==================== block 1
File: src/rtl/reg_n_universal.sv
// W-bit universal register: hold, load, shift, rotate, increment and decrement,
// with serial output, a zero flag and a sticky wrap flag.
module reg_n_universal #(
    parameter int             W       = 4,
    parameter logic [W-1:0]   RST_VAL = '0
) (
    input  logic         Clk,
    input  logic         Rst,
    input  logic         Clr,
    input  logic         En,
    input  logic [2:0]   Mode,
    input  logic [W-1:0] I,
    input  logic         Sin,
    output logic [W-1:0] Q,
    output logic         Sout,
    output logic         Zero,
    output logic         Ovf
);

    typedef enum logic [2:0] {
        MODE_HOLD = 3'b000,
        MODE_LOAD = 3'b001,
        MODE_SHL  = 3'b010,
        MODE_SHR  = 3'b011,
        MODE_ROTL = 3'b100,
        MODE_ROTR = 3'b101,
        MODE_INC  = 3'b110,
        MODE_DEC  = 3'b111
    } mode_t;

    logic [W-1:0] q_nxt;
    logic         sout_nxt;
    logic         ovf_nxt;

    always_comb begin
        q_nxt    = Q;
        sout_nxt = Sout;
        ovf_nxt  = Ovf;
        case (mode_t'(Mode))
            MODE_HOLD: ;
            MODE_LOAD: begin
                q_nxt   = I;
                ovf_nxt = 1'b0;
            end
            MODE_SHL: begin
                q_nxt    = {Q[W-2:0], Sin};
                sout_nxt = Q[W-1];
            end
            MODE_SHR: begin
                q_nxt    = {Sin, Q[W-1:1]};
                sout_nxt = Q[0];
            end
            MODE_ROTL: begin
                q_nxt    = {Q[W-2:0], Q[W-1]};
                sout_nxt = Q[W-1];
            end
            MODE_ROTR: begin
                q_nxt    = {Q[0], Q[W-1:1]};
                sout_nxt = Q[0];
            end
            // Wrap detection uses the pre-update value; Ovf is sticky until load/Clr/Rst.
            MODE_INC: begin
                q_nxt   = Q + {{(W-1){1'b0}}, 1'b1};
                ovf_nxt = Ovf | (&Q);
            end
            MODE_DEC: begin
                q_nxt   = Q - {{(W-1){1'b0}}, 1'b1};
                ovf_nxt = Ovf | ~(|Q);
            end
            default: ;
        endcase
    end

    always_ff @(posedge Clk) begin
        if (!Rst) begin
            Q    <= RST_VAL;
            Sout <= 1'b0;
            Ovf  <= 1'b0;
        end else if (Clr) begin
            Q    <= '0;
            Sout <= 1'b0;
            Ovf  <= 1'b0;
        end else if (En) begin
            Q    <= q_nxt;
            Sout <= sout_nxt;
            Ovf  <= ovf_nxt;
        end
    end

    assign Zero = (Q == '0);

endmodule

File: config.mk
export PLATFORM = sky130hd
export DESIGN_NAME = reg_n_universal
export DESIGN_NICKNAME = d
export VERILOG_FILES = /design/src/rtl/reg_n_universal.sv
export SDC_FILE = /design/constraint.sdc
export NUM_CORES = 1
export LEC_CHECK = 0
export ABC_AREA = 1
export CAP_MARGIN = 0
export CORE_UTILIZATION = 30
export CTS_BUF_LIST = sky130_fd_sc_hd__clkbuf_8
export CTS_CLUSTER_DIAMETER = 120
export DETAILED_ROUTE_END_ITERATION = 7
export GPL_TIMING_DRIVEN = 0
export MAX_ROUTING_LAYER = met4
export PLACE_DENSITY = 0.62
export SYNTH_ARGS = -nofsm -noshare
export SYNTH_HDL_FRONTEND = slang
export SYNTH_SLANG_ARGS = --single-unit
export TNS_END_PERCENT = 20
File: constraint.sdc
create_clock -name Clk -period 3.5 [get_ports Clk]
set_input_delay 0.525 -clock Clk [delete_from_list [all_inputs] [get_ports Clk]]
set_output_delay 0.525 -clock Clk [all_outputs]
set_load 0.005 [all_outputs]
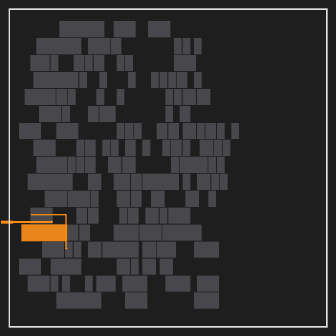
Fig. 1. Wires at chosen ports, followed through buffers (block 1).
| port | colour | bits | direction | edge | end cells | buffers | wire |
|---|---|---|---|---|---|---|---|
| `Sout` | orange | 1 | output | west | 1 | 1 | 17.5 um |
Port Buffers: 16
IO Pins: 19

==> out/results.ini <==
[clocking]
clk-insertion-delay-late_ps=220
numCtsBuffers=3
post_cts_buffers=0
clock-sinks=6
hold_buffers=0

[synth]
syn_inst=113
ff_type=dfxtp_1
synth-seq-cells=6

[routing]
drt_first_pass_iters=4
drc=0
wl_met2_um=941
wl_met3_um=64
num_vias=790
wl_met1_um=847

[worst_setup_path]
timing.rr.end=Q[2]
reg2reg_slack_ps=2020
ff2ff_path_depth=11

[global_routing]
grt_pass1_vias=800

[layout]
logic_area_um2=486.7
sh_comb_area_pct=51.39
layout.nets=147
ff_count=6
utilization_pct=42.82

[final_timing]
finalSetupTns_ps=0

[die]
initial_core_util_pct=32.13

[placed_design]
gp_congestion=0.8620

[status]
status=finished, final reports clean

[pwr]
vdd_drop_max_v=0.0002080

==> sequential cells by signal (all words and copies together), names as in the netlist <==
register	cells
Q	4
Sout	1
Ovf	1
==> worst max-delay path, cell delays in order, from the launching register on <==
cell and delay, ps:
dfxtp_1 370, inv_1 160, nand3_1 130, nor2_1 180, clkdlybuf4s50_1 530
==> power by group through the flow <==
stage	clock, mW	combinational, mW	sequential (mW)
floorplan	0	0.0487	0.0748
global placement	0	0.0746	0.0756
detailed placement	0	0.0754	0.0756
CTS	0.105	0.0759	0.0746
global route	0.108	0.0847	0.0750
finish	0.101	0.0763	0.0746

==================== block 2
Fig. 2: block 2, cell classes on the final placement
Bar = 20 um. Fill, decap, tap and diode cells in grey.
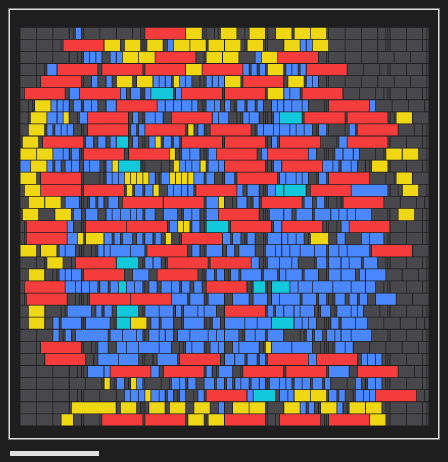
Fig. 3: block 2, routing congestion map
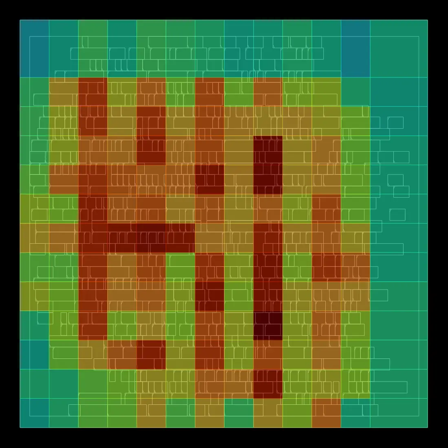
$ cat src/rtl/seq_divider_if.sv
// Request/result bundle for the sequential divider.
// Handshake: start is honoured only at a rising edge where busy=0; done pulses for one cycle when results become valid.
interface seq_divider_if #(
   parameter int WIDTH = 16
);
   logic             start;
   logic [WIDTH-1:0] dividend;
   logic [WIDTH-1:0] divisor;
   logic             busy;
   logic             done;
   logic [WIDTH-1:0] quotient;
   logic [WIDTH-1:0] remainder;
   logic             div_by_zero;

   modport master (
      output start, dividend, divisor,
      input  busy, done, quotient, remainder, div_by_zero
   );

   modport slave (
      input  start, dividend, divisor,
      output busy, done, quotient, remainder, div_by_zero
   );
endinterface

$ cat src/rtl/seq_divider.sv
// Multi-cycle unsigned restoring divider: one shift-and-subtract step per clock,
// results held from done until the next completed operation.
module seq_divider #(
   parameter int WIDTH = 16
) (
   input  logic         clk,
   input  logic         rst_n,
   seq_divider_if.slave bus,
   output logic [1:0]   o_dbg_state
);
   localparam int CNT_W = (WIDTH > 2) ? $clog2(WIDTH) : 1;

   typedef enum logic [1:0] {
      S_IDLE = 2'd0,
      S_RUN  = 2'd1,
      S_DONE = 2'd2
   } state_t;

   state_t             r_state;
   state_t             w_state_next;
   logic [CNT_W-1:0]   r_cnt;
   logic [WIDTH-1:0]   r_q;
   logic [WIDTH-1:0]   r_rem;
   logic [WIDTH-1:0]   r_divisor;
   logic [WIDTH-1:0]   r_quot;
   logic [WIDTH-1:0]   r_remd;
   logic               r_dbz;

   logic               w_accept;
   logic               w_last;
   logic               w_zero_div;
   logic [WIDTH:0]     w_shift;
   logic [WIDTH:0]     w_sub;
   logic               w_ge;
   logic [WIDTH-1:0]   w_rem_next;
   logic [WIDTH-1:0]   w_q_next;

   assign w_accept   = bus.start && (r_state != S_RUN);
   assign w_last     = (r_cnt == CNT_W'(WIDTH - 1));
   assign w_zero_div = (r_divisor == '0);

   // Partial remainder stays below the divisor, so a borrow out of the
   // WIDTH+1-bit subtraction is exactly "shifted value < divisor".
   assign w_shift    = {r_rem, r_q[WIDTH-1]};
   assign w_sub      = w_shift - {1'b0, r_divisor};
   assign w_ge       = ~w_sub[WIDTH];
   assign w_rem_next = w_ge ? w_sub[WIDTH-1:0] : w_shift[WIDTH-1:0];
   assign w_q_next   = {r_q[WIDTH-2:0], w_ge};

   always_ff @(posedge clk or negedge rst_n) begin
      if (!rst_n) begin
         r_state <= S_IDLE;
      end else begin
         r_state <= w_state_next;
      end
   end

   always_comb begin
      w_state_next = r_state;
      bus.busy     = 1'b0;
      bus.done     = 1'b0;
      case (r_state)
         S_IDLE: begin
            if (bus.start) w_state_next = S_RUN;
         end
         S_RUN: begin
            bus.busy = 1'b1;
            if (w_zero_div || w_last) w_state_next = S_DONE;
         end
         S_DONE: begin
            bus.done     = 1'b1;
            w_state_next = bus.start ? S_RUN : S_IDLE;
         end
         default: w_state_next = S_IDLE;
      endcase
   end

   // A zero divisor spends one RUN cycle and then reports without iterating.
   always_ff @(posedge clk or negedge rst_n) begin
      if (!rst_n) begin
         r_cnt     <= '0;
         r_q       <= '0;
         r_rem     <= '0;
         r_divisor <= '0;
         r_quot    <= '0;
         r_remd    <= '0;
         r_dbz     <= 1'b0;
      end else if (w_accept) begin
         r_q       <= bus.dividend;
         r_divisor <= bus.divisor;
         r_rem     <= '0;
         r_cnt     <= '0;
      end else if (r_state == S_RUN) begin
         if (w_zero_div) begin
            r_quot <= '1;
            r_remd <= r_q;
            r_dbz  <= 1'b1;
         end else begin
            r_q   <= w_q_next;
            r_rem <= w_rem_next;
            r_cnt <= r_cnt + 1'b1;
            if (w_last) begin
               r_quot <= w_q_next;
               r_remd <= w_rem_next;
               r_dbz  <= 1'b0;
            end
         end
      end
   end

   assign bus.quotient    = r_quot;
   assign bus.remainder   = r_remd;
   assign bus.div_by_zero = r_dbz;
   assign o_dbg_state     = r_state;
endmodule
$ cat src/flat_wrapper.sv
// flat-port wrapper written by rule: the top's interface ports become plain ports
module seq_divider_flat 
#(
   parameter int WIDTH = 16
)
  (clk, rst_n, o_dbg_state, bus_start, bus_dividend, bus_divisor, bus_busy, bus_done, bus_quotient, bus_remainder, bus_div_by_zero);
  seq_divider_if #(.WIDTH(WIDTH)) bus_i ();
  input  logic clk;
  input  logic rst_n;
  output logic [1:0] o_dbg_state;
  input wire logic [$bits(bus_i.start)-1:0] bus_start;
  input wire logic [$bits(bus_i.dividend)-1:0] bus_dividend;
  input wire logic [$bits(bus_i.divisor)-1:0] bus_divisor;
  output wire logic [$bits(bus_i.busy)-1:0] bus_busy;
  output wire logic [$bits(bus_i.done)-1:0] bus_done;
  output wire logic [$bits(bus_i.quotient)-1:0] bus_quotient;
  output wire logic [$bits(bus_i.remainder)-1:0] bus_remainder;
  output wire logic [$bits(bus_i.div_by_zero)-1:0] bus_div_by_zero;
  assign bus_i.start = bus_start;
  assign bus_i.dividend = bus_dividend;
  assign bus_i.divisor = bus_divisor;
  assign bus_busy = bus_i.busy;
  assign bus_done = bus_i.done;
  assign bus_quotient = bus_i.quotient;
  assign bus_remainder = bus_i.remainder;
  assign bus_div_by_zero = bus_i.div_by_zero;
  seq_divider #(.WIDTH(WIDTH)) u_core (.clk(clk), .rst_n(rst_n), .bus(bus_i), .o_dbg_state(o_dbg_state));
endmodule
$ cat config.mk
export PLATFORM = sky130hd
export DESIGN_NAME = seq_divider_flat
export DESIGN_NICKNAME = d
export VERILOG_FILES = /design/src/rtl/seq_divider_if.sv /design/src/rtl/seq_divider.sv /design/src/flat_wrapper.sv
export SDC_FILE = /design/constraint.sdc
export NUM_CORES = 1
export LEC_CHECK = 0
export CORE_MARGIN = 2
export CORE_UTILIZATION = 54
export CTS_CLUSTER_DIAMETER = 100
export DETAILED_ROUTE_END_ITERATION = 16
export GPL_TIMING_DRIVEN = 0
export PLACE_DENSITY = 0.88
export SYNTH_ARGS = -nofsm -noshare
export SYNTH_HDL_FRONTEND = slang
export SYNTH_SLANG_ARGS = --single-unit
$ cat constraint.sdc
create_clock -name clk -period 3.3 [get_ports clk]
set_clock_uncertainty 0.1 [all_clocks]
set_input_delay 0.99 -clock clk [delete_from_list [all_inputs] [get_ports clk]]
set_output_delay 0.99 -clock clk [all_outputs]
set_load 0.01 [all_outputs]
==> out/results.ini <==
[synth]
syn_nets=577
mux_share_pct=3.259
most_common_cell=nand2_1
synth_area_um2=4607

[global_routing]
grt_max_degree=73

[final_timing]
clock.fmax_mhz=323.1
setup_viol=0
fin_crit_ps=3095

[clocking]
post_cts_resized=0
cts_tree=yes
cts_max_path_buffers=2

[status]
status=finished, final reports clean

[job]
maxCapViolCount=0

[layout]
syn2layout_area_growth_pct=22.95
stdcell_count=716

[worst_setup_path]
criticalPathCategory=reg2reg
reg2reg_slack_ps=200

[routing]
num_vias=4333
wl_met2_mm=5.988

[pwr]
switching_share_pct=45.70

Notes on Fig. 2 above:
| class | colour | cells | share of their area |
|---|---|---|---|
| flops | red | 87 | 39% |
| all other logic | blue | 408 | 42% |
| clock drivers and dummy loads | cyan | 15 | 3.1% |
| other buffers and delay cells | yellow | 101 | 16% |
Layout Utilization: 68.59%
Core Rows: 33
post-route cell area: 5664 um^2
Seq area share: 38.44%
Core Region: 8258 um^2

Notes on Fig. 3 above:
GR peak layer: met2
met3 Use GR: 3.837%
Routed wire per std cell: 17.46 um
All-Layer GR Usage: 28.33%
met1 GRT Util: 39.11%

==> critical path: stages (launching register included) <==
cell     delay [ps]
dfrtp_1         370
inv_1            60
ha_1            380
a21oi_1         180
o21ai_0         220
a221o_1         400
or3_1           370
and2_4          170
buf_6           150
buf_6           170
a31oi_1         250
o21ai_0         120
==> final cells by class <==
cell class                      instances  area [um^2]
Multi-Input combinational cell        386         2245
Sequential cell                        87         2177
Buffer                                 29        123.9
Fill cell                             656         2594
Clock inverter                          6        45.04
Tap cell                              105        131.4
Clock buffer                            9        123.9
Inverter                               22        82.58
Timing Repair Buffer                   72        735.7

==================== block 3
[config.mk]
export PLATFORM = sky130hd
export DESIGN_NAME = temp_mmss_bcd
export DESIGN_NICKNAME = d
export VERILOG_FILES = /design/src/rtl/temp_mmss_bcd_pkg.sv /design/src/rtl/temp_mmss_bcd_dig_dn.sv /design/src/rtl/temp_mmss_bcd.sv
export SDC_FILE = /design/constraint.sdc
export NUM_CORES = 1
export LEC_CHECK = 0
export CAP_MARGIN = 20
export CORE_ASPECT_RATIO = 0.5
export CORE_MARGIN = 2
export CORE_UTILIZATION = 49
export DETAILED_ROUTE_END_ITERATION = 8
export PLACE_DENSITY = 0.79
export SYNTH_ARGS = -nofsm -noshare
export SYNTH_HDL_FRONTEND = slang
export SYNTH_SLANG_ARGS = --single-unit
[constraint.sdc]
create_clock -name mclk -period 3.5 [get_ports mclk]
set_clock_uncertainty 0.05 [all_clocks]
set_input_delay 0.35 -clock mclk [delete_from_list [all_inputs] [get_ports mclk]]
set_output_delay 0.35 -clock mclk [all_outputs]
set_load 0.005 [all_outputs]
[src/rtl/temp_mmss_bcd_pkg.sv]
// temp_mmss_bcd_pkg
// Shared definitions for the BCD mm:ss countdown timer:
//   - state_e      : FSM encoding (IDLE=0, RUN=1, PAUSE=2, DONE=3)
//   - UNITS_MAX    : largest value of any units digit (and of minutes tens)
//   - SEC_TENS_MAX : largest value of the seconds tens digit
//   - preset_ok()  : checks a {min, sec} BCD preset for legal digits
package temp_mmss_bcd_pkg;

  typedef enum logic [1:0] {
    ST_IDLE  = 2'd0,
    ST_RUN   = 2'd1,
    ST_PAUSE = 2'd2,
    ST_DONE  = 2'd3
  } state_e;

  localparam logic [3:0] UNITS_MAX    = 4'd9;
  localparam logic [3:0] SEC_TENS_MAX = 4'd5;

  function automatic logic preset_ok(input logic [7:0] m, input logic [7:0] s);
    return (m[7:4] <= UNITS_MAX) && (m[3:0] <= UNITS_MAX) &&
           (s[7:4] <= SEC_TENS_MAX) && (s[3:0] <= UNITS_MAX);
  endfunction

endpackage

[src/rtl/temp_mmss_bcd_dig_dn.sv]
// bcd_dig_dn
// One BCD digit down-counter. Digits are chained through borrow: a digit
// decrements when en is high, and wraps 0 -> MAX while raising borrow so
// the next more significant digit decrements in the same cycle.
// Ports:
//   clk     in  clock (rising edge)
//   rst_n   in  synchronous active-low reset, digit -> 0
//   en      in  decrement this cycle
//   ld      in  load d (wins over en)
//   d       in  load value
//   q       out current digit
//   borrow  out en & (q == 0): the wrap request for the next digit
module bcd_dig_dn #(
  parameter logic [3:0] MAX = 4'd9
) (
  input  logic       clk,
  input  logic       rst_n,
  input  logic       en,
  input  logic       ld,
  input  logic [3:0] d,
  output logic [3:0] q,
  output logic       borrow
);

  logic [3:0] q_q, q_d;

  always_comb begin
    q_d = q_q;
    if (ld) begin
      q_d = d;
    end else if (en) begin
      q_d = (q_q == 4'd0) ? MAX : (q_q - 4'd1);
    end
  end

  always_ff @(posedge clk) begin
    if (!rst_n) q_q <= 4'd0;
    else        q_q <= q_d;
  end

  assign q      = q_q;
  assign borrow = en && (q_q == 4'd0);

endmodule

[src/rtl/temp_mmss_bcd.sv]
// temp_mmss_bcd
// BCD countdown timer mm:ss (00:00..99:59). A prescaler counts tick strobes
// in RUN and every TICKS_PER_SEC strobes decrements the value by one second.
// Ports:
//   mclk, reset (sync, active-low)
//   tick            enable strobe from the tick generator
//   load/start/pause/clear  one-cycle commands (priority clear>load>start>pause)
//   preset_min/sec  BCD preset captured by load
//   min_bcd/sec_bcd current value; running/done state flags
//   expired         one-cycle pulse on reaching 00:00 by decrement
//   load_err        one-cycle pulse when a load carries an illegal digit
// Interface semantics: tick is a pure enable strobe with no back-pressure;
// it is high for a single mclk cycle per period and is consumed on the edge
// where it is sampled, or dropped when the timer is not in RUN.
module temp_mmss_bcd
  import temp_mmss_bcd_pkg::*;
#(
  parameter int TICKS_PER_SEC = 500
) (
  input  logic       mclk,
  input  logic       reset,
  input  logic       tick,
  input  logic       load,
  input  logic [7:0] preset_min,
  input  logic [7:0] preset_sec,
  input  logic       start,
  input  logic       pause,
  input  logic       clear,
  output logic [7:0] min_bcd,
  output logic [7:0] sec_bcd,
  output logic       running,
  output logic       done,
  output logic       expired,
  output logic       load_err
);

  localparam int PW = (TICKS_PER_SEC > 1) ? $clog2(TICKS_PER_SEC) : 1;
  localparam logic [PW-1:0] PRESC_LAST = PW'(TICKS_PER_SEC - 1);

  state_e        state_q, state_d;
  logic [PW-1:0] presc_q, presc_d;
  logic          expired_q, expired_d;
  logic          load_err_q, load_err_d;

  logic          dig_ld;
  logic [7:0]    ld_min, ld_sec;
  logic          any_cmd, sec_dec;
  logic          su_bw, st_bw, mu_bw, mt_bw;
  logic [3:0]    su_q, st_q, mu_q, mt_q;
  logic          is_one, nonzero;

  // Any command in the cycle discards a coincident tick.
  assign any_cmd = clear || load || start || pause;
  assign sec_dec = (state_q == ST_RUN) && tick && !any_cmd && (presc_q == PRESC_LAST);

  assign is_one  = ({mt_q, mu_q, st_q, su_q} == 16'h0001);
  assign nonzero = |{mt_q, mu_q, st_q, su_q};

  bcd_dig_dn #(.MAX(UNITS_MAX)) u_sec_u (
    .clk(mclk), .rst_n(reset), .en(sec_dec), .ld(dig_ld), .d(ld_sec[3:0]),
    .q(su_q), .borrow(su_bw));
  bcd_dig_dn #(.MAX(SEC_TENS_MAX)) u_sec_t (
    .clk(mclk), .rst_n(reset), .en(su_bw), .ld(dig_ld), .d(ld_sec[7:4]),
    .q(st_q), .borrow(st_bw));
  bcd_dig_dn #(.MAX(UNITS_MAX)) u_min_u (
    .clk(mclk), .rst_n(reset), .en(st_bw), .ld(dig_ld), .d(ld_min[3:0]),
    .q(mu_q), .borrow(mu_bw));
  bcd_dig_dn #(.MAX(UNITS_MAX)) u_min_t (
    .clk(mclk), .rst_n(reset), .en(mu_bw), .ld(dig_ld), .d(ld_min[7:4]),
    .q(mt_q), .borrow(mt_bw));

  always_comb begin
    state_d    = state_q;
    presc_d    = presc_q;
    expired_d  = 1'b0;
    load_err_d = 1'b0;
    dig_ld     = 1'b0;
    ld_min     = 8'h00;
    ld_sec     = 8'h00;

    if (clear) begin
      state_d = ST_IDLE;
      presc_d = '0;
      dig_ld  = 1'b1;
    end else if (load) begin
      // Load is silently ignored in RUN, even with an illegal preset.
      if (state_q != ST_RUN) begin
        if (preset_ok(preset_min, preset_sec)) begin
          state_d = ST_IDLE;
          presc_d = '0;
          dig_ld  = 1'b1;
          ld_min  = preset_min;
          ld_sec  = preset_sec;
        end else begin
          load_err_d = 1'b1;
        end
      end
    end else if (start) begin
      if (nonzero && (state_q == ST_IDLE || state_q == ST_PAUSE)) begin
        state_d = ST_RUN;
        // Resuming from PAUSE keeps the partial second.
        if (state_q == ST_IDLE) presc_d = '0;
      end
    end else if (pause) begin
      if (state_q == ST_RUN) state_d = ST_PAUSE;
    end else if (state_q == ST_RUN && tick) begin
      if (sec_dec) begin
        presc_d = '0;
        // mt_bw would mean an underflow from 00:00, which RUN never holds;
        // treat it as expiry so the counter can never wrap to 99:59.
        if (is_one || mt_bw) begin
          state_d   = ST_DONE;
          expired_d = 1'b1;
        end
      end else begin
        presc_d = presc_q + 1'b1;
      end
    end
  end

  always_ff @(posedge mclk) begin
    if (!reset) begin
      state_q    <= ST_IDLE;
      presc_q    <= '0;
      expired_q  <= 1'b0;
      load_err_q <= 1'b0;
    end else begin
      state_q    <= state_d;
      presc_q    <= presc_d;
      expired_q  <= expired_d;
      load_err_q <= load_err_d;
    end
  end

  assign min_bcd  = {mt_q, mu_q};
  assign sec_bcd  = {st_q, su_q};
  assign running  = (state_q == ST_RUN);
  assign done     = (state_q == ST_DONE);
  assign expired  = expired_q;
  assign load_err = load_err_q;

endmodule
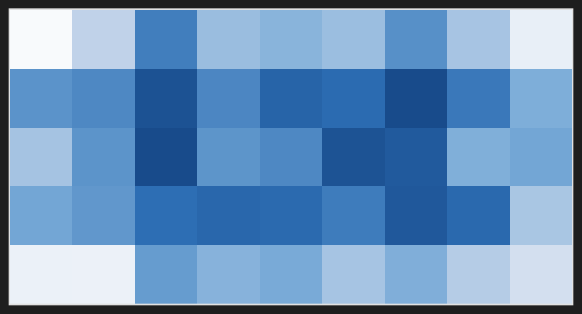
Fig. 4. Local utilization (block 3).
The die is cut into 9 by 5 equal tiles; white is low, dark blue is high, 0 to 100% covered.
tiles over 75% full: 24%
densest ninth of the die: centre
emptiest ninth of the die: south-west
mean over tiles: 54%
fullest tile: 89%
Layout Utilization: 66.78%
Initial Utilization: 50.99%

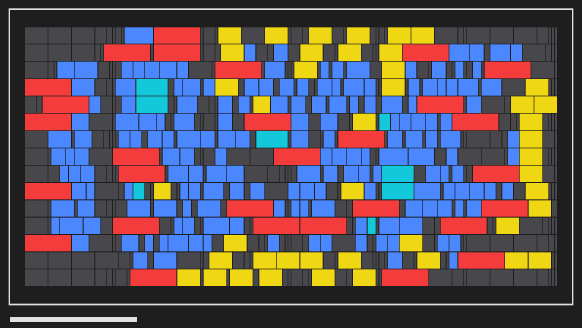
Fig. 5. Cell classes on the final placement (block 3).
Bar = 20 um. Fill, decap, tap and diode cells in grey.
| class | colour | cells | share of their area |
|---|---|---|---|
| clock drivers and dummy loads | cyan | 8 | 3.7% |
| all other logic | blue | 176 | 50% |
| other buffers and delay cells | yellow | 44 | 20% |
| flops | red | 29 | 26% |
post-route cell area: 2281 um^2
Core Rows: 15
Core Region: 3416 um^2
Seq area share: 25.45%

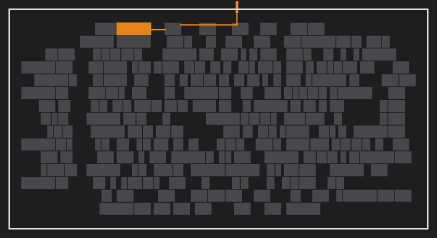
Fig. 6. Wires at chosen ports, followed through buffers (block 3).
| port | colour | bits | direction | edge | end cells | buffers | wire |
|---|---|---|---|---|---|---|---|
| `load_err` | orange | 1 | output | north | 1 | 1 | 18.8 um |

## state kept, by name, indices dropped and copies added (netlist names)
register,count
u_sec_u.q,4
u_min_u.q,4
u_min_t.q,4
expired,1
load_err,1
u_sec_t.q,4
presc_q,9
state_q,2
## worst max-delay path: stages
cell and delay [ps]:
clkdlybuf4s50_1 520, or4b_1 520, or4_1 690, or4_4 570, o311ai_1 310, a31oi_1 120
==> out/results.ini <==
[synth]
mux_share_pct=2.874
ff_type=dfxtp_1
synth.largest_area_cell=dfxtp_1
common_cells=29 x dfxtp_1, 19 x a21oi_1, 17 x o21ai_0

[layout]
diodes=0
stdcell_count=308

[global_routing]
grt_pass1_wl_mm=7.645
grt_max_degree=26

[worst_setup_path]
crit_start=clear
r2r-start=state_q[1]

[pwr]
powerClk_mw=0.276
power_density_nw_per_um2=321.3

[routing]
wl_met1_mm=2.261
top_layer_used=met4
wl_met2_mm=2.270

[die]
die_x_um=88.32
chip_area_um2=4076

[final_timing]
fin_hold_ws_ps=443.0

[placed_design]
dp_hpwl_mm=3.534
portBuffers=42
gp_congestion=0.9972

[clocking]
clk-insertion-delay-late_ps=280
numCtsBuffers=5
cts_max_path_buffers=2

[status]
status=finished, final reports clean


==================== block 4
$ cat config.mk
export PLATFORM = sky130hd
export DESIGN_NAME = imem_loader_flat
export DESIGN_NICKNAME = d
export VERILOG_FILES = /design/src/rtl/imem_loader_pkg.sv /design/src/rtl/imem_loader_if.sv /design/src/rtl/imem_loader_byte_packer.sv /design/src/rtl/imem_loader.sv /design/src/flat_wrapper.sv
export SDC_FILE = /design/constraint.sdc
export NUM_CORES = 1
export LEC_CHECK = 0
export ABC_AREA = 1
export CORE_MARGIN = 2
export CORE_UTILIZATION = 44
export CTS_CLUSTER_DIAMETER = 30
export DETAILED_ROUTE_END_ITERATION = 16
export GPL_TIMING_DRIVEN = 0
export PLACE_DENSITY = 0.76
export SYNTH_ARGS = -nofsm -noshare
export SYNTH_HDL_FRONTEND = slang
export SYNTH_SLANG_ARGS = --single-unit
$ cat constraint.sdc
create_clock -name clk -period 1.5 [get_ports clk]
set_clock_uncertainty 0.05 [all_clocks]
set_input_delay 0.3 -clock clk [delete_from_list [all_inputs] [get_ports clk]]
set_output_delay 0.3 -clock clk [all_outputs]
set_load 0.02 [all_outputs]
$ cat src/rtl/imem_loader_pkg.sv
// Shared types and constants for the instruction-memory loader.
package imem_loader_pkg;

  localparam int IMEM_WORDS = 32;
  localparam int ADDR_W     = 5;
  localparam int COUNT_W    = 6;

  typedef enum logic [1:0] {
    IDLE  = 2'd0,
    LOAD  = 2'd1,
    WRITE = 2'd2,
    DONE  = 2'd3
  } state_t;

endpackage

$ cat src/rtl/imem_loader_if.sv
// Loader bus: control, byte stream, memory write port and status.
interface imem_loader_if #(
  parameter int ADDR_W = imem_loader_pkg::ADDR_W
);
  import imem_loader_pkg::*;

  logic               start;
  logic [COUNT_W-1:0] word_count;
  logic               byte_valid;
  logic [7:0]         byte_data;
  logic               byte_ready;
  logic               imem_we;
  logic [ADDR_W-1:0]  imem_addr;
  logic [31:0]        imem_wdata;
  logic               busy;
  logic               done;
  logic               cpu_reset;

  // Controller / byte source / memory side
  modport master (
    output start, word_count, byte_valid, byte_data,
    input  byte_ready, imem_we, imem_addr, imem_wdata, busy, done, cpu_reset
  );

  // Loader side
  modport slave (
    input  start, word_count, byte_valid, byte_data,
    output byte_ready, imem_we, imem_addr, imem_wdata, busy, done, cpu_reset
  );

endinterface

$ cat src/rtl/imem_loader_byte_packer.sv
// Assembles four big-endian bytes into one 32-bit instruction word.
module byte_packer (
  input  logic        clk,
  input  logic        reset,
  input  logic        clear,
  input  logic        shift_en,
  input  logic [7:0]  byte_in,
  output logic [31:0] word,
  output logic        word_full
);

  logic [1:0] cnt;

  // The byte being accepted now is the fourth one of the word.
  assign word_full = shift_en && (cnt == 2'd3);

  // Shift bytes in MSB-first; the counter wraps to 0 after the fourth byte.
  always_ff @(posedge clk) begin
    if (reset) begin
      cnt  <= '0;
      word <= '0;
    end else if (clear) begin
      cnt <= '0;
    end else if (shift_en) begin
      cnt  <= cnt + 2'd1;
      word <= {word[23:0], byte_in};
    end
  end

endmodule

$ cat src/rtl/imem_loader.sv
// Streams a program from a byte source into instruction memory while
// holding the CPU in reset until the whole image has been written.
module imem_loader
  import imem_loader_pkg::*;
#(
  parameter int IMEM_WORDS = imem_loader_pkg::IMEM_WORDS,
  parameter int ADDR_W     = imem_loader_pkg::ADDR_W
) (
  input logic         clk,
  input logic         reset,
  imem_loader_if.slave bus
);

  state_t             state;
  logic [ADDR_W-1:0]  word_idx;
  logic [COUNT_W-1:0] count_q;
  logic               start_ok;
  logic               start_take;
  logic               last_word;
  logic               pk_clear;
  logic               pk_shift;
  logic               pk_full;
  logic [31:0]        pk_word;

  // A start is honoured only with a count in 1..IMEM_WORDS and only when idle or finished.
  assign start_ok   = bus.start && (bus.word_count != '0) &&
                      ({1'b0, bus.word_count} <= 7'(IMEM_WORDS));
  assign start_take = start_ok && ((state == IDLE) || (state == DONE));
  assign last_word  = (COUNT_W'(word_idx) + COUNT_W'(1)) == count_q;

  assign pk_shift = (state == LOAD) && bus.byte_valid;
  assign pk_clear = start_take || (state == WRITE);

  byte_packer u_packer (
    .clk      (clk),
    .reset    (reset),
    .clear    (pk_clear),
    .shift_en (pk_shift),
    .byte_in  (bus.byte_data),
    .word     (pk_word),
    .word_full(pk_full)
  );

  assign bus.byte_ready = (state == LOAD);
  assign bus.imem_we    = (state == WRITE);
  assign bus.imem_addr  = word_idx;
  assign bus.imem_wdata = pk_word;
  assign bus.busy       = (state == LOAD) || (state == WRITE);
  assign bus.done       = (state == DONE);
  assign bus.cpu_reset  = (state != DONE);

  // Load sequencing: wait for start, collect a word, write it, repeat until the count is met.
  always_ff @(posedge clk) begin
    if (reset) begin
      state    <= IDLE;
      word_idx <= '0;
      count_q  <= '0;
    end else begin
      case (state)
        IDLE, DONE: begin
          if (start_ok) begin
            count_q  <= bus.word_count;
            word_idx <= '0;
            state    <= LOAD;
          end
        end
        LOAD: begin
          if (pk_full) state <= WRITE;
        end
        WRITE: begin
          if (last_word) begin
            state <= DONE;
          end else begin
            word_idx <= word_idx + 1'b1;
            state    <= LOAD;
          end
        end
        default: state <= IDLE;
      endcase
    end
  end

endmodule

$ cat src/flat_wrapper.sv
// flat-port wrapper written by rule: the top's interface ports become plain ports
module imem_loader_flat import imem_loader_pkg::*;
#(
  parameter int IMEM_WORDS = imem_loader_pkg::IMEM_WORDS,
  parameter int ADDR_W     = imem_loader_pkg::ADDR_W
)
  (clk, reset, bus_start, bus_word_count, bus_byte_valid, bus_byte_data, bus_byte_ready, bus_imem_we, bus_imem_addr, bus_imem_wdata, bus_busy, bus_done, bus_cpu_reset);
  imem_loader_if #(.ADDR_W(ADDR_W)) bus_i ();
  input logic clk;
  input logic reset;
  input wire logic [$bits(bus_i.start)-1:0] bus_start;
  input wire logic [$bits(bus_i.word_count)-1:0] bus_word_count;
  input wire logic [$bits(bus_i.byte_valid)-1:0] bus_byte_valid;
  input wire logic [$bits(bus_i.byte_data)-1:0] bus_byte_data;
  output wire logic [$bits(bus_i.byte_ready)-1:0] bus_byte_ready;
  output wire logic [$bits(bus_i.imem_we)-1:0] bus_imem_we;
  output wire logic [$bits(bus_i.imem_addr)-1:0] bus_imem_addr;
  output wire logic [$bits(bus_i.imem_wdata)-1:0] bus_imem_wdata;
  output wire logic [$bits(bus_i.busy)-1:0] bus_busy;
  output wire logic [$bits(bus_i.done)-1:0] bus_done;
  output wire logic [$bits(bus_i.cpu_reset)-1:0] bus_cpu_reset;
  assign bus_i.start = bus_start;
  assign bus_i.word_count = bus_word_count;
  assign bus_i.byte_valid = bus_byte_valid;
  assign bus_i.byte_data = bus_byte_data;
  assign bus_byte_ready = bus_i.byte_ready;
  assign bus_imem_we = bus_i.imem_we;
  assign bus_imem_addr = bus_i.imem_addr;
  assign bus_imem_wdata = bus_i.imem_wdata;
  assign bus_busy = bus_i.busy;
  assign bus_done = bus_i.done;
  assign bus_cpu_reset = bus_i.cpu_reset;
  imem_loader #(.IMEM_WORDS(IMEM_WORDS), .ADDR_W(ADDR_W)) u_core (.clk(clk), .reset(reset), .bus(bus_i));
endmodule
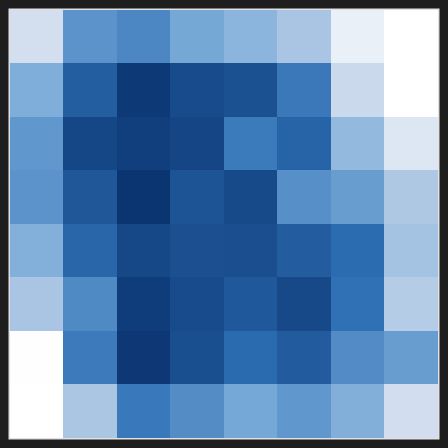
Fig. 7. Local utilization (block 4).
The die is cut into 8 by 8 equal tiles; white is low, dark blue is high, 0 to 100% covered.
nearly empty tiles: 6.2%
densest ninth of the die: centre
fullest tile: 98%
emptiest ninth of the die: north-east

==> out/results.ini <==
[worst_setup_path]
crit_top_cell=nand2_1

[synth]
ys_area_um2=2320

[routing]
wl_met1_mm=2.760
drt_first_pass_iters=5

[pwr]
pg_seq_mw=1.81

[final_timing]
clock.fmax_mhz=607.5
tightestPinTransition_ps=474.3
setup_viol=36
worst_slack_ps=-146.0
finalSetupTns_ps=-2683

[clocking]
clock-sinks=47
root_buffer=clkbuf_8

[status]
status=complete, but fails checks
violations=negative setup slack

[hold_path]
hp-class=in2reg

[global_routing]
grt_max_degree=17

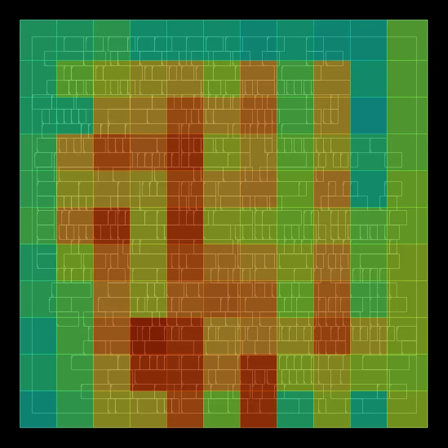
Fig. 8. Routing congestion map (block 4).
GR peak layer: met2
grt met2 use: 40.18%
All-Layer GR Usage: 21.43%

-- registers in the layout, summed over array words and instances (netlist names) --
name / cells
u_core.u_packer.word: 32
u_core.count_q: 6
u_core.bus.imem_addr: 5
u_core.state: 2
u_core.u_packer.cnt: 2
-- area by class of cell --
| type | count | share of cell area (%) |
|---|---|---|
| clock inverters | 3 | 1.227 |
| well taps | 70 | 2.385 |
| clock buffers | 5 | 1.874 |
| repair buffers | 84 | 22.32 |
| plain buffers | 11 | 2.964 |
| flip-flops and latches | 47 | 26.06 |
| inverters | 53 | 5.554 |
| multi-input cells | 245 | 37.61 |

==================== block 5
Fig. 9: block 5, routing congestion map
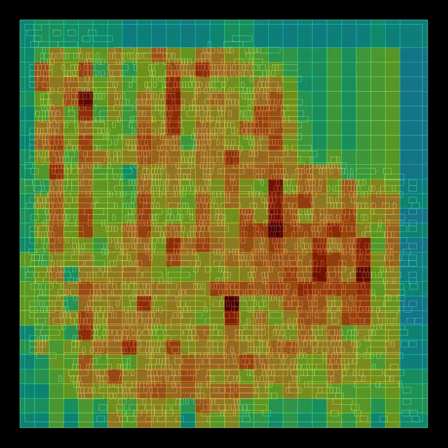
Fig. 10: block 5, signal wires on met4
Bar = 50 um. Supply wires on this layer in grey. Cells faint in the background.
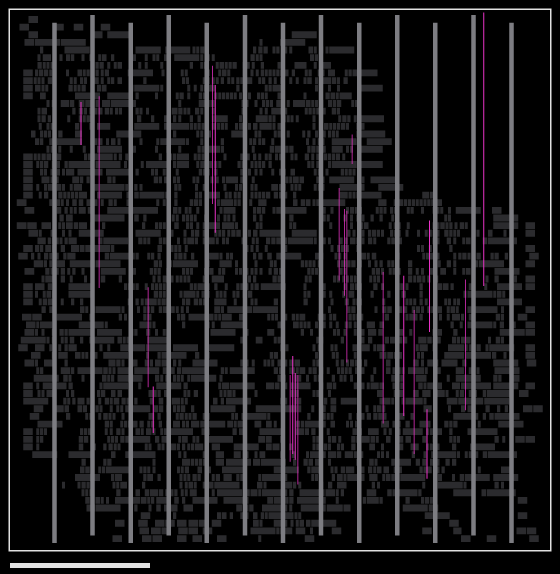
### config.mk
export PLATFORM = sky130hd
export DESIGN_NAME = muldiv
export DESIGN_NICKNAME = d
export VERILOG_FILES = /design/src/rtl/muldiv_pkg.sv /design/src/rtl/muldiv_neg.sv /design/src/rtl/muldiv.sv
export SDC_FILE = /design/constraint.sdc
export NUM_CORES = 1
export LEC_CHECK = 0
export ABC_AREA = 1
export CAP_MARGIN = 20
export CORE_MARGIN = 2
export CORE_UTILIZATION = 37
export DETAILED_ROUTE_END_ITERATION = 6
export SLEW_MARGIN = 20
export SYNTH_ARGS = -nofsm -noshare
export SYNTH_HDL_FRONTEND = slang
export SYNTH_HIERARCHICAL = 1
export SYNTH_SLANG_ARGS = --single-unit
### constraint.sdc
create_clock -name clk -period 5.6 [get_ports clk]
set_clock_uncertainty 0.15 [all_clocks]
set_input_delay 1.4 -clock clk [delete_from_list [all_inputs] [get_ports clk]]
set_output_delay 1.4 -clock clk [all_outputs]
set_load 0.05 [all_outputs]
### src/rtl/muldiv_pkg.sv
// muldiv_pkg: shared encodings for the iterative RV32M multiply/divide unit.
//   OP_*  : funct3 encodings of the M-extension ops.
//   state_t : controller states (IDLE -> MUL|DIV -> FIX -> DONE -> IDLE).
package muldiv_pkg;

    localparam logic [2:0] OP_MUL    = 3'd0;
    localparam logic [2:0] OP_MULH   = 3'd1;
    localparam logic [2:0] OP_MULHSU = 3'd2;
    localparam logic [2:0] OP_MULHU  = 3'd3;
    localparam logic [2:0] OP_DIV    = 3'd4;
    localparam logic [2:0] OP_DIVU   = 3'd5;
    localparam logic [2:0] OP_REM    = 3'd6;
    localparam logic [2:0] OP_REMU   = 3'd7;

    typedef enum logic [2:0] {
        ST_IDLE,
        ST_MUL,
        ST_DIV,
        ST_FIX,
        ST_DONE
    } state_t;

endpackage

### src/rtl/muldiv_neg.sv
// muldiv_neg: conditional two's-complement negate.
//   neg  in  1      negate when high, pass through when low
//   din  in  WIDTH  value
//   dout out WIDTH  neg ? -din : din
module muldiv_neg #(
    parameter int unsigned WIDTH = 64
) (
    input  logic             neg,
    input  logic [WIDTH-1:0] din,
    output logic [WIDTH-1:0] dout
);

    assign dout = neg ? (~din + WIDTH'(1)) : din;

endmodule

### src/rtl/muldiv.sv
// muldiv: iterative RV32M multiply/divide unit feeding the register file write port.
//   clk, rst (async, active-high)
//   start/op/rs1_val/rs2_val/rd_in : request, sampled only in IDLE
//   busy                           : op in flight (accept+1 .. DONE)
//   wen/rd/rd_val                  : one-cycle write-back pulse
// Build option: define MULDIV_DIV_EN to build the divider. Without it, ops 4-7
// complete immediately with a zero result.
module muldiv #(
    parameter int unsigned W     = 32,
    parameter int unsigned CNT_W = 6
) (
    input  logic         clk,
    input  logic         rst,
    input  logic         start,
    input  logic [2:0]   op,
    input  logic [W-1:0] rs1_val,
    input  logic [W-1:0] rs2_val,
    input  logic [4:0]   rd_in,
    output logic         busy,
    output logic         wen,
    output logic [4:0]   rd,
    output logic [W-1:0] rd_val
);
    import muldiv_pkg::*;

    state_t           state_q, state_d;
    logic [2:0]       op_q, op_d;
    logic [4:0]       rd_q, rd_d;
    logic [W-1:0]     rd_val_q, rd_val_d;
    logic [W-1:0]     a_q, a_d;
    logic             sa_q, sa_d;
    logic             sb_q, sb_d;
    logic [CNT_W-1:0] cnt_q, cnt_d;
    logic [2*W-1:0]   prod_q, prod_d;

    // Operand sign handling for the incoming request
    logic         sgn_a, sgn_b, neg_a, neg_b;
    logic [W-1:0] a_mag, b_mag;
    logic [W:0]   mul_sum;
    logic [2*W-1:0] prod_fix;

    assign sgn_a = (op == OP_MULH) || (op == OP_MULHSU) || (op == OP_DIV) || (op == OP_REM);
    assign sgn_b = (op == OP_MULH) || (op == OP_DIV) || (op == OP_REM);
    assign neg_a = sgn_a & rs1_val[W-1];
    assign neg_b = sgn_b & rs2_val[W-1];
    assign a_mag = neg_a ? (~rs1_val + W'(1)) : rs1_val;
    assign b_mag = neg_b ? (~rs2_val + W'(1)) : rs2_val;

    // Upper half accumulates the multiplicand; multiplier sits in the lower half and shifts out
    assign mul_sum = {1'b0, prod_q[2*W-1:W]} + (prod_q[0] ? {1'b0, a_q} : {(W+1){1'b0}});

    muldiv_neg #(.WIDTH(2*W)) u_neg_prod (
        .neg  (sa_q ^ sb_q),
        .din  (prod_q),
        .dout (prod_fix)
    );

`ifdef MULDIV_DIV_EN
    logic [W-1:0] b_q, b_d;
    logic [W-1:0] quo_q, quo_d;
    logic [W-1:0] rem_q, rem_d;
    logic         div0_q, div0_d;
    logic         ovf;
    logic [W:0]   div_shift, div_diff;
    logic [W-1:0] quo_fix, rem_fix;

    assign ovf = sgn_b && (rs1_val == {1'b1, {(W-1){1'b0}}}) && (rs2_val == {W{1'b1}});

    assign div_shift = {rem_q, quo_q[W-1]};
    assign div_diff  = div_shift - {1'b0, b_q};

    muldiv_neg #(.WIDTH(W)) u_neg_quo (
        .neg  (sa_q ^ sb_q),
        .din  (quo_q),
        .dout (quo_fix)
    );

    muldiv_neg #(.WIDTH(W)) u_neg_rem (
        .neg  (sa_q),
        .din  (rem_q),
        .dout (rem_fix)
    );
`endif

    always_comb begin
        state_d  = state_q;
        op_d     = op_q;
        rd_d     = rd_q;
        rd_val_d = rd_val_q;
        a_d      = a_q;
        sa_d     = sa_q;
        sb_d     = sb_q;
        cnt_d    = cnt_q;
        prod_d   = prod_q;
`ifdef MULDIV_DIV_EN
        b_d      = b_q;
        quo_d    = quo_q;
        rem_d    = rem_q;
        div0_d   = div0_q;
`endif
        unique case (state_q)
            ST_IDLE: begin
                if (start) begin
                    op_d   = op;
                    rd_d   = rd_in;
                    a_d    = a_mag;
                    sa_d   = neg_a;
                    sb_d   = neg_b;
                    cnt_d  = '0;
                    prod_d = {{W{1'b0}}, b_mag};
                    if (!op[2]) begin
                        state_d = ST_MUL;
                    end else begin
`ifdef MULDIV_DIV_EN
                        b_d    = b_mag;
                        quo_d  = a_mag;
                        rem_d  = '0;
                        div0_d = (rs2_val == '0);
                        if (rs2_val == '0) begin
                            // Remainder un-negates back to rs1_val in FIX
                            rem_d   = a_mag;
                            state_d = ST_FIX;
                        end else if (ovf) begin
                            // quo=|MIN|, rem=0 with matching signs already gives MIN / 0
                            state_d = ST_FIX;
                        end else begin
                            state_d = ST_DIV;
                        end
`else
                        rd_val_d = '0;
                        state_d  = ST_DONE;
`endif
                    end
                end
            end
            ST_MUL: begin
                prod_d = {mul_sum, prod_q[W-1:1]};
                cnt_d  = cnt_q + CNT_W'(1);
                if (cnt_q == CNT_W'(W-1)) begin
                    state_d = ST_FIX;
                end
            end
`ifdef MULDIV_DIV_EN
            ST_DIV: begin
                if (!div_diff[W]) begin
                    rem_d = div_diff[W-1:0];
                    quo_d = {quo_q[W-2:0], 1'b1};
                end else begin
                    rem_d = div_shift[W-1:0];
                    quo_d = {quo_q[W-2:0], 1'b0};
                end
                cnt_d = cnt_q + CNT_W'(1);
                if (cnt_q == CNT_W'(W-1)) begin
                    state_d = ST_FIX;
                end
            end
`endif
            ST_FIX: begin
                case (op_q)
                    OP_MUL:                        rd_val_d = prod_fix[W-1:0];
                    OP_MULH, OP_MULHSU, OP_MULHU:  rd_val_d = prod_fix[2*W-1:W];
`ifdef MULDIV_DIV_EN
                    OP_DIV, OP_DIVU:               rd_val_d = div0_q ? {W{1'b1}} : quo_fix;
                    OP_REM, OP_REMU:               rd_val_d = rem_fix;
`endif
                    default:                       rd_val_d = '0;
                endcase
                state_d = ST_DONE;
            end
            ST_DONE: begin
                state_d = ST_IDLE;
            end
            default: begin
                state_d = ST_IDLE;
            end
        endcase
    end

    always_ff @(posedge clk or posedge rst) begin
        if (rst) begin
            state_q  <= ST_IDLE;
            op_q     <= '0;
            rd_q     <= '0;
            rd_val_q <= '0;
            a_q      <= '0;
            sa_q     <= 1'b0;
            sb_q     <= 1'b0;
            cnt_q    <= '0;
            prod_q   <= '0;
        end else begin
            state_q  <= state_d;
            op_q     <= op_d;
            rd_q     <= rd_d;
            rd_val_q <= rd_val_d;
            a_q      <= a_d;
            sa_q     <= sa_d;
            sb_q     <= sb_d;
            cnt_q    <= cnt_d;
            prod_q   <= prod_d;
        end
    end

`ifdef MULDIV_DIV_EN
    always_ff @(posedge clk or posedge rst) begin
        if (rst) begin
            b_q    <= '0;
            quo_q  <= '0;
            rem_q  <= '0;
            div0_q <= 1'b0;
        end else begin
            b_q    <= b_d;
            quo_q  <= quo_d;
            rem_q  <= rem_d;
            div0_q <= div0_d;
        end
    end
`endif

    assign busy   = (state_q != ST_IDLE);
    assign wen    = (state_q == ST_DONE);
    assign rd     = rd_q;
    assign rd_val = rd_val_q;

endmodule

==> out/results.ini <==
[status]
status=finished, final reports clean

[placed_design]
portBuffers=113
placedCellCount=2716

[synth]
ys_area_um2=13140
ys_seq_share_pct=28.00
yosysWarnings=6
ys_cells=2193
syn_inst=2193
ys_types=48
yosys.area_share.simple_pct=41.54

[die]
io-pin-count=114
chip_area_um2=37030
row_count=69

[layout]
stdcell_count=2748

[worst_setup_path]
criticalPathCategory=reg2out
crit_path_end=busy

[hold_path]
holdPathStages=2

[routing]
wl_met3_mm=2.768
wl_met1_mm=20.55
drt_first_pass_iters=6

[clocking]
clock-sinks=147

[final_timing]
finalSetupTns_ps=0

[pwr]
power_density_nw_per_um2=572.5

About Fig. 9:
met1 GRT Util: 34.20%
GR peak layer: met2

About Fig. 10:
wire length on this layer: 860 um
nets with wire on the layer: 15
final WL: 42.08 mm
routed vias: 13630

[power breakdown]
part / total (mW) / internal (mW) / switching (mW)
combinational: 5.44 / 1.77 / 3.67
clock: 1.24 / 0.733 / 0.503
sequential: 2.08 / 1.48 / 0.597
[worst max-delay path, delay by kind of cell (launching register included)]
| family | cells | cell delay, ps |
|---|---|---|
| and+or+nand+nor | 1 | 390 |
| buffers and inverters | 2 | 930 |
| DFF | 1 | 450 |
[per-stage QoR]
step,hold slack (ps),power [mW]
after CTS,337.4,8.743
after global placement,314.9,7.402
after floorplan,299.3,5.900
after detailed placement,319.0,7.474
after global routing,360.0,9.587
final,331.3,8.757

==================== block 6
--- config.mk ---
export PLATFORM = sky130hd
export DESIGN_NAME = rv3n_dmem_arb
export DESIGN_NICKNAME = d
export VERILOG_FILES = /design/src/rtl/rv3n_dmem_arb_pkg.sv /design/src/rtl/rv3n_arb_tagfifo.sv /design/src/rtl/rv3n_dmem_arb.sv
export SDC_FILE = /design/constraint.sdc
export NUM_CORES = 1
export LEC_CHECK = 0
export ABC_AREA = 1
export CAP_MARGIN = 10
export CORE_AREA = 2 2 121 123
export DETAILED_ROUTE_END_ITERATION = 10
export DIE_AREA = 0 0 123 125
export HOLD_SLACK_MARGIN = 0.03
export PLACE_DENSITY_LB_ADDON = 0.15
export SLEW_MARGIN = 20
export SYNTH_ARGS = -nofsm -noshare
export SYNTH_HDL_FRONTEND = slang
export SYNTH_SLANG_ARGS = --single-unit
--- constraint.sdc ---
create_clock -name clk -period 1.8 [get_ports clk]
set_clock_uncertainty 0.1 [all_clocks]
set_input_delay 0.45 -clock clk [delete_from_list [all_inputs] [get_ports clk]]
set_output_delay 0.45 -clock clk [all_outputs]
set_load 0.02 [all_outputs]
--- src/rtl/rv3n_dmem_arb_pkg.sv ---
// Shared types and constants for the rv3n data-memory arbiter.
// Master IDs, bus command/width encodings and the request bundle.
package rv3n_dmem_arb_pkg;

    localparam int XLEN = 32;

    localparam logic CMD_RD = 1'b0;
    localparam logic CMD_WR = 1'b1;

    localparam logic [1:0] W_BYTE = 2'd0;
    localparam logic [1:0] W_HALF = 2'd1;
    localparam logic [1:0] W_WORD = 2'd2;

    typedef enum logic {
        MST0 = 1'b0,
        MST1 = 1'b1
    } mst_t;

    typedef struct packed {
        logic            cmd;
        logic [1:0]      width;
        logic [XLEN-1:0] addr;
        logic [XLEN-1:0] wdata;
    } dreq_t;

endpackage

--- src/rtl/rv3n_arb_tagfifo.sv ---
// In-order FIFO of master IDs for outstanding memory transactions.
// Push and pop may happen in the same cycle, even when full.
module rv3n_arb_tagfifo
    import rv3n_dmem_arb_pkg::*;
#(
    parameter int DEPTH = 2,
    localparam int PW = (DEPTH > 1) ? $clog2(DEPTH) : 1,
    localparam int CW = $clog2(DEPTH + 1)
) (
    input  logic          clk,
    input  logic          rst,
    input  logic          push,
    input  mst_t          push_id,
    input  logic          pop,
    output mst_t          head,
    output logic [CW-1:0] count
);

    mst_t          mem [DEPTH];
    logic [PW-1:0] wp;
    logic [PW-1:0] rp;

    function automatic logic [PW-1:0] nxt(input logic [PW-1:0] p);
        return (p == PW'(DEPTH - 1)) ? '0 : p + 1'b1;
    endfunction

    always_ff @(posedge clk) begin
        if (rst) begin
            wp    <= '0;
            rp    <= '0;
            count <= '0;
        end else begin
            if (push) wp <= nxt(wp);
            if (pop)  rp <= nxt(rp);
            if (push && !pop)
                count <= count + 1'b1;
            else if (!push && pop)
                count <= count - 1'b1;
        end
    end

    // Tag storage needs no reset: count gates every read.
    always_ff @(posedge clk) begin
        if (push) mem[wp] <= push_id;
    end

    assign head = mem[rp];

endmodule

--- src/rtl/rv3n_dmem_arb.sv ---
// Two-master arbiter for the shared dmem port, zero added latency.
// Responses return in order and are steered by a tag FIFO.
module rv3n_dmem_arb
    import rv3n_dmem_arb_pkg::*;
#(
    parameter int DEPTH      = 2,
    parameter bit FIXED_PRIO = 1'b0,
    localparam int CW = $clog2(DEPTH + 1)
) (
    input  logic            clk,
    input  logic            rst,
    input  logic            m0_req,
    input  logic            m0_cmd,
    input  logic [1:0]      m0_width,
    input  logic [XLEN-1:0] m0_addr,
    input  logic [XLEN-1:0] m0_wdata,
    output logic            m0_gnt,
    output logic            m0_resp,
    output logic [XLEN-1:0] m0_rdata,
    output logic            m0_err,
    input  logic            m1_req,
    input  logic            m1_cmd,
    input  logic [1:0]      m1_width,
    input  logic [XLEN-1:0] m1_addr,
    input  logic [XLEN-1:0] m1_wdata,
    output logic            m1_gnt,
    output logic            m1_resp,
    output logic [XLEN-1:0] m1_rdata,
    output logic            m1_err,
    output logic            dmem_req,
    output logic            dmem_cmd,
    output logic [1:0]      dmem_width,
    output logic [XLEN-1:0] dmem_addr,
    output logic [XLEN-1:0] dmem_wdata,
    input  logic [XLEN-1:0] dmem_rdata,
    input  logic            dmem_resp,
    input  logic            dmem_err,
    output logic            arb_busy,
    output logic            arb_spurious
);

    logic [CW-1:0] count;
    mst_t          head;
    mst_t          winner;
    mst_t          last_gnt;
    logic          nonempty;
    logic          pop;
    logic          space;
    dreq_t         sel;

    assign nonempty = (count != '0);
    assign pop      = dmem_resp & nonempty;
    // A full FIFO can still accept when a response frees a slot now.
    assign space    = (count < CW'(DEPTH)) | pop;
    assign dmem_req = (m0_req | m1_req) & space;

    always_comb begin
        winner = MST0;
        unique case (1'b1)
            (m0_req & m1_req):
                winner = FIXED_PRIO ? MST0 :
                         ((last_gnt == MST0) ? MST1 : MST0);
            (m1_req & !m0_req):
                winner = MST1;
            default:
                winner = MST0;
        endcase
    end

    assign m0_gnt = dmem_req & (winner == MST0);
    assign m1_gnt = dmem_req & (winner == MST1);

    always_comb begin
        sel = '0;
        if (dmem_req) begin
            if (winner == MST1)
                sel = '{m1_cmd, m1_width, m1_addr, m1_wdata};
            else
                sel = '{m0_cmd, m0_width, m0_addr, m0_wdata};
        end
    end

    assign dmem_cmd   = sel.cmd;
    assign dmem_width = sel.width;
    assign dmem_addr  = sel.addr;
    assign dmem_wdata = sel.wdata;

    always_ff @(posedge clk) begin
        if (rst) begin
            last_gnt     <= MST1;
            arb_spurious <= 1'b0;
        end else begin
            if (dmem_req)
                last_gnt <= winner;
            if (dmem_resp && !nonempty)
                arb_spurious <= 1'b1;
        end
    end

    rv3n_arb_tagfifo #(
        .DEPTH (DEPTH)
    ) u_tagfifo (
        .clk     (clk),
        .rst     (rst),
        .push    (dmem_req),
        .push_id (winner),
        .pop     (pop),
        .head    (head),
        .count   (count)
    );

    assign m0_resp  = pop & (head == MST0);
    assign m1_resp  = pop & (head == MST1);
    assign m0_rdata = m0_resp ? dmem_rdata : '0;
    assign m1_rdata = m1_resp ? dmem_rdata : '0;
    assign m0_err   = m0_resp & dmem_err;
    assign m1_err   = m1_resp & dmem_err;
    assign arb_busy = nonempty;

endmodule

==> out/results.ini <==
[synth]
ff_type=dfxtp_1
yosysWarnings=0
synthAoiAreaFrac_pct=2.193
synth-seq-cells=9
most_common_cell=nand2_1
syn_nets=553

[pwr]
power_frac_seq_pct=5.4
switching_share_pct=45.55
p_int_mw=3.293

[worst_setup_path]
slowest_delay_ps=250
crit_family=buffers and inverters
crit_path_end_kind=primary output
ff2ff_path_depth=12

[layout]
num-nonclk-buffers=377
ff_count=9
sh_comb_area_pct=31.34
buf_share_pct=58.81
clock_area_share_pct=1.087
clock_buffers=4

[final_timing]
worst_slack_ps=-318.2
setup_viol=137

[status]
violations=negative setup slack
status=complete, but fails checks

[die]
io-pin-count=312

[global_routing]
grtUsageTotal_pct=15.49
antenna_found_initial=0

[hold_path]
holdPathStages=2

[routing]
drt_first_pass_iters=4

[clocking]
cts_max_path_buffers=2

[placed_design]
portBuffers=311

==> power groups by stage <==
stage | logic, mW | clock network (mW) | registers [mW]
after floorplan | 1.79 | 0 | 0.306
after global placement | 3.59 | 0 | 0.301
after detailed placement | 3.59 | 0 | 0.301
after CTS | 4.71 | 0.414 | 0.311
after global routing | 5.63 | 0.419 | 0.333
final | 5.32 | 0.404 | 0.326
==> per-layer routing <==
layer	vias up	wire (um)	global-route usage [%]
met5	-	0	0
met4	0	220	3.676
met3	18	1374	4.243
met2	201	7814	30.48
met1	1686	4707	15.75
li1	1822	-	-
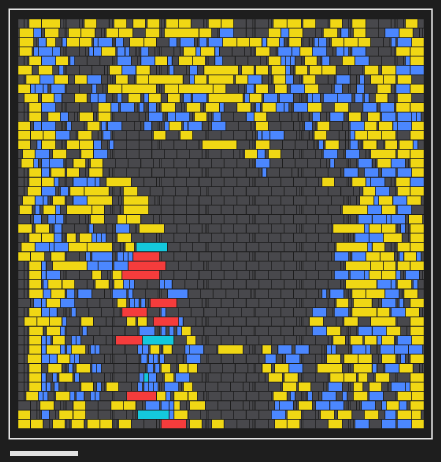
Fig. 11. Cell classes on the final placement (block 6).
Bar = 20 um. Fill, decap, tap and diode cells in grey.
| class | colour | cells | share of their area |
|---|---|---|---|
| other buffers and delay cells | yellow | 377 | 61% |
| all other logic | blue | 351 | 35% |
| flops | red | 9 | 3.0% |
| clock drivers and dummy loads | cyan | 4 | 1.1% |
Core Region: 14200 um^2
Layout Utilization: 51.07%

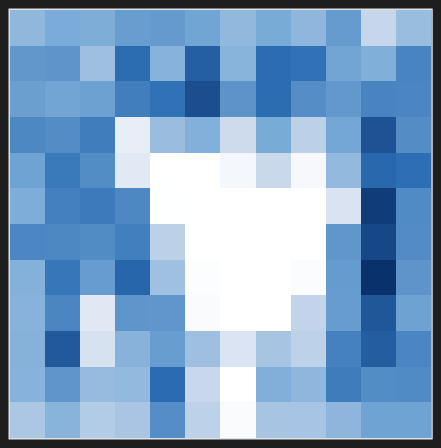
Fig. 12. Local utilization (block 6).
The die is cut into 12 by 12 equal tiles; white is low, dark blue is high, 0 to 100% covered.
nearly empty tiles: 12%
emptiest ninth of the die: centre
mean over tiles: 46%


==================== block 7
**src/rtl/serial_add_pkg.sv**
```systemverilog
// Shared types and sizing helpers for the bit-serial add/subtract controller.
package serial_add_pkg;

    typedef enum logic [1:0] {
        ST_IDLE = 2'd0,
        ST_RUN  = 2'd1,
        ST_FIN  = 2'd2
    } state_t;

    // Bit-counter width; a 2-bit operand still needs one counter bit.
    function automatic int cnt_w(input int width);
        return (width <= 2) ? 1 : $clog2(width);
    endfunction

endpackage

```
**src/rtl/FA_X1.sv**
```systemverilog
// Single full-adder cell, the only arithmetic element of the serial adder.
module FA_X1 (
    input  logic A,
    input  logic B,
    input  logic CI,
    output logic CO,
    output logic S
);

    assign S  = A ^ B ^ CI;
    assign CO = (A & B) | (CI & (A ^ B));

endmodule

```
**src/rtl/serial_add_ctrl.sv**
```systemverilog
// Bit-serial add/subtract: one FA_X1 cell stepped over WIDTH bits, LSB first,
// framed by a start/busy/done handshake.
module serial_add_ctrl
    import serial_add_pkg::*;
#(
    parameter int WIDTH = 8
) (
    input  logic             CK,
    input  logic             RN,
    input  logic             START,
    input  logic             SUB,
    input  logic [WIDTH-1:0] A,
    input  logic [WIDTH-1:0] B,
    input  logic             CI,
    output logic             BUSY,
    output logic             DONE,
    output logic [WIDTH-1:0] S,
    output logic             CO,
    output logic             OVF
);

    localparam int CNT_W = cnt_w(WIDTH);
    localparam logic [CNT_W-1:0] LAST_BIT = CNT_W'(WIDTH - 1);

    state_t           state;
    logic [WIDTH-1:0] a_sr;
    logic [WIDTH-1:0] b_sr;
    logic [WIDTH-1:0] s_sr;
    logic             c_q;
    logic             cmsb_q;
    logic [CNT_W-1:0] count;
    logic             fa_co;
    logic             fa_s;
    logic             accept;

    FA_X1 u_fa (a_sr[0], b_sr[0], c_q, fa_co, fa_s);

    assign accept = START && (state == ST_IDLE || state == ST_FIN);

    // Subtraction is A + ~B + 1, so the inversion happens at load and the +1
    // rides in through the carry flop.
    always_ff @(posedge CK) begin
        if (!RN) begin
            state  <= ST_IDLE;
            BUSY   <= 1'b0;
            DONE   <= 1'b0;
            a_sr   <= '0;
            b_sr   <= '0;
            s_sr   <= '0;
            c_q    <= 1'b0;
            cmsb_q <= 1'b0;
            count  <= '0;
        end else begin
            case (state)
                ST_IDLE, ST_FIN: begin
                    DONE <= 1'b0;
                    if (accept) begin
                        state <= ST_RUN;
                        BUSY  <= 1'b1;
                        a_sr  <= A;
                        b_sr  <= SUB ? ~B : B;
                        c_q   <= SUB ? 1'b1 : CI;
                        s_sr  <= '0;
                        count <= '0;
                    end else begin
                        state <= ST_IDLE;
                        BUSY  <= 1'b0;
                    end
                end
                ST_RUN: begin
                    a_sr  <= a_sr >> 1;
                    b_sr  <= b_sr >> 1;
                    s_sr  <= {fa_s, s_sr[WIDTH-1:1]};
                    c_q   <= fa_co;
                    count <= count + 1'b1;
                    // The carry entering the MSB is kept for overflow detection.
                    if (count == LAST_BIT) begin
                        cmsb_q <= c_q;
                        state  <= ST_FIN;
                        BUSY   <= 1'b0;
                        DONE   <= 1'b1;
                    end
                end
                default: begin
                    state <= ST_IDLE;
                    BUSY  <= 1'b0;
                    DONE  <= 1'b0;
                end
            endcase
        end
    end

    assign S   = s_sr;
    assign CO  = c_q;
    assign OVF = cmsb_q ^ c_q;

endmodule

```
**config.mk**
```make
export PLATFORM = sky130hd
export DESIGN_NAME = serial_add_ctrl
export DESIGN_NICKNAME = d
export VERILOG_FILES = /design/src/rtl/serial_add_pkg.sv /design/src/rtl/FA_X1.sv /design/src/rtl/serial_add_ctrl.sv
export SDC_FILE = /design/constraint.sdc
export NUM_CORES = 1
export LEC_CHECK = 0
export CAP_MARGIN = 20
export CORE_UTILIZATION = 53
export DETAILED_ROUTE_END_ITERATION = 6
export PLACE_DENSITY = 0.83
export SYNTH_ARGS = -nofsm -noshare
export SYNTH_HDL_FRONTEND = slang
export SYNTH_SLANG_ARGS = --single-unit
```
**constraint.sdc**
```tcl
create_clock -name CK -period 2.91 [get_ports CK]
set_input_delay 0.873 -clock CK [delete_from_list [all_inputs] [get_ports CK]]
set_output_delay 0.873 -clock CK [all_outputs]
set_load 0.01 [all_outputs]
```
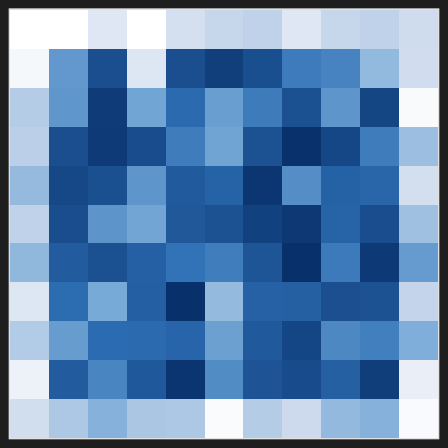
Fig. 13. Local utilization (block 7).
The die is cut into 11 by 11 equal tiles; white is low, dark blue is high, 0 to 100% covered.
mean over tiles: 60%
tiles over 75% full: 44%
densest ninth of the die: centre
emptiest ninth of the die: north-west
nearly empty tiles: 2.5%

==> out/results.ini <==
[worst_setup_path]
r2r-start=state[0]
cp.arrival_ps=1440
crit_cells=2
ff2ff_path_depth=4
cp_slowest_cell=clkdlybuf4s50_1
reg2reg_slack_ps=1300
crit_required_ps=2040

[layout]
fillers=207
inv_count=4
diodes=0
dominant_cells=multi-input combinational cells
logic_area_um2=730.7
layout.nets=214
design_area_um2=1868

[final_timing]
tightestPinTransition_ps=700.7
timing.slew.headroom_pct=53.29
finalSetupTns_ps=0

[routing]
vias_per_cell=5.611

[synth]
async_flop_share_pct=0
syn_inst=162
synth.area.top_cells=dfxtp_1 44%, a21boi_1 10%, nand3_1 8.6%

[pwr]
p_leak_nw=0.7099

[status]
status=finished, final reports clean

[hold_path]
min_from=a_sr[7]
hold_end=a_sr[7]

[clocking]
root_buffer=clkbuf_4

[global_routing]
grt_pass1_wl_mm=5.009

per-layer routing:
layer,GRT usage [%],part of all wire (%)
met1,25.86,44
met2,31.84,48
met3,7.260,6.9
met4,8.571,0.73
met5,0,0
stage by stage:
step                power [mW]  cells
floorplan               0.5936    162
finish                  0.9171    221
global placement        0.6340    212
global route            0.9706    221
detailed placement      0.6394    212
CTS                     0.9243    220
logic make-up (layout without fill, tap and decap cells):
group	count (synthesis)	in the layout	synth area share, %
buf+inv	19	48	7.641
xor+xnor	9	9	5.233
compound gates	48	48	23.59
fa+ha+maj	3	3	2.990
simple gates	50	50	16.69
flops	33	33	43.85

==================== block 8
`src/rtl/balanca_pkg.sv`:
```
// balanca_pkg: shared types and constants for the scale price engine.
package balanca_pkg;

    typedef enum logic [1:0] {ST_IDLE, ST_MUL, ST_DIV, ST_RND} state_t;

    localparam int GRAMS_PER_KG = 1000;

    function automatic int clog2(input int v);
        int r;
        r = 0;
        while ((1 << r) < v) r++;
        return r;
    endfunction

endpackage

```
`src/rtl/divisor_seq.sv`:
```
// divisor_seq: restoring divider, one quotient bit per cycle after load.
module divisor_seq
    import balanca_pkg::*;
#(
    parameter int W = 22
) (
    input  logic         clk,
    input  logic         rst_n,
    input  logic         load,
    input  logic [W-1:0] dividend,
    input  logic [W-1:0] divisor,
    output logic [W-1:0] quotient,
    output logic [W-1:0] remainder,
    output logic         valid
);

    localparam int CW = clog2(W + 1);

    logic [CW-1:0] cnt;
    logic [W:0]    trial;
    logic          fits;

    // quotient doubles as the dividend shift register
    always_comb begin
        trial = {remainder, quotient[W-1]};
        fits  = trial >= {1'b0, divisor};
    end

    always_ff @(posedge clk or negedge rst_n) begin
        if (!rst_n) begin
            quotient  <= '0;
            remainder <= '0;
            cnt       <= '0;
            valid     <= 1'b0;
        end else if (load) begin
            quotient  <= dividend;
            remainder <= '0;
            cnt       <= CW'(W);
            valid     <= 1'b0;
        end else if (cnt != '0) begin
            remainder <= fits ? W'(trial - {1'b0, divisor}) : trial[W-1:0];
            quotient  <= {quotient[W-2:0], fits};
            cnt       <= cnt - CW'(1);
            valid     <= cnt == CW'(1);
        end
    end

endmodule

```
`src/rtl/preco_multiplicador_seq.sv`:
```
// preco_multiplicador_seq: price = round_half_up(weight_g * price_kg / DIVISOR)
// via shift-add multiply, restoring divide, then round and saturate.
module preco_multiplicador_seq
    import balanca_pkg::*;
#(
    parameter int WEIGHT_W = 12,
    parameter int PRICE_W  = 10,
    parameter int OUT_W    = 16,
    parameter int DIVISOR  = GRAMS_PER_KG
) (
    input  logic                clk,
    input  logic                rst_n,
    input  logic                start,
    input  logic [WEIGHT_W-1:0] weight_g,
    input  logic [PRICE_W-1:0]  price_kg,
    output logic                busy,
    output logic                done,
    output logic [OUT_W-1:0]    price,
    output logic                ovf
);

    localparam int PROD_W = WEIGHT_W + PRICE_W;
    localparam int CNT_W  = clog2(PROD_W + 1);

    state_t              state, next;
    logic [CNT_W-1:0]    cnt;
    logic [WEIGHT_W-1:0] w_sh;
    logic [PROD_W-1:0]   p_sh, prod, q, r;
    logic [PROD_W:0]     qr;
    logic                div_load, div_valid, sat;

    always_ff @(posedge clk or negedge rst_n) begin
        if (!rst_n) begin
            state <= ST_IDLE;
            cnt   <= '0;
        end else begin
            state <= next;
            cnt   <= (next != state || state == ST_IDLE) ? '0 : cnt + CNT_W'(1);
        end
    end

    // DIV spends one cycle loading the divider, then PROD_W cycles dividing
    always_comb begin
        next = state;
        case (state)
            ST_IDLE: next = start ? ST_MUL : ST_IDLE;
            ST_MUL:  next = (cnt == CNT_W'(WEIGHT_W - 1)) ? ST_DIV : ST_MUL;
            ST_DIV:  next = (cnt == CNT_W'(PROD_W)) ? ST_RND : ST_DIV;
            default: next = ST_IDLE;
        endcase
    end

    always_comb begin
        busy     = state != ST_IDLE;
        div_load = state == ST_DIV && cnt == '0;
    end

    always_comb begin
        qr  = {1'b0, q} + (PROD_W + 1)'({r, 1'b0} >= (PROD_W + 1)'(DIVISOR));
        sat = |qr[PROD_W:OUT_W];
    end

    always_ff @(posedge clk or negedge rst_n) begin
        if (!rst_n) begin
            w_sh  <= '0;
            p_sh  <= '0;
            prod  <= '0;
            done  <= 1'b0;
            price <= '0;
            ovf   <= 1'b0;
        end else begin
            done <= state == ST_RND && div_valid;
            if (state == ST_IDLE && start) begin
                w_sh <= weight_g;
                p_sh <= PROD_W'(price_kg);
                prod <= '0;
            end
            if (state == ST_MUL) begin
                prod <= w_sh[0] ? prod + p_sh : prod;
                w_sh <= w_sh >> 1;
                p_sh <= p_sh << 1;
            end
            if (state == ST_RND) begin
                price <= sat ? '1 : qr[OUT_W-1:0];
                ovf   <= sat;
            end
        end
    end

    divisor_seq #(.W(PROD_W)) u_div (
        .clk      (clk),
        .rst_n    (rst_n),
        .load     (div_load),
        .dividend (prod),
        .divisor  (PROD_W'(DIVISOR)),
        .quotient (q),
        .remainder(r),
        .valid    (div_valid)
    );

endmodule

```
`config.mk`:
```
export PLATFORM = sky130hd
export DESIGN_NAME = preco_multiplicador_seq
export DESIGN_NICKNAME = d
export VERILOG_FILES = /design/src/rtl/balanca_pkg.sv /design/src/rtl/divisor_seq.sv /design/src/rtl/preco_multiplicador_seq.sv
export SDC_FILE = /design/constraint.sdc
export NUM_CORES = 1
export LEC_CHECK = 0
export CORE_MARGIN = 8
export CORE_UTILIZATION = 55
export CTS_CLUSTER_DIAMETER = 50
export CTS_CLUSTER_SIZE = 25
export DETAILED_ROUTE_END_ITERATION = 8
export GPL_TIMING_DRIVEN = 0
export HOLD_SLACK_MARGIN = 0.1
export PLACE_DENSITY = 0.73
export SLEW_MARGIN = 20
export SYNTH_ARGS = -nofsm -noshare
export SYNTH_HDL_FRONTEND = slang
export SYNTH_SLANG_ARGS = --single-unit
```
`constraint.sdc`:
```
create_clock -name clk -period 4.1 [get_ports clk]
set_input_delay 0.82 -clock clk [delete_from_list [all_inputs] [get_ports clk]]
set_output_delay 0.82 -clock clk [all_outputs]
set_load 0.01 [all_outputs]
```
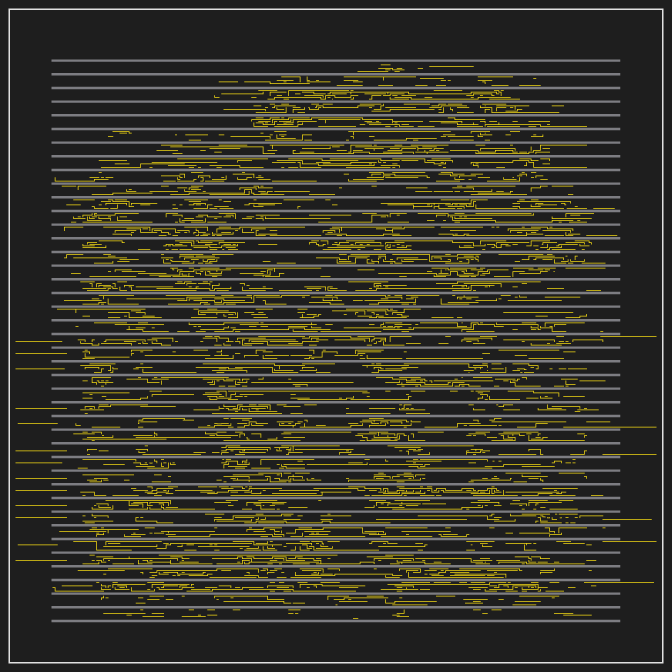
Fig. 14. Metal 1 (block 8).
Supply wires on this layer in grey.
longest straight run: 35.4 um
main direction: horizontal
nets with wire on the layer: 862
wire length on this layer: 7620 um
share of all routed wire: 46%

==> out/results.ini <==
[worst_setup_path]
crit_family=simple AND/OR/NAND/NOR gates
ff2ff_path_depth=12
start_kind=register

[synth]
ys_cells=809
synth.largest_area_cell=dfrtp_1
xor_area_share_pct=6.769

[hold_path]
hp-class=in2async

[pwr]
pwr-share-comb_pct=38.9
combinationalPower_mw=2.39

[routing]
wirelength_mm=16.49
wl_met2_mm=7.735

[clocking]
post_cts_resized=0
numCtsBuffers=17
clk-insertion-delay-late_ps=420

[layout]
fillers=1037
clock_buffers=29

[status]
status=finished, final reports clean

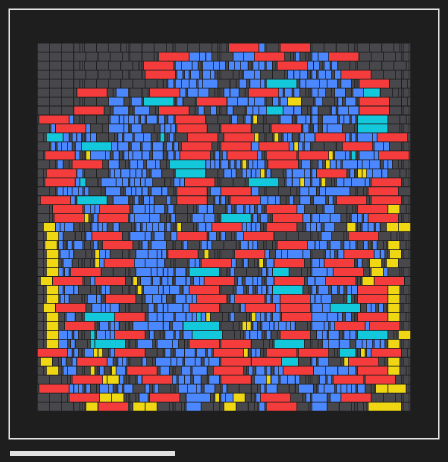
Fig. 15. Cell classes on the final placement (block 8).
Bar = 50 um. Fill, decap, tap and diode cells in grey.
| class | colour | cells | share of their area |
|---|---|---|---|
| clock drivers and dummy loads | cyan | 32 | 7.3% |
| other buffers and delay cells | yellow | 81 | 7.5% |
| flops | red | 131 | 40% |
| all other logic | blue | 641 | 45% |
Seq area share: 39.01%
Core Rows: 41
Core Region: 12620 um^2
Layout Utilization: 66.59%

[layout by cell type (no fill, tap or decap), drive strengths merged, types with 4 or more instances in the layout]
cell type and count:
buf 4, a22o 6, a211oi 6, nor4 8, ha 31, xnor2 34, nand3 28, nor3 10
clkbuf 64, and2 4, dfrtp 131, nor2 73, and3 15, o21ai 51, inv 13, a31oi 23
a21o 5, clkdlybuf4s50 42, o31ai 5, nor3b 4, a22oi 20, xor2 21, nand4 7, a21oi 59
nand2 177
[per-layer routing]
layer  GRT usage (%)  vias to the layer above
met5               0                        -
met2           32.80                      197
met4           6.284                        0
li1                -                     2956
met1           27.18                     2959
met3           5.059                       27

==================== block 9
### src/rtl/mips_pkg.sv
// Shared types and constants for the MIPS core's Avalon-MM bus arbiter.
package mips_pkg;

  localparam int unsigned ADDR_W = 32;
  localparam int unsigned DATA_W = 32;
  localparam int unsigned BE_W   = 4;

  localparam logic [BE_W-1:0] BE_WORD = 4'hF;

  typedef enum logic [1:0] {
    IDLE,
    BUS_I,
    BUS_D,
    FAULT
  } bus_state_t;

  // Registered Avalon-MM command presented on the master port
  typedef struct packed {
    logic [ADDR_W-1:0] address;
    logic [DATA_W-1:0] writedata;
    logic [BE_W-1:0]   byteenable;
    logic              read;
    logic              write;
  } avm_cmd_t;

  function automatic logic word_misaligned(input logic [1:0] addr_lsb);
    return addr_lsb != 2'b00;
  endfunction

endpackage

### src/rtl/mips_wait_timer.sv
// Counts consecutive stalled bus cycles; flags the cycle in which the limit is reached.
module mips_wait_timer #(
  parameter int unsigned TIMEOUT = 1024
) (
  input  logic clk,
  input  logic reset_n,
  input  logic start,
  input  logic en,
  output logic expired_c
);

  localparam int unsigned CNT_W = (TIMEOUT > 1) ? $clog2(TIMEOUT) : 1;
  localparam int unsigned LAST_INT = (TIMEOUT == 0) ? 0 : TIMEOUT - 1;
  localparam logic [CNT_W-1:0] LAST = CNT_W'(LAST_INT);

  logic [CNT_W-1:0] count_q;

  always_ff @(posedge clk or negedge reset_n) begin
    if (!reset_n) begin
      count_q <= '0;
    end else if (start) begin
      count_q <= '0;
    end else if (en) begin
      count_q <= count_q + CNT_W'(1);
    end
  end

  // TIMEOUT of zero disables expiry entirely
  assign expired_c = (TIMEOUT != 0) && (count_q == LAST);

endmodule

### src/rtl/mips_bus_arbiter.sv
// Shares one Avalon-MM master between instruction fetch and data load/store,
// one transaction at a time, with alignment checks and a sticky stall timeout.
module mips_bus_arbiter
  import mips_pkg::*;
#(
  parameter int unsigned TIMEOUT    = 1024,
  parameter bit          DATA_FIRST = 1'b1
) (
  input  logic              clk,
  input  logic              reset_n,
  input  logic              i_req,
  input  logic [ADDR_W-1:0] i_addr,
  output logic [DATA_W-1:0] i_rdata,
  output logic              i_ack,
  output logic              i_err,
  input  logic              d_req,
  input  logic              d_we,
  input  logic [ADDR_W-1:0] d_addr,
  input  logic [DATA_W-1:0] d_wdata,
  input  logic [BE_W-1:0]   d_be,
  output logic [DATA_W-1:0] d_rdata,
  output logic              d_ack,
  output logic              d_err,
  output logic [ADDR_W-1:0] address,
  output logic              read,
  output logic              write,
  input  logic              waitrequest,
  output logic [DATA_W-1:0] writedata,
  output logic [BE_W-1:0]   byteenable,
  input  logic [DATA_W-1:0] readdata,
  output logic              bus_fault
);

  bus_state_t        state_q, state_d;
  logic              last_d_q, last_d_d;   // 1: most recent grant went to the data port
  avm_cmd_t          cmd_q, cmd_d;
  logic [DATA_W-1:0] i_rdata_d, d_rdata_d;
  logic              i_ack_d, i_err_d, d_ack_d, d_err_d, fault_d;
  logic              i_elig, d_elig, pick_d;
  logic              tmr_start, tmr_en, tmr_expired_c;

  mips_wait_timer #(.TIMEOUT(TIMEOUT)) u_wait_timer (
    .clk       (clk),
    .reset_n   (reset_n),
    .start     (tmr_start),
    .en        (tmr_en),
    .expired_c (tmr_expired_c)
  );

  always_ff @(posedge clk or negedge reset_n) begin
    if (!reset_n) begin
      state_q   <= IDLE;
      last_d_q  <= ~DATA_FIRST;
      cmd_q     <= '0;
      i_rdata   <= '0;
      d_rdata   <= '0;
      i_ack     <= 1'b0;
      i_err     <= 1'b0;
      d_ack     <= 1'b0;
      d_err     <= 1'b0;
      bus_fault <= 1'b0;
    end else begin
      state_q   <= state_d;
      last_d_q  <= last_d_d;
      cmd_q     <= cmd_d;
      i_rdata   <= i_rdata_d;
      d_rdata   <= d_rdata_d;
      i_ack     <= i_ack_d;
      i_err     <= i_err_d;
      d_ack     <= d_ack_d;
      d_err     <= d_err_d;
      bus_fault <= fault_d;
    end
  end

  // A port in its ack cycle is ignored so a held req is never issued twice
  assign i_elig = i_req && !i_ack;
  assign d_elig = d_req && !d_ack;
  assign pick_d = d_elig && (!i_elig || !last_d_q);

  always_comb begin
    state_d   = state_q;
    last_d_d  = last_d_q;
    cmd_d     = cmd_q;
    i_rdata_d = i_rdata;
    d_rdata_d = d_rdata;
    i_ack_d   = 1'b0;
    i_err_d   = 1'b0;
    d_ack_d   = 1'b0;
    d_err_d   = 1'b0;
    fault_d   = bus_fault;
    tmr_start = 1'b0;
    tmr_en    = 1'b0;

    case (state_q)
      IDLE: begin
        if (i_elig || d_elig) begin
          last_d_d = pick_d;
          if (pick_d) begin
            if (word_misaligned(d_addr[1:0]) || (d_be == '0)) begin
              d_ack_d = 1'b1;
              d_err_d = 1'b1;
            end else begin
              cmd_d.address    = d_addr;
              cmd_d.writedata  = d_wdata;
              cmd_d.byteenable = d_be;
              cmd_d.read       = !d_we;
              cmd_d.write      = d_we;
              tmr_start        = 1'b1;
              state_d          = BUS_D;
            end
          end else begin
            if (word_misaligned(i_addr[1:0])) begin
              i_ack_d = 1'b1;
              i_err_d = 1'b1;
            end else begin
              cmd_d.address    = i_addr;
              cmd_d.writedata  = '0;
              cmd_d.byteenable = BE_WORD;
              cmd_d.read       = 1'b1;
              cmd_d.write      = 1'b0;
              tmr_start        = 1'b1;
              state_d          = BUS_I;
            end
          end
        end
      end

      BUS_I, BUS_D: begin
        tmr_en = waitrequest;
        if (!waitrequest) begin
          cmd_d.read  = 1'b0;
          cmd_d.write = 1'b0;
          tmr_start   = 1'b1;
          state_d     = IDLE;
          if (state_q == BUS_I) begin
            i_ack_d   = 1'b1;
            i_rdata_d = readdata;
          end else begin
            d_ack_d = 1'b1;
            if (cmd_q.read) begin
              d_rdata_d = readdata;
            end
          end
        end else if (tmr_expired_c) begin
          cmd_d.read  = 1'b0;
          cmd_d.write = 1'b0;
          fault_d     = 1'b1;
          state_d     = FAULT;
        end
      end

      FAULT: begin
        state_d = FAULT;
      end

      default: begin
        state_d = IDLE;
      end
    endcase
  end

  assign address    = cmd_q.address;
  assign writedata  = cmd_q.writedata;
  assign byteenable = cmd_q.byteenable;
  assign read       = cmd_q.read;
  assign write      = cmd_q.write;

endmodule

### config.mk
export PLATFORM = sky130hd
export DESIGN_NAME = mips_bus_arbiter
export DESIGN_NICKNAME = d
export VERILOG_FILES = /design/src/rtl/mips_pkg.sv /design/src/rtl/mips_wait_timer.sv /design/src/rtl/mips_bus_arbiter.sv
export SDC_FILE = /design/constraint.sdc
export NUM_CORES = 1
export LEC_CHECK = 0
export CAP_MARGIN = 20
export CORE_MARGIN = 2
export CORE_UTILIZATION = 30
export CTS_CLUSTER_DIAMETER = 30
export CTS_CLUSTER_SIZE = 28
export DETAILED_ROUTE_END_ITERATION = 6
export DONT_BUFFER_PORTS = 1
export PLACE_DENSITY_LB_ADDON = 0.08
export SYNTH_ARGS = -nofsm -noshare
export SYNTH_HDL_FRONTEND = slang
export SYNTH_SLANG_ARGS = --single-unit
### constraint.sdc
create_clock -name clk -period 3.81 [get_ports clk]
set_input_delay 1.143 -clock clk [delete_from_list [all_inputs] [get_ports clk]]
set_output_delay 1.143 -clock clk [all_outputs]
set_load 0.02 [all_outputs]
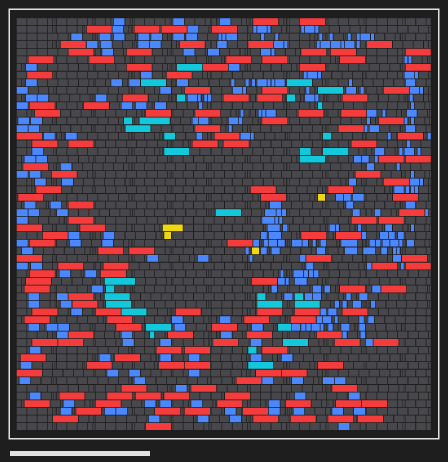
Fig. 16. Cell classes on the final placement (block 9).
Bar = 50 um. Fill, decap, tap and diode cells in grey.
| class | colour | cells | share of their area |
|---|---|---|---|
| clock drivers and dummy loads | cyan | 32 | 8.5% |
| other buffers and delay cells | yellow | 4 | 0.60% |
| flops | red | 152 | 54% |
| all other logic | blue | 321 | 37% |
Seq area share: 51.02%
Core Region: 21690 um^2
post-route cell area: 7455 um^2

==> out/results.ini <==
[placed_design]
portBuffers=0
placedCellCount=757

[clocking]
clk-insertion-delay-late_ps=420

[routing]
postRouteAntennaNets=0

[pwr]
vdd_drop_max_v=0.0003114
switching_share_pct=40.65
pg_seq_mw=3.81
p_int_mw=4.159

[layout]
drive_above_1_share_pct=32.81
num-nonclk-buffers=4
flop_area_um2=3804

[die]
io-pin-count=277
tapCellCount=280

[worst_setup_path]
path_buffers=0

[synth]
edf_count=0

[status]
status=finished, final reports clean

-- worst max path at each step --
stage / depth (start not counted) / from / end / slack (ps)
floorplan: 5 / d_req / address[18] / 1230
global placement: 4 / d_req / address[29] / 960
detailed placement: 4 / d_req / address[31] / 920
CTS: 4 / d_req / address[31] / 1360
global route: 6 / state_q[0] / address[25] / 1190
finish: 4 / d_req / address[31] / 1370
-- layer usage --
metal	up-vias	GRT usage [%]
li1	1723	-
met1	1901	17.10
met2	161	21.86
met3	20	6.542
met4	0	5.162
met5	-	0

==================== block 10
Fig. 17: block 10, cell classes on the final placement
Bar = 20 um. Fill, decap, tap and diode cells in grey.
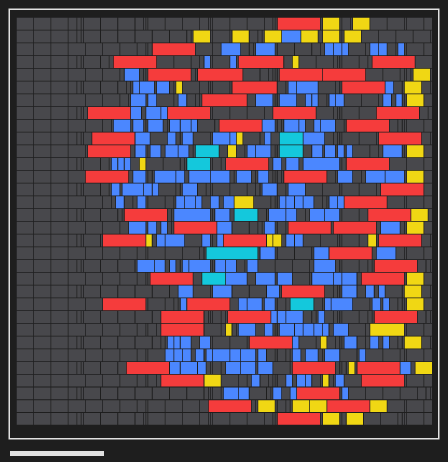
Fig. 18: block 10, routing congestion map
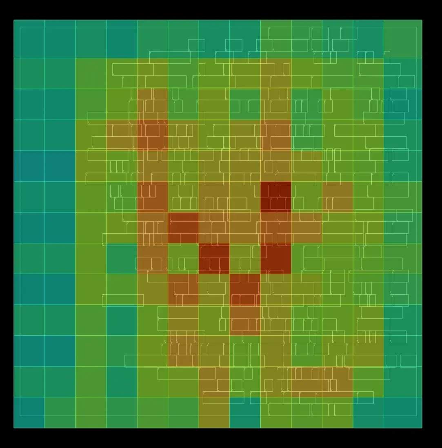
[config.mk]
export PLATFORM = sky130hd
export DESIGN_NAME = vga_scan_reader
export DESIGN_NICKNAME = d
export VERILOG_FILES = /design/src/rtl/vga_scan_reader.sv
export SDC_FILE = /design/constraint.sdc
export NUM_CORES = 1
export LEC_CHECK = 0
export CAP_MARGIN = 20
export CORE_UTILIZATION = 35
export DETAILED_ROUTE_END_ITERATION = 8
export GPL_TIMING_DRIVEN = 0
export SLEW_MARGIN = 30
export SYNTH_ARGS = -nofsm -noshare
export SYNTH_HDL_FRONTEND = slang
export SYNTH_SLANG_ARGS = --single-unit
[constraint.sdc]
create_clock -name clk -period 2.3 [get_ports clk]
set_input_delay 0.345 -clock clk [delete_from_list [all_inputs] [get_ports clk]]
set_output_delay 0.345 -clock clk [all_outputs]
set_load 0.05 [all_outputs]
[src/rtl/vga_scan_reader.sv]
// vga_scan_reader: 640x480@60 VGA timing that scans a 160x120 framebuffer, each pixel shown as a 4x4 block,
// and outputs the colour one pixel tick after the framebuffer read.
module vga_scan_reader #(
    parameter int H_ACTIVE = 640,
    parameter int H_FP     = 16,
    parameter int H_SYNC   = 96,
    parameter int H_BP     = 48,
    parameter int V_ACTIVE = 480,
    parameter int V_FP     = 10,
    parameter int V_SYNC   = 2,
    parameter int V_BP     = 33,
    parameter int FB_W     = 160
) (
    input  logic        clk,
    input  logic        reset,
    output logic [14:0] rd_addr,
    output logic        rd_en,
    input  logic [2:0]  rd_data,
    output logic [2:0]  colour_out,
    output logic        vga_hs,
    output logic        vga_vs,
    output logic        vga_blank_n,
    output logic        vblank_pulse
);
    localparam logic [9:0]  H_VIS   = 10'(H_ACTIVE);
    localparam logic [9:0]  V_VIS   = 10'(V_ACTIVE);
    localparam logic [9:0]  HS_BEG  = 10'(H_ACTIVE + H_FP);
    localparam logic [9:0]  HS_END  = 10'(H_ACTIVE + H_FP + H_SYNC);
    localparam logic [9:0]  VS_BEG  = 10'(V_ACTIVE + V_FP);
    localparam logic [9:0]  VS_END  = 10'(V_ACTIVE + V_FP + V_SYNC);
    localparam logic [9:0]  H_LAST  = 10'(H_ACTIVE + H_FP + H_SYNC + H_BP - 1);
    localparam logic [9:0]  V_LAST  = 10'(V_ACTIVE + V_FP + V_SYNC + V_BP - 1);
    localparam logic [9:0]  V_VLAST = 10'(V_ACTIVE - 1);
    localparam logic [14:0] ROW_INC = 15'(FB_W);

    logic        phase;
    logic [9:0]  h_cnt, v_cnt;
    logic [14:0] row_base;
    logic        hs_a, vs_a, blank_a;
    logic        visible, hs_raw, vs_raw, h_wrap, v_wrap;

    always_comb begin
        visible = (h_cnt < H_VIS) && (v_cnt < V_VIS);
        hs_raw  = !((h_cnt >= HS_BEG) && (h_cnt < HS_END));
        vs_raw  = !((v_cnt >= VS_BEG) && (v_cnt < VS_END));
        h_wrap  = h_cnt == H_LAST;
        v_wrap  = v_cnt == V_LAST;
    end

    // Everything except phase and vblank_pulse advances only on the 25 MHz pixel tick (phase==1).
    always_ff @(posedge clk or posedge reset) begin
        if (reset) begin
            phase        <= 1'b0;
            h_cnt        <= '0;
            v_cnt        <= '0;
            row_base     <= '0;
            rd_addr      <= '0;
            rd_en        <= 1'b0;
            hs_a         <= 1'b1;
            vs_a         <= 1'b1;
            blank_a      <= 1'b0;
            colour_out   <= '0;
            vga_hs       <= 1'b1;
            vga_vs       <= 1'b1;
            vga_blank_n  <= 1'b0;
            vblank_pulse <= 1'b0;
        end else begin
            phase        <= ~phase;
            vblank_pulse <= phase && h_wrap && (v_cnt == V_VLAST);
            if (phase) begin
                h_cnt <= h_wrap ? '0 : h_cnt + 10'd1;
                if (h_wrap) begin
                    v_cnt    <= v_wrap ? '0 : v_cnt + 10'd1;
                    row_base <= v_wrap ? '0 : (v_cnt[1:0] == 2'd3 ? row_base + ROW_INC : row_base);
                end
                rd_en <= visible;
                if (visible)
                    rd_addr <= row_base + {7'd0, h_cnt[9:2]};
                hs_a        <= hs_raw;
                vs_a        <= vs_raw;
                blank_a     <= visible;
                colour_out  <= blank_a ? rd_data : 3'b000;
                vga_hs      <= hs_a;
                vga_vs      <= vs_a;
                vga_blank_n <= blank_a;
            end
        end
    end
endmodule
==> out/results.ini <==
[routing]
postRouteAntennaNets=0
wl_met3_um=115
drtIter0Drc=78

[worst_setup_path]
crit_start=h_cnt[1]
crit_path_end=row_base[9]

[layout]
drive_above_1_share_pct=12.21
stdcell_count=405
layout_top_cell=dfrtp_1
logic_gates=182
syn2layout_area_growth_pct=20.33

[pwr]
pwr-share-comb_pct=2.8
p_int_mw=1.387
p_switching_mw=0.3437
power_density_nw_per_um2=514.8
power.total_mw=1.731
power_frac_seq_pct=57.1

[synth]
yosys.area_share.simple_pct=21.45
synthAdderAreaFrac_pct=3.583

[die]
tapCellCount=102

[final_timing]
tightestPinTransition_ps=586.8
setup_viol=0
maxSlewViolCount=0

[status]
status=finished, final reports clean

[placed_design]
gp_congestion=0.7897

[clocking]
htreeDepth=2
clock-sinks=56

[global_routing]
grt.overflow.total=0

About Fig. 17:
| class | colour | cells | share of their area |
|---|---|---|---|
| all other logic | blue | 197 | 42% |
| clock drivers and dummy loads | cyan | 8 | 3.9% |
| flops | red | 56 | 43% |
| other buffers and delay cells | yellow | 42 | 11% |

About Fig. 18:
met1 GRT Util: 19.29%
All-Layer GR Usage: 14.07%

## synthesized netlist by cell type (4+ instances only)
cell,number
dfstp_2,4
nand3_1,16
dfrtp_1,52
mux2i_1,8
nor4_1,8
and3_1,5
nand2_1,14
nor3_1,9
nand4_1,6
ha_1,8
o21ai_0,18
nor2_1,17
xor2_1,4
inv_1,15
clkbuf_1,10
mux2_2,9
xnor2_1,16
a21oi_1,6
## sequential cells by signal (all words and copies together), names as in the netlist, 3 cells and up
| name | cells |
|---|---|
| row_base | 10 |
| v_cnt | 10 |
| rd_addr | 15 |
| h_cnt | 10 |
| colour_out | 3 |

==================== block 11
`src/rtl/rpn_evaluator.sv`:
```
// Reverse-Polish expression evaluator over a 64-entry token queue with a 16-entry Q8.8 operand stack.
// Multi-cycle DIV (restoring, one quotient bit per cycle) and POW (one multiply per cycle).
module rpn_evaluator #(
  parameter int NUMBER_WIDTH     = 16,
  parameter int TOKEN_WIDTH      = 17,
  parameter int QUEUE_ADDR_WIDTH = 6,
  parameter int STACK_DEPTH      = 16
) (
  input  logic                        clk,
  input  logic                        rst_n,
  input  logic                        start,
  input  logic [NUMBER_WIDTH-1:0]     x_value,
  input  logic [QUEUE_ADDR_WIDTH:0]   token_count,
  output logic [QUEUE_ADDR_WIDTH-1:0] token_addr,
  input  logic [TOKEN_WIDTH-1:0]      token,
  output logic                        busy,
  output logic                        done,
  output logic [NUMBER_WIDTH-1:0]     result,
  output logic [3:0]                  error
);
  localparam int W    = NUMBER_WIDTH;
  localparam int SP_W = $clog2(STACK_DEPTH);
  localparam int IX_W = QUEUE_ADDR_WIDTH + 1;
  localparam logic [SP_W:0] D_ONE  = (SP_W+1)'(1);
  localparam logic [SP_W:0] D_TWO  = (SP_W+1)'(2);
  localparam logic [SP_W:0] D_FULL = (SP_W+1)'(STACK_DEPTH);

  typedef enum logic [2:0] {IDLE, FETCH, EXEC, MUL_LOOP, DIV_LOOP, FINISH} state_t;
  typedef enum logic [2:0] {
    OP_PLUS = 3'd0, OP_SUB = 3'd1, OP_MUL = 3'd2, OP_DIV = 3'd3, OP_POW = 3'd4, OP_VAR = 3'd6
  } opcode_t;

  state_t                   state;
  logic signed [W-1:0]      stack [STACK_DEPTH];
  logic [SP_W:0]            depth;
  logic [IX_W-1:0]          index, count;
  logic signed [W-1:0]      x_reg;
  logic [TOKEN_WIDTH-1:0]   tok;
  logic signed [W-1:0]      acc, base;
  logic [W-9:0]             pow_cnt;
  logic [W+7:0]             quo;
  logic [W-1:0]             rem, divisor;
  logic                     div_neg;
  logic [4:0]               div_cnt;

  function automatic logic signed [W-1:0] mul_q88(input logic signed [W-1:0] a,
                                                  input logic signed [W-1:0] b);
    logic signed [2*W-1:0] p;
    p = $signed({{W{a[W-1]}}, a}) * $signed({{W{b[W-1]}}, b});
    p = p >>> 8;
    return p[W-1:0];
  endfunction

  function automatic logic [W-1:0] magnitude(input logic signed [W-1:0] v);
    return v[W-1] ? -v : v;
  endfunction

  function automatic logic [W-1:0] apply_sign(input logic [W-1:0] mag, input logic neg);
    return neg ? -mag : mag;
  endfunction

  logic                  is_op, is_push;
  logic [2:0]            opcode;
  logic [SP_W-1:0]       top_idx, sec_idx, st_idx;
  logic signed [W-1:0]   a_val, b_val, push_val, st_data;
  logic                  st_we;
  logic [3:0]            exec_err;
  logic [W:0]            rem_sh, rem_diff;
  logic                  div_ge;
  logic [W-1:0]          rem_nxt;
  logic [W+7:0]          quo_nxt;

  assign token_addr = index[QUEUE_ADDR_WIDTH-1:0];
  assign is_op      = tok[TOKEN_WIDTH-1];
  assign opcode     = tok[2:0];
  assign is_push    = !is_op || (opcode == OP_VAR);
  assign push_val   = is_op ? x_reg : $signed(tok[W-1:0]);
  assign top_idx    = SP_W'(depth - D_ONE);
  assign sec_idx    = SP_W'(depth - D_TWO);
  assign a_val      = stack[sec_idx];
  assign b_val      = stack[top_idx];

  // One restoring-division step: shift in the next dividend bit, subtract if it fits
  always_comb begin
    rem_sh   = {rem, quo[W+7]};
    rem_diff = rem_sh - {1'b0, divisor};
    div_ge   = (rem_sh >= {1'b0, divisor});
    rem_nxt  = div_ge ? rem_diff[W-1:0] : rem_sh[W-1:0];
    quo_nxt  = {quo[W+6:0], div_ge};
  end

  always_comb begin
    st_we    = 1'b0;
    st_idx   = top_idx;
    st_data  = '0;
    exec_err = 4'b0000;
    case (state)
      EXEC: begin
        if (is_push) begin
          if (depth == D_FULL) exec_err = 4'b0010;
          else begin
            st_we   = 1'b1;
            st_idx  = depth[SP_W-1:0];
            st_data = push_val;
          end
        end else if (opcode == 3'd5 || opcode == 3'd7) begin
          exec_err = 4'b1000;
        end else if (depth < D_TWO) begin
          exec_err = 4'b0001;
        end else begin
          st_idx = sec_idx;
          case (opcode)
            OP_PLUS: begin st_we = 1'b1; st_data = a_val + b_val; end
            OP_SUB:  begin st_we = 1'b1; st_data = a_val - b_val; end
            OP_MUL:  begin st_we = 1'b1; st_data = mul_q88(a_val, b_val); end
            OP_DIV:  if (b_val == '0) exec_err = 4'b0100;
            default: if (b_val[W-1]) exec_err = 4'b1000;
          endcase
        end
      end
      DIV_LOOP: if (div_cnt == 5'd1) begin
        st_we   = 1'b1;
        st_data = apply_sign(quo_nxt[W-1:0], div_neg);
      end
      MUL_LOOP: if (pow_cnt == '0) begin
        st_we   = 1'b1;
        st_data = acc;
      end
      default: ;
    endcase
  end

  // Datapath registers carry no reset; their contents are only consumed under FSM control
  always_ff @(posedge clk) begin
    if (st_we) stack[st_idx] <= st_data;
    if (state == IDLE && start) x_reg <= x_value;
    if (state == FETCH) tok <= token;
    if (state == EXEC) begin
      quo     <= {magnitude(a_val), 8'h00};
      rem     <= '0;
      divisor <= magnitude(b_val);
      div_neg <= a_val[W-1] ^ b_val[W-1];
      acc     <= W'(16'h0100);
      base    <= a_val;
    end
    if (state == DIV_LOOP) begin
      quo <= quo_nxt;
      rem <= rem_nxt;
    end
    if (state == MUL_LOOP) acc <= mul_q88(acc, base);
  end

  always_ff @(posedge clk or negedge rst_n) begin
    if (!rst_n) begin
      state   <= IDLE;
      busy    <= 1'b0;
      done    <= 1'b0;
      result  <= '0;
      error   <= 4'b0000;
      index   <= '0;
      count   <= '0;
      depth   <= '0;
      pow_cnt <= '0;
      div_cnt <= '0;
    end else begin
      case (state)
        IDLE: begin
          done <= 1'b0;
          if (start) begin
            count <= token_count;
            index <= '0;
            depth <= '0;
            error <= 4'b0000;
            busy  <= 1'b1;
            state <= FETCH;
          end
        end
        FETCH: begin
          if (index == count) state <= FINISH;
          else begin
            index <= index + IX_W'(1);
            state <= EXEC;
          end
        end
        EXEC: begin
          if (exec_err != 4'b0000) begin
            error <= exec_err;
            state <= FINISH;
          end else if (is_push) begin
            depth <= depth + D_ONE;
            state <= FETCH;
          end else begin
            depth <= depth - D_ONE;
            case (opcode)
              OP_DIV: begin div_cnt <= 5'(W + 8); state <= DIV_LOOP; end
              OP_POW: begin pow_cnt <= b_val[W-1:8]; state <= MUL_LOOP; end
              default: state <= FETCH;
            endcase
          end
        end
        DIV_LOOP: begin
          div_cnt <= div_cnt - 5'd1;
          if (div_cnt == 5'd1) state <= FETCH;
        end
        MUL_LOOP: begin
          if (pow_cnt == '0) state <= FETCH;
          else pow_cnt <= pow_cnt - 1'b1;
        end
        FINISH: begin
          done  <= 1'b1;
          busy  <= 1'b0;
          state <= IDLE;
          if (error == 4'b0000 && depth == D_ONE) result <= b_val;
          else result <= '0;
          if (error == 4'b0000 && depth != D_ONE) error <= 4'b1000;
        end
        default: state <= IDLE;
      endcase
    end
  end
endmodule

```
`config.mk`:
```
export PLATFORM = sky130hd
export DESIGN_NAME = rpn_evaluator
export DESIGN_NICKNAME = d
export VERILOG_FILES = /design/src/rtl/rpn_evaluator.sv
export SDC_FILE = /design/constraint.sdc
export NUM_CORES = 2
export LEC_CHECK = 0
export CAP_MARGIN = 20
export CELL_PAD_IN_SITES_DETAIL_PLACEMENT = 1
export CELL_PAD_IN_SITES_GLOBAL_PLACEMENT = 2
export CORE_UTILIZATION = 45
export CTS_BUF_LIST = sky130_fd_sc_hd__clkbuf_8
export DETAILED_ROUTE_END_ITERATION = 10
export GPL_TIMING_DRIVEN = 0
export PLACE_DENSITY = 0.85
export SLEW_MARGIN = 20
export SYNTH_ARGS = -nofsm -noshare
export SYNTH_HDL_FRONTEND = slang
export SYNTH_SLANG_ARGS = --single-unit
export TNS_END_PERCENT = 100
```
`constraint.sdc`:
```
create_clock -name clk -period 13.6 [get_ports clk]
set_clock_uncertainty 0.1 [all_clocks]
set_input_delay 2.72 -clock clk [delete_from_list [all_inputs] [get_ports clk]]
set_output_delay 2.72 -clock clk [all_outputs]
set_load 0.005 [all_outputs]
```
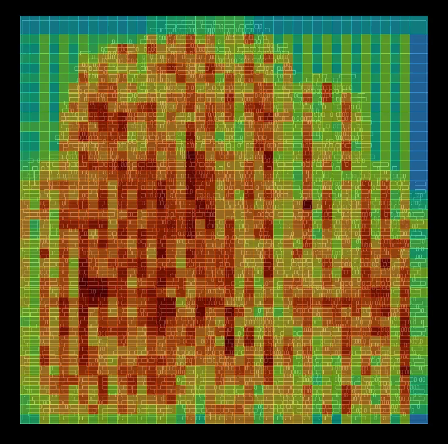
Fig. 19. Routing congestion map (block 11).
Routed wire per std cell: 27.56 um
GR peak layer: met2
met3 Use GR: 4.638%
met1 GRT Util: 38.73%

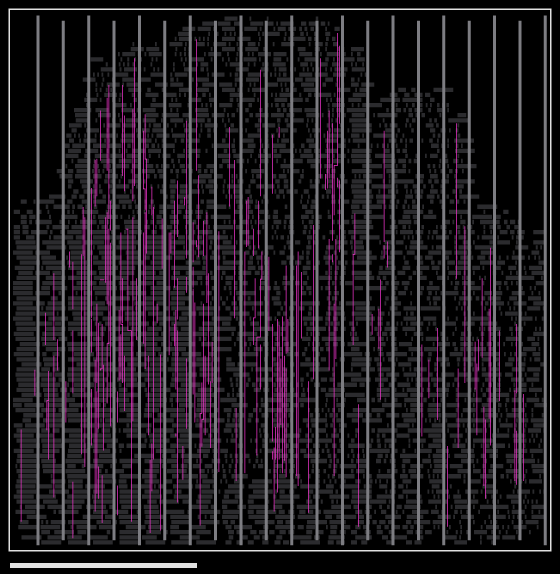
Fig. 20. Signal wires on met4 (block 11).
Bar = 100 um. Supply wires on this layer in grey. Cells faint in the background.
longest straight run: 135 um
main direction: vertical

==> out/results.ini <==
[final_timing]
finalCritPeriodShare_pct=97.64
fin_crit_ps=13280
setup_viol=0

[global_routing]
grt.overflow.total=0

[status]
status=finished, final reports clean

[synth]
synth-seq-cells=435
async_flop_share_pct=13.10
most_common_cell=inv_1
xor_area_share_pct=3.825
synth.largest_area_cell=edfxtp_1

[routing]
drc=0
top_layer_used=met5

[worst_setup_path]
timing.rr.end=stack[11][9]
crit_required_ps=13890
start_kind=register
r2r-start=depth[1]
crit_path_end_kind=register
slowest_delay_ps=860

[layout]
layout.nets=4035
reg_top3=stack (256), quo (24), tok (17)
drive_above_1_share_pct=11.19

[clocking]
post_cts_buffers=0
numCtsBuffers=78
cts_max_path_buffers=3

[die]
row_count=104

[job]
warning_count=32

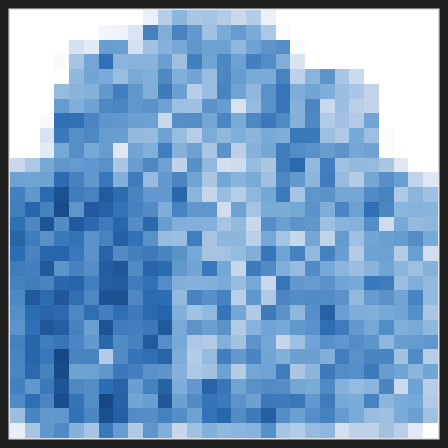
Fig. 21. Local utilization (block 11).
The die is cut into 29 by 29 equal tiles; white is low, dark blue is high, 0 to 100% covered.
tiles over 75% full: 8.3%
fullest tile: 90%
emptiest ninth of the die: north-east

-- area by class of cell --
| class | instances | area (um^2) |
|---|---|---|
| fillers | 8645 | 39970 |
| inverters | 520 | 1952 |
| well taps | 1060 | 1326 |
| repair buffers | 83 | 903.4 |
| plain buffers | 168 | 784.5 |
| flip-flops and latches | 435 | 12780 |
| clock buffers | 78 | 1074 |
| diodes | 1 | 2.502 |
| clock inverters | 61 | 421.7 |
| multi-input cells | 2149 | 21720 |
-- through the flow --
stage               utilization [%]  TNS (ps)
floorplan                         -         0
global placement              48.25    -42720
detailed placement            48.72     -4528
CTS                           50.58         0
global route                  50.61         0
finish                        50.61         0

==================== block 12
Fig. 22: block 12, metal 1
Supply wires on this layer in grey.
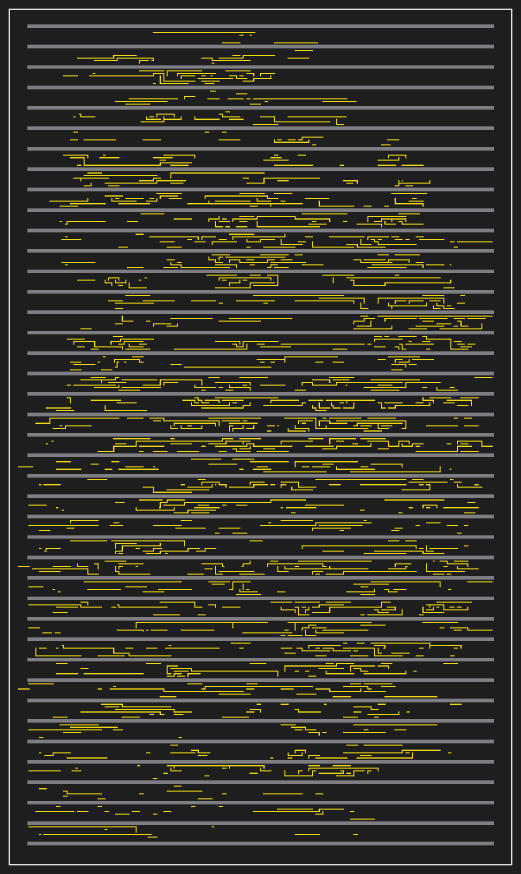
Fig. 23: block 12, cell classes on the final placement
Bar = 20 um. Fill, decap, tap and diode cells in grey.
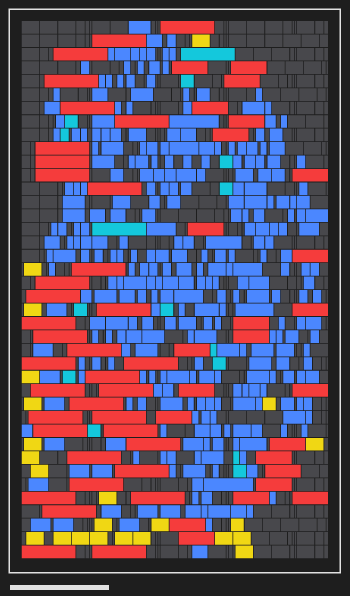
[src/rtl/prime_uart_tx.sv]
// prime_uart_tx: takes one unsigned WIDTH-bit value per valid/ready handshake,
// converts it to decimal with shift-add-3 and sends the significant digits
// followed by CR LF as 8N1 UART frames on tx.
//
// state     | meaning
// ----------+--------------------------------------------------------------
// S_IDLE    | waiting for a value, in_ready high, tx idle high
// S_CONVERT | WIDTH double-dabble shifts, then one cycle to pick first digit
// S_SEND    | streaming digit / CR / LF frames back-to-back
module prime_uart_tx #(
  parameter int WIDTH        = 16,
  parameter int DIGITS       = 5,
  parameter int CLKS_PER_BIT = 104
) (
  input  logic             clk,
  input  logic             rst,
  input  logic             in_valid,
  output logic             in_ready,
  input  logic [WIDTH-1:0] in_data,
  output logic             tx,
  output logic             busy
);

  localparam int BCD_W     = 4 * DIGITS;
  localparam int CHAR_W    = $clog2(DIGITS + 2);
  localparam int BIT_CNT_W = $clog2(CLKS_PER_BIT);
  localparam int CONV_W    = $clog2(WIDTH + 1);

  localparam logic [CHAR_W-1:0]    CHAR_CR  = CHAR_W'(DIGITS);
  localparam logic [CHAR_W-1:0]    CHAR_LF  = CHAR_W'(DIGITS + 1);
  localparam logic [BIT_CNT_W-1:0] BIT_LAST = BIT_CNT_W'(CLKS_PER_BIT - 1);
  localparam logic [CONV_W-1:0]    CONV_END = CONV_W'(WIDTH);
  localparam logic [3:0]           STOP_IDX = 4'd9;

  typedef enum logic [1:0] {S_IDLE, S_CONVERT, S_SEND} state_t;

  state_t              state_q, state_d;
  logic [WIDTH-1:0]    shreg_q, shreg_d;
  logic [BCD_W-1:0]    bcd_q, bcd_d;
  logic [CONV_W-1:0]   conv_cnt_q, conv_cnt_d;
  logic [BIT_CNT_W-1:0] bit_cnt_q, bit_cnt_d;
  logic [3:0]          bit_idx_q, bit_idx_d;
  logic [CHAR_W-1:0]   char_idx_q, char_idx_d;
  logic                tx_q, tx_d;
  logic                busy_q, busy_d;
  logic                in_ready_q, in_ready_d;

  logic [BCD_W-1:0]    dd_adj;
  logic [BCD_W-1:0]    bcd_shift;
  logic [WIDTH-1:0]    shreg_shift;
  logic [CHAR_W-1:0]   first_digit;
  logic [3:0]          nib;
  logic [7:0]          char_byte;
  logic [9:0]          frame;

  // One double-dabble step: add 3 to every nibble >= 5, then shift left.
  always_comb begin
    dd_adj = bcd_q;
    for (int i = 0; i < DIGITS; i++) begin
      if (bcd_q[4*i +: 4] >= 4'd5) dd_adj[4*i +: 4] = bcd_q[4*i +: 4] + 4'd3;
    end
    {bcd_shift, shreg_shift} = {dd_adj, shreg_q} << 1;
  end

  // Slot of the most significant non-zero digit; slot DIGITS-1 for value 0.
  always_comb begin
    first_digit = CHAR_W'(DIGITS - 1);
    for (int i = DIGITS - 1; i >= 0; i--) begin
      if (bcd_q[4*(DIGITS-1-i) +: 4] != 4'd0) first_digit = CHAR_W'(i);
    end
  end

  // Sequencer: handshake, conversion count, and bit/character stepping.
  always_comb begin
    state_d    = state_q;
    shreg_d    = shreg_q;
    bcd_d      = bcd_q;
    conv_cnt_d = conv_cnt_q;
    bit_cnt_d  = bit_cnt_q;
    bit_idx_d  = bit_idx_q;
    char_idx_d = char_idx_q;
    if (rst) begin
      state_d    = S_IDLE;
      conv_cnt_d = '0;
      bit_cnt_d  = '0;
      bit_idx_d  = '0;
      char_idx_d = '0;
    end else begin
      case (state_q)
        S_IDLE: begin
          if (in_valid && in_ready_q) begin
            shreg_d    = in_data;
            bcd_d      = '0;
            conv_cnt_d = '0;
            state_d    = S_CONVERT;
          end
        end
        S_CONVERT: begin
          if (conv_cnt_q == CONV_END) begin
            state_d    = S_SEND;
            char_idx_d = first_digit;
            bit_idx_d  = '0;
            bit_cnt_d  = '0;
          end else begin
            bcd_d      = bcd_shift;
            shreg_d    = shreg_shift;
            conv_cnt_d = conv_cnt_q + 1'b1;
          end
        end
        S_SEND: begin
          if (bit_cnt_q == BIT_LAST) begin
            bit_cnt_d = '0;
            if (bit_idx_q == STOP_IDX) begin
              bit_idx_d = '0;
              if (char_idx_q == CHAR_LF) state_d = S_IDLE;
              else char_idx_d = char_idx_q + 1'b1;
            end else begin
              bit_idx_d = bit_idx_q + 1'b1;
            end
          end else begin
            bit_cnt_d = bit_cnt_q + 1'b1;
          end
        end
        default: state_d = S_IDLE;
      endcase
    end
  end

  // Character for the upcoming cycle; tx is registered from next-state
  // values so the line lines up with the state, not one cycle behind it.
  always_comb begin
    nib = 4'd0;
    for (int i = 0; i < DIGITS; i++) begin
      if (char_idx_d == CHAR_W'(i)) nib = bcd_q[4*(DIGITS-1-i) +: 4];
    end
    if (char_idx_d == CHAR_CR)      char_byte = 8'h0D;
    else if (char_idx_d == CHAR_LF) char_byte = 8'h0A;
    else                            char_byte = 8'h30 + {4'h0, nib};
    frame = {1'b1, char_byte, 1'b0};
  end

  // Output flops: idle-high line, busy outside IDLE, ready only in IDLE.
  always_comb begin
    tx_d       = (state_d == S_SEND) ? frame[bit_idx_d] : 1'b1;
    busy_d     = !rst && (state_d != S_IDLE);
    in_ready_d = !rst && (state_d == S_IDLE);
  end

  // State register.
  always_ff @(posedge clk) begin
    state_q    <= state_d;
    shreg_q    <= shreg_d;
    bcd_q      <= bcd_d;
    conv_cnt_q <= conv_cnt_d;
    bit_cnt_q  <= bit_cnt_d;
    bit_idx_q  <= bit_idx_d;
    char_idx_q <= char_idx_d;
    tx_q       <= tx_d;
    busy_q     <= busy_d;
    in_ready_q <= in_ready_d;
  end

  assign tx       = tx_q;
  assign busy     = busy_q;
  assign in_ready = in_ready_q;

endmodule

[config.mk]
export PLATFORM = sky130hd
export DESIGN_NAME = prime_uart_tx
export DESIGN_NICKNAME = d
export VERILOG_FILES = /design/src/rtl/prime_uart_tx.sv
export SDC_FILE = /design/constraint.sdc
export NUM_CORES = 1
export LEC_CHECK = 0
export CAP_MARGIN = 20
export CORE_ASPECT_RATIO = 1.75
export CORE_MARGIN = 2
export CORE_UTILIZATION = 55
export CTS_BUF_LIST = sky130_fd_sc_hd__clkbuf_4
export DETAILED_ROUTE_END_ITERATION = 8
export GPL_TIMING_DRIVEN = 1
export PLACE_DENSITY = 0.74
export SLEW_MARGIN = 15
export SYNTH_ARGS = -nofsm -noshare
export SYNTH_HDL_FRONTEND = slang
export SYNTH_SLANG_ARGS = --single-unit
[constraint.sdc]
create_clock -name clk -period 6.57 [get_ports clk]
set_input_delay 1.6425 -clock clk [delete_from_list [all_inputs] [get_ports clk]]
set_output_delay 1.6425 -clock clk [all_outputs]
set_load 0.03 [all_outputs]
==> out/results.ini <==
[pwr]
power.total_mw=0.8255
power_leader=sequential cells
powerClk_mw=0.289

[global_routing]
grt-busiest-layer=met2
grtUsageTotal_pct=22.78
grt.overflow.total=0

[clocking]
path_clk_slew_ps=100
clock-sinks=60
root_buffer=clkbuf_4

[job]
maxCapViolCount=0
warning_count=40

[worst_setup_path]
r2r-start=state_q[1]
crit_start=in_valid

[status]
status=finished, final reports clean

[layout]
regMostFlops=bcd_q
lay_top_cells=46 x nor2_1, 37 x a21oi_1, 36 x edfxtp_1
dominant_cells=multi-input combinational cells

[final_timing]
finalCritPeriodShare_pct=54.48
timing.slew.headroom_pct=34.31

[routing]
top_layer_used=met4

[synth]
synth.largest_area_cell=edfxtp_1

## Picture notes: Fig. 22
share of all routed wire: 38%
wire length on this layer: 2940 um
main direction: horizontal
longest straight run: 17.5 um
routed vias: 2945
met1 GRT Util: 22.79%
final WL: 7.751 mm

## Picture notes: Fig. 23
| class | colour | cells | share of their area |
|---|---|---|---|
| flops | red | 60 | 38% |
| all other logic | blue | 315 | 53% |
| clock drivers and dummy loads | cyan | 15 | 3.6% |
| other buffers and delay cells | yellow | 23 | 5.5% |
post-route cell area: 4199 um^2
Seq area share: 37.19%
Layout Utilization: 62.15%
Core Region: 6756 um^2
Core Rows: 40

-- logic make-up (layout without fill, tap and decap cells) --
logic type | count (synthesis) | after routing | synth area share (%)
multiplexers | 18 | 18 | 5.362
other | 0 | 1 | 0
flip-flops | 60 | 60 | 41.31
adder cells (fa/ha/maj) | 24 | 24 | 7.944
AND/OR/NAND/NOR | 146 | 146 | 21.55
XOR/XNOR | 13 | 13 | 3.012
buffers and inverters | 35 | 60 | 4.072
AND-OR/OR-AND | 92 | 92 | 16.75
-- worst max-delay path, cell delays in order --
cell and delay [ps]:
clkdlybuf4s50_1 510, nand2_1 80, and2_1 180, or3_1 420
nor2_4 770

==================== block 13
$ cat config.mk
export PLATFORM = sky130hd
export DESIGN_NAME = run_tx_flat
export DESIGN_NICKNAME = d
export VERILOG_FILES = /design/src/rtl/run_tx_if.sv /design/src/rtl/run_tx.sv /design/src/flat_wrapper.sv
export SDC_FILE = /design/constraint.sdc
export NUM_CORES = 1
export LEC_CHECK = 0
export CAP_MARGIN = 20
export CELL_PAD_IN_SITES_DETAIL_PLACEMENT = 1
export CELL_PAD_IN_SITES_GLOBAL_PLACEMENT = 1
export CORE_MARGIN = 3
export CORE_UTILIZATION = 39
export CTS_CLUSTER_SIZE = 12
export DETAILED_ROUTE_END_ITERATION = 10
export GPL_TIMING_DRIVEN = 0
export PLACE_DENSITY_LB_ADDON = 0.1
export SYNTH_ARGS = -nofsm -noshare
export SYNTH_HDL_FRONTEND = slang
export SYNTH_SLANG_ARGS = --single-unit
$ cat constraint.sdc
create_clock -name clk -period 2.1 [get_ports clk]
set_clock_uncertainty 0.2 [all_clocks]
set_input_delay 0.525 -clock clk [delete_from_list [all_inputs] [get_ports clk]]
set_output_delay 0.525 -clock clk [all_outputs]
set_load 0.01 [all_outputs]
$ cat src/rtl/run_tx_if.sv
`default_nettype none
// ============================================================================
//  Module      : run_tx_if
//  Description : Request/response bundle for the run_tx run-length serialiser.
//                The master offers runs and observes the serial stream, the
//                detector prediction and the status pulses.
//  Revision    : 1.0 - initial release
// ============================================================================
interface run_tx_if;
    logic       in_valid;
    logic       in_bit;
    logic [3:0] in_len;
    logic       in_ready;
    logic       w;
    logic       z_exp;
    logic       done;
    logic       err;

    modport master (
        output in_valid,
        output in_bit,
        output in_len,
        input  in_ready,
        input  w,
        input  z_exp,
        input  done,
        input  err
    );

    modport slave (
        input  in_valid,
        input  in_bit,
        input  in_len,
        output in_ready,
        output w,
        output z_exp,
        output done,
        output err
    );
endinterface
`default_nettype wire

$ cat src/rtl/run_tx.sv
`default_nettype none
// ============================================================================
//  Module      : run_tx
//  Description : Drives a registered serial stream w as a sequence of
//                constant-level runs (level, length 1..15) requested over a
//                valid/ready handshake, and predicts the output z of a
//                two-in-a-row detector watching w.
//  Revision    : 1.0 - initial release
// ============================================================================
module run_tx (
    input  wire       clk,
    input  wire       reset,
    run_tx_if.slave   bus
);

    // One-hot controller encoding: bit 0 = IDLE, bit 1 = SEND.
    typedef enum logic [1:0] {
        ST_IDLE = 2'b01,
        ST_SEND = 2'b10
    } state_t;

    localparam logic [1:0] c_V_SAT = 2'd2;

    state_t     r_state;
    state_t     w_state_nxt;
    logic [3:0] r_cnt;
    logic [3:0] w_cnt_nxt;
    logic       r_w;
    logic       w_w_nxt;
    logic       r_done;
    logic       w_done_nxt;
    logic       r_err;
    logic       w_err_nxt;
    logic       w_ready;
    logic       w_accept;
    logic       w_load;

    // Detector model state.
    logic       r_s1;
    logic       r_s2;
    logic [1:0] r_v;
    logic       r_z;

    // Ready in IDLE, and on the last cycle of a run so runs can chain with no gap.
    assign w_ready  = (r_state == ST_IDLE) || ((r_state == ST_SEND) && (r_cnt == 4'd0));
    assign w_accept = bus.in_valid && w_ready;

    // Next-state and next-output decode; a zero-length request is dropped with err.
    always_comb begin
        w_state_nxt = r_state;
        w_cnt_nxt   = r_cnt;
        w_w_nxt     = r_w;
        w_done_nxt  = 1'b0;
        w_err_nxt   = 1'b0;
        w_load      = 1'b0;
        case (r_state)
            ST_IDLE: begin
                w_load = w_accept;
            end
            ST_SEND: begin
                if (r_cnt != 4'd0) begin
                    w_cnt_nxt = r_cnt - 4'd1;
                end else begin
                    w_done_nxt  = 1'b1;
                    w_state_nxt = ST_IDLE;
                    w_load      = w_accept;
                end
            end
            default: begin
                w_state_nxt = ST_IDLE;
            end
        endcase
        if (w_load) begin
            if (bus.in_len != 4'd0) begin
                w_w_nxt     = bus.in_bit;
                w_cnt_nxt   = bus.in_len - 4'd1;
                w_state_nxt = ST_SEND;
            end else begin
                w_err_nxt   = 1'b1;
                w_state_nxt = ST_IDLE;
            end
        end
    end

    // Controller and stream registers; reset aborts any run without a done pulse.
    always_ff @(posedge clk or posedge reset) begin
        if (reset) begin
            r_state <= ST_IDLE;
            r_cnt   <= 4'd0;
            r_w     <= 1'b0;
            r_done  <= 1'b0;
            r_err   <= 1'b0;
        end else begin
            r_state <= w_state_nxt;
            r_cnt   <= w_cnt_nxt;
            r_w     <= w_w_nxt;
            r_done  <= w_done_nxt;
            r_err   <= w_err_nxt;
        end
    end

    // Detector shadow: z_exp is computed from the next s1/s2/v values so the
    // flop output equals (v==2)&&(s1==s2) in the same cycle the detector shows z.
    always_ff @(posedge clk or posedge reset) begin
        if (reset) begin
            r_s1 <= 1'b0;
            r_s2 <= 1'b0;
            r_v  <= 2'd0;
            r_z  <= 1'b0;
        end else begin
            r_s1 <= r_w;
            r_s2 <= r_s1;
            r_v  <= (r_v == c_V_SAT) ? c_V_SAT : r_v + 2'd1;
            r_z  <= (r_v != 2'd0) && (r_w == r_s1);
        end
    end

    assign bus.in_ready = w_ready;
    assign bus.w        = r_w;
    assign bus.z_exp    = r_z;
    assign bus.done     = r_done;
    assign bus.err      = r_err;

endmodule
`default_nettype wire

$ cat src/flat_wrapper.sv
// flat-port wrapper written by rule: the top's interface ports become plain ports
module run_tx_flat 
  (clk, reset, bus_in_valid, bus_in_bit, bus_in_len, bus_in_ready, bus_w, bus_z_exp, bus_done, bus_err);
  run_tx_if bus_i ();
  input  wire clk;
  input  wire reset;
  input wire logic [$bits(bus_i.in_valid)-1:0] bus_in_valid;
  input wire logic [$bits(bus_i.in_bit)-1:0] bus_in_bit;
  input wire logic [$bits(bus_i.in_len)-1:0] bus_in_len;
  output wire logic [$bits(bus_i.in_ready)-1:0] bus_in_ready;
  output wire logic [$bits(bus_i.w)-1:0] bus_w;
  output wire logic [$bits(bus_i.z_exp)-1:0] bus_z_exp;
  output wire logic [$bits(bus_i.done)-1:0] bus_done;
  output wire logic [$bits(bus_i.err)-1:0] bus_err;
  assign bus_i.in_valid = bus_in_valid;
  assign bus_i.in_bit = bus_in_bit;
  assign bus_i.in_len = bus_in_len;
  assign bus_in_ready = bus_i.in_ready;
  assign bus_w = bus_i.w;
  assign bus_z_exp = bus_i.z_exp;
  assign bus_done = bus_i.done;
  assign bus_err = bus_i.err;
  run_tx u_core (.clk(clk), .reset(reset), .bus(bus_i));
endmodule
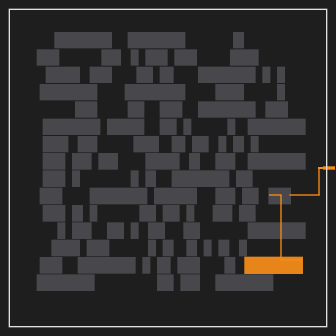
Fig. 24. Wires at chosen ports, followed through buffers (block 13).
| port | colour | bits | direction | edge | end cells | buffers | wire |
|---|---|---|---|---|---|---|---|
| `bus_done` | orange | 1 | output | east | 1 | 1 | 24.8 um |
Port Buffers: 12
IO Pins: 13

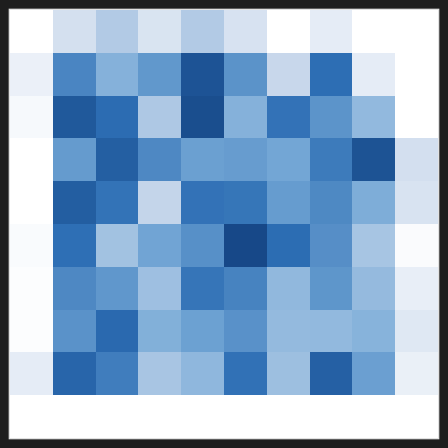
Fig. 25. Local utilization (block 13).
The die is cut into 10 by 10 equal tiles; white is low, dark blue is high, 0 to 100% covered.
mean over tiles: 40%
fullest tile: 90%
tiles over 75% full: 12%

==> out/results.ini <==
[routing]
wl_met3_um=59

[pwr]
power_leader=combinational logic

[global_routing]
grt_use_met3_pct=3.021
grt_pass1_wl_mm=3.042
grt_max_degree=14

[status]
status=complete, but fails checks
violations=negative setup slack

[placed_design]
gp_congestion=0.7193

[synth]
xor_area_share_pct=3.541
async_flop_share_pct=100.0

[final_timing]
setup_viol=1
worst_slack_ps=-27.07

[layout]
dominant_cells=multi-input combinational cells

[clocking]
cts_tree=yes
numCtsBuffers=3

-- final timing paths --
| path | endpoint | slack (ps) | cells after the start |
|---|---|---|---|
| worst max-delay path | bus_in_ready | -30 | 5 |
| worst min-delay path | u_core.r_s1 | 250 | 0 |
| worst max register to register | u_core.bus.w | 90 | 6 |
| worst min register to register | u_core.r_s1 | 250 | 0 |
| max in group asynchronous | u_core.r_state[0] | 970 | 2 |
| min in group asynchronous | u_core.r_v[0] | 360 | 2 |
-- cells by family after synthesis --
logic type / Yosys count
mux: 4
flops: 13
xor+xnor: 3
fa+ha+maj: 6
compound gates: 13
buf+inv: 10
simple gates: 22


==> screenshots <==
Metal 1.
Supply wires on this layer in grey.
Plate I
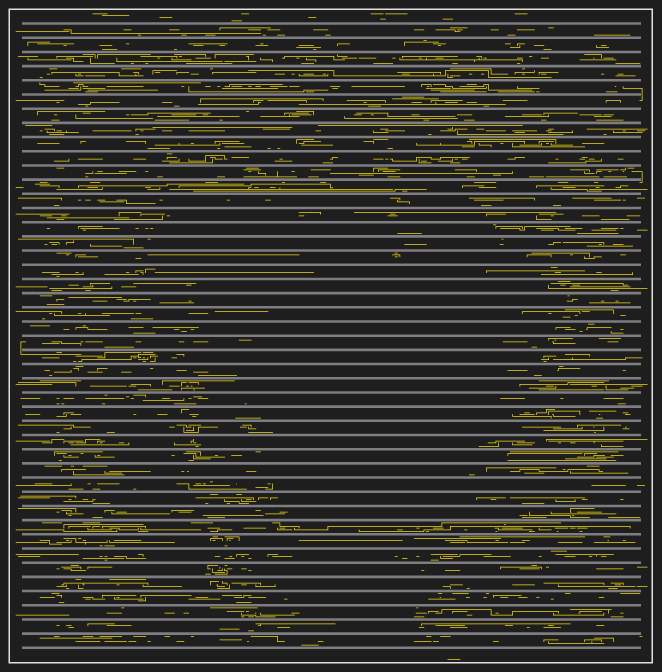
Plate II
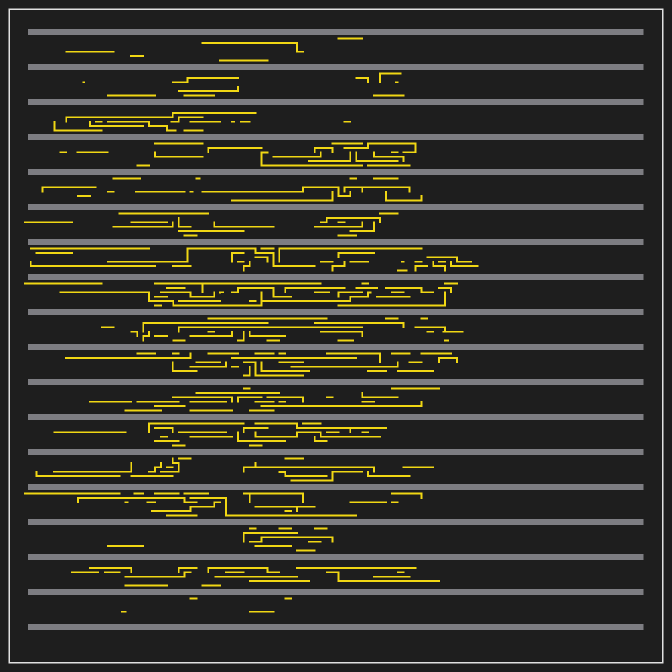
Plate III
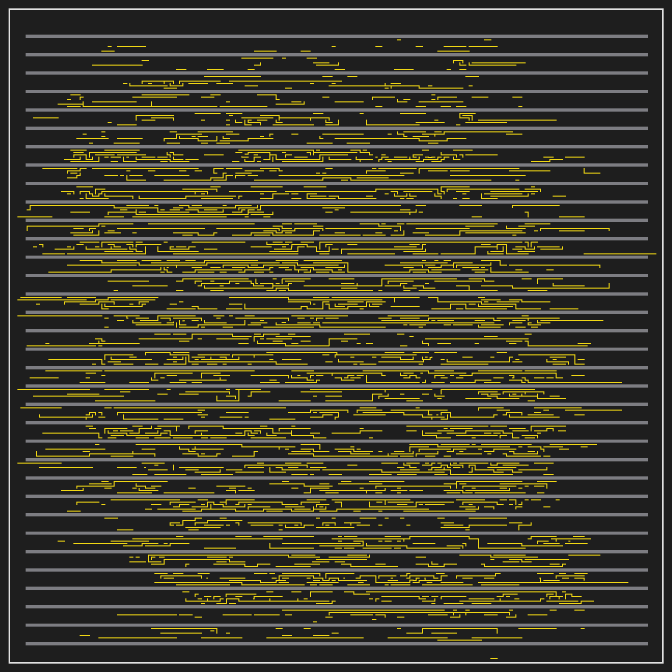
Plate IV
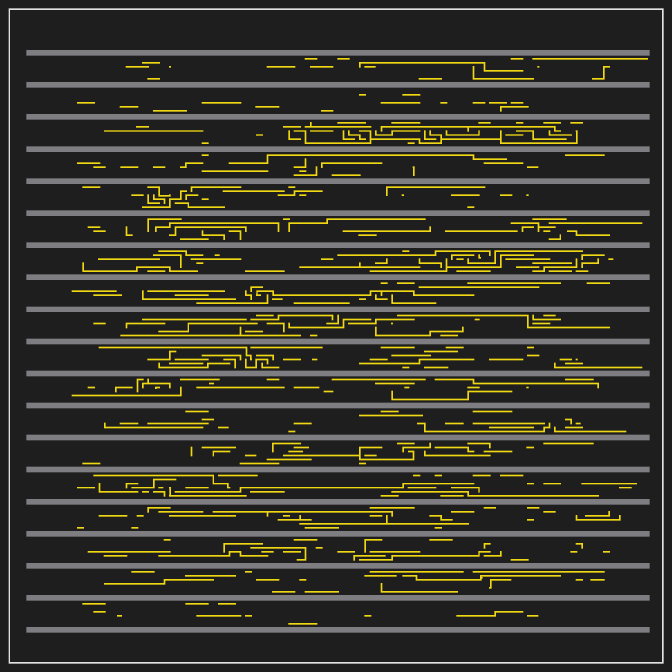
Plate V
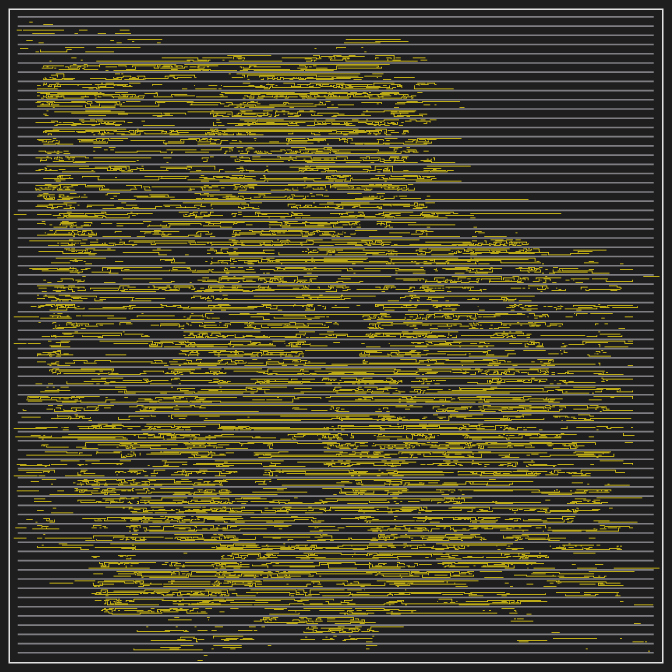
Plate VI
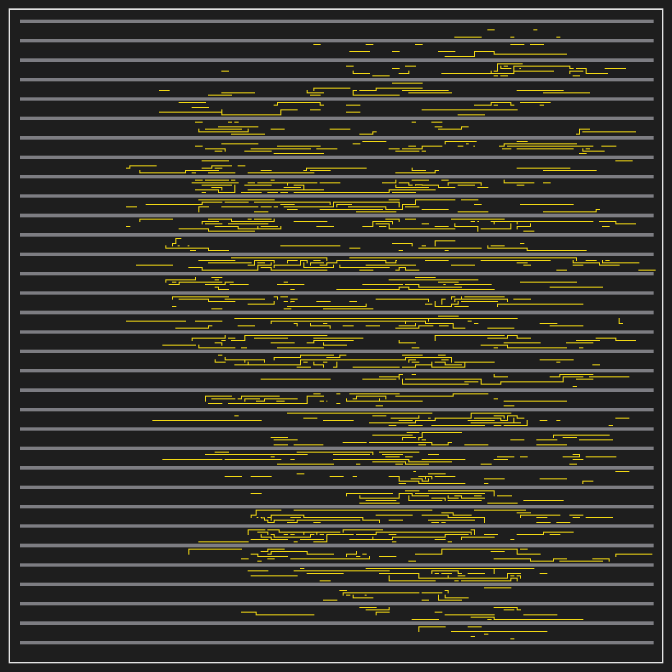
For block 5, see Plate V.
For block 1, see Plate II.
For block 10, see Plate VI.
For block 7, see Plate IV.
For block 6, see Plate I.
For block 2, see Plate III.


## Gallery

Local utilization.
(a)
The die is cut into 13 by 13 equal tiles; white is low, dark blue is high, 0 to 100% covered.
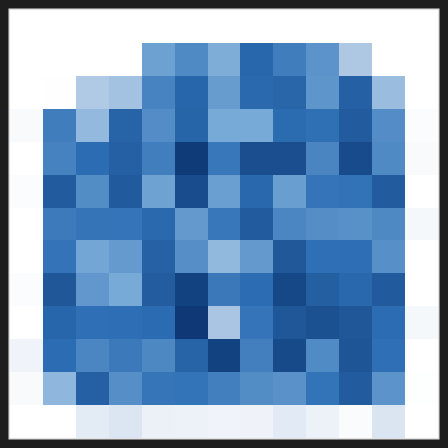
(b)
The die is cut into 10 by 10 equal tiles; white is low, dark blue is high, 0 to 100% covered.
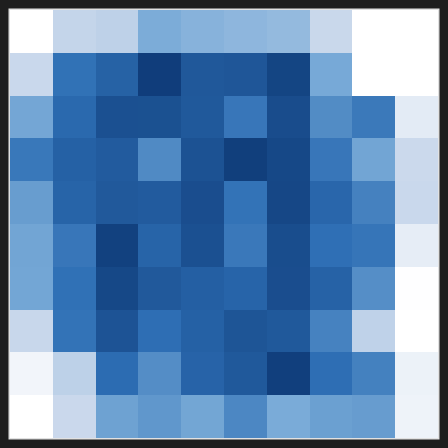
(c)
The die is cut into 9 by 9 equal tiles; white is low, dark blue is high, 0 to 100% covered.
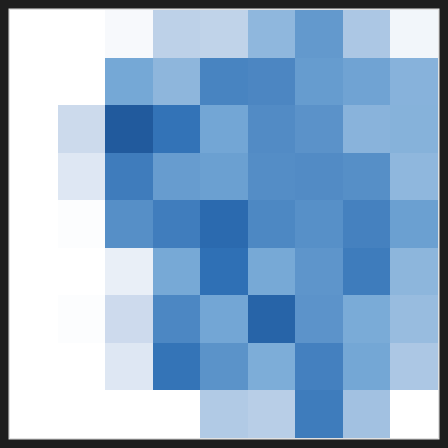
(d)
The die is cut into 10 by 10 equal tiles; white is low, dark blue is high, 0 to 100% covered.
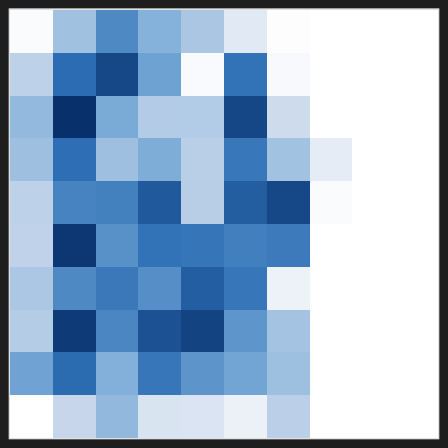
(e)
The die is cut into 15 by 15 equal tiles; white is low, dark blue is high, 0 to 100% covered.
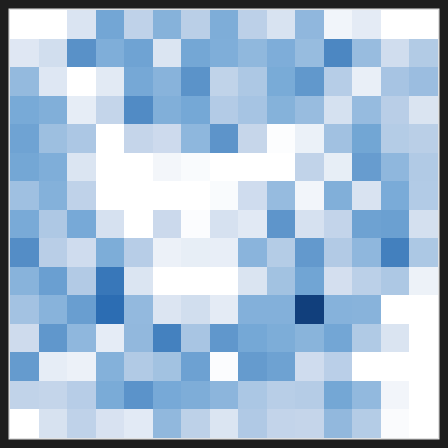
- block 8 = (a)
- block 2 = (b)
- block 1 = (d)
- block 10 = (c)
- block 9 = (e)
The one with the lowest utilization is (e).

Power and IR drop assume default switching activity.
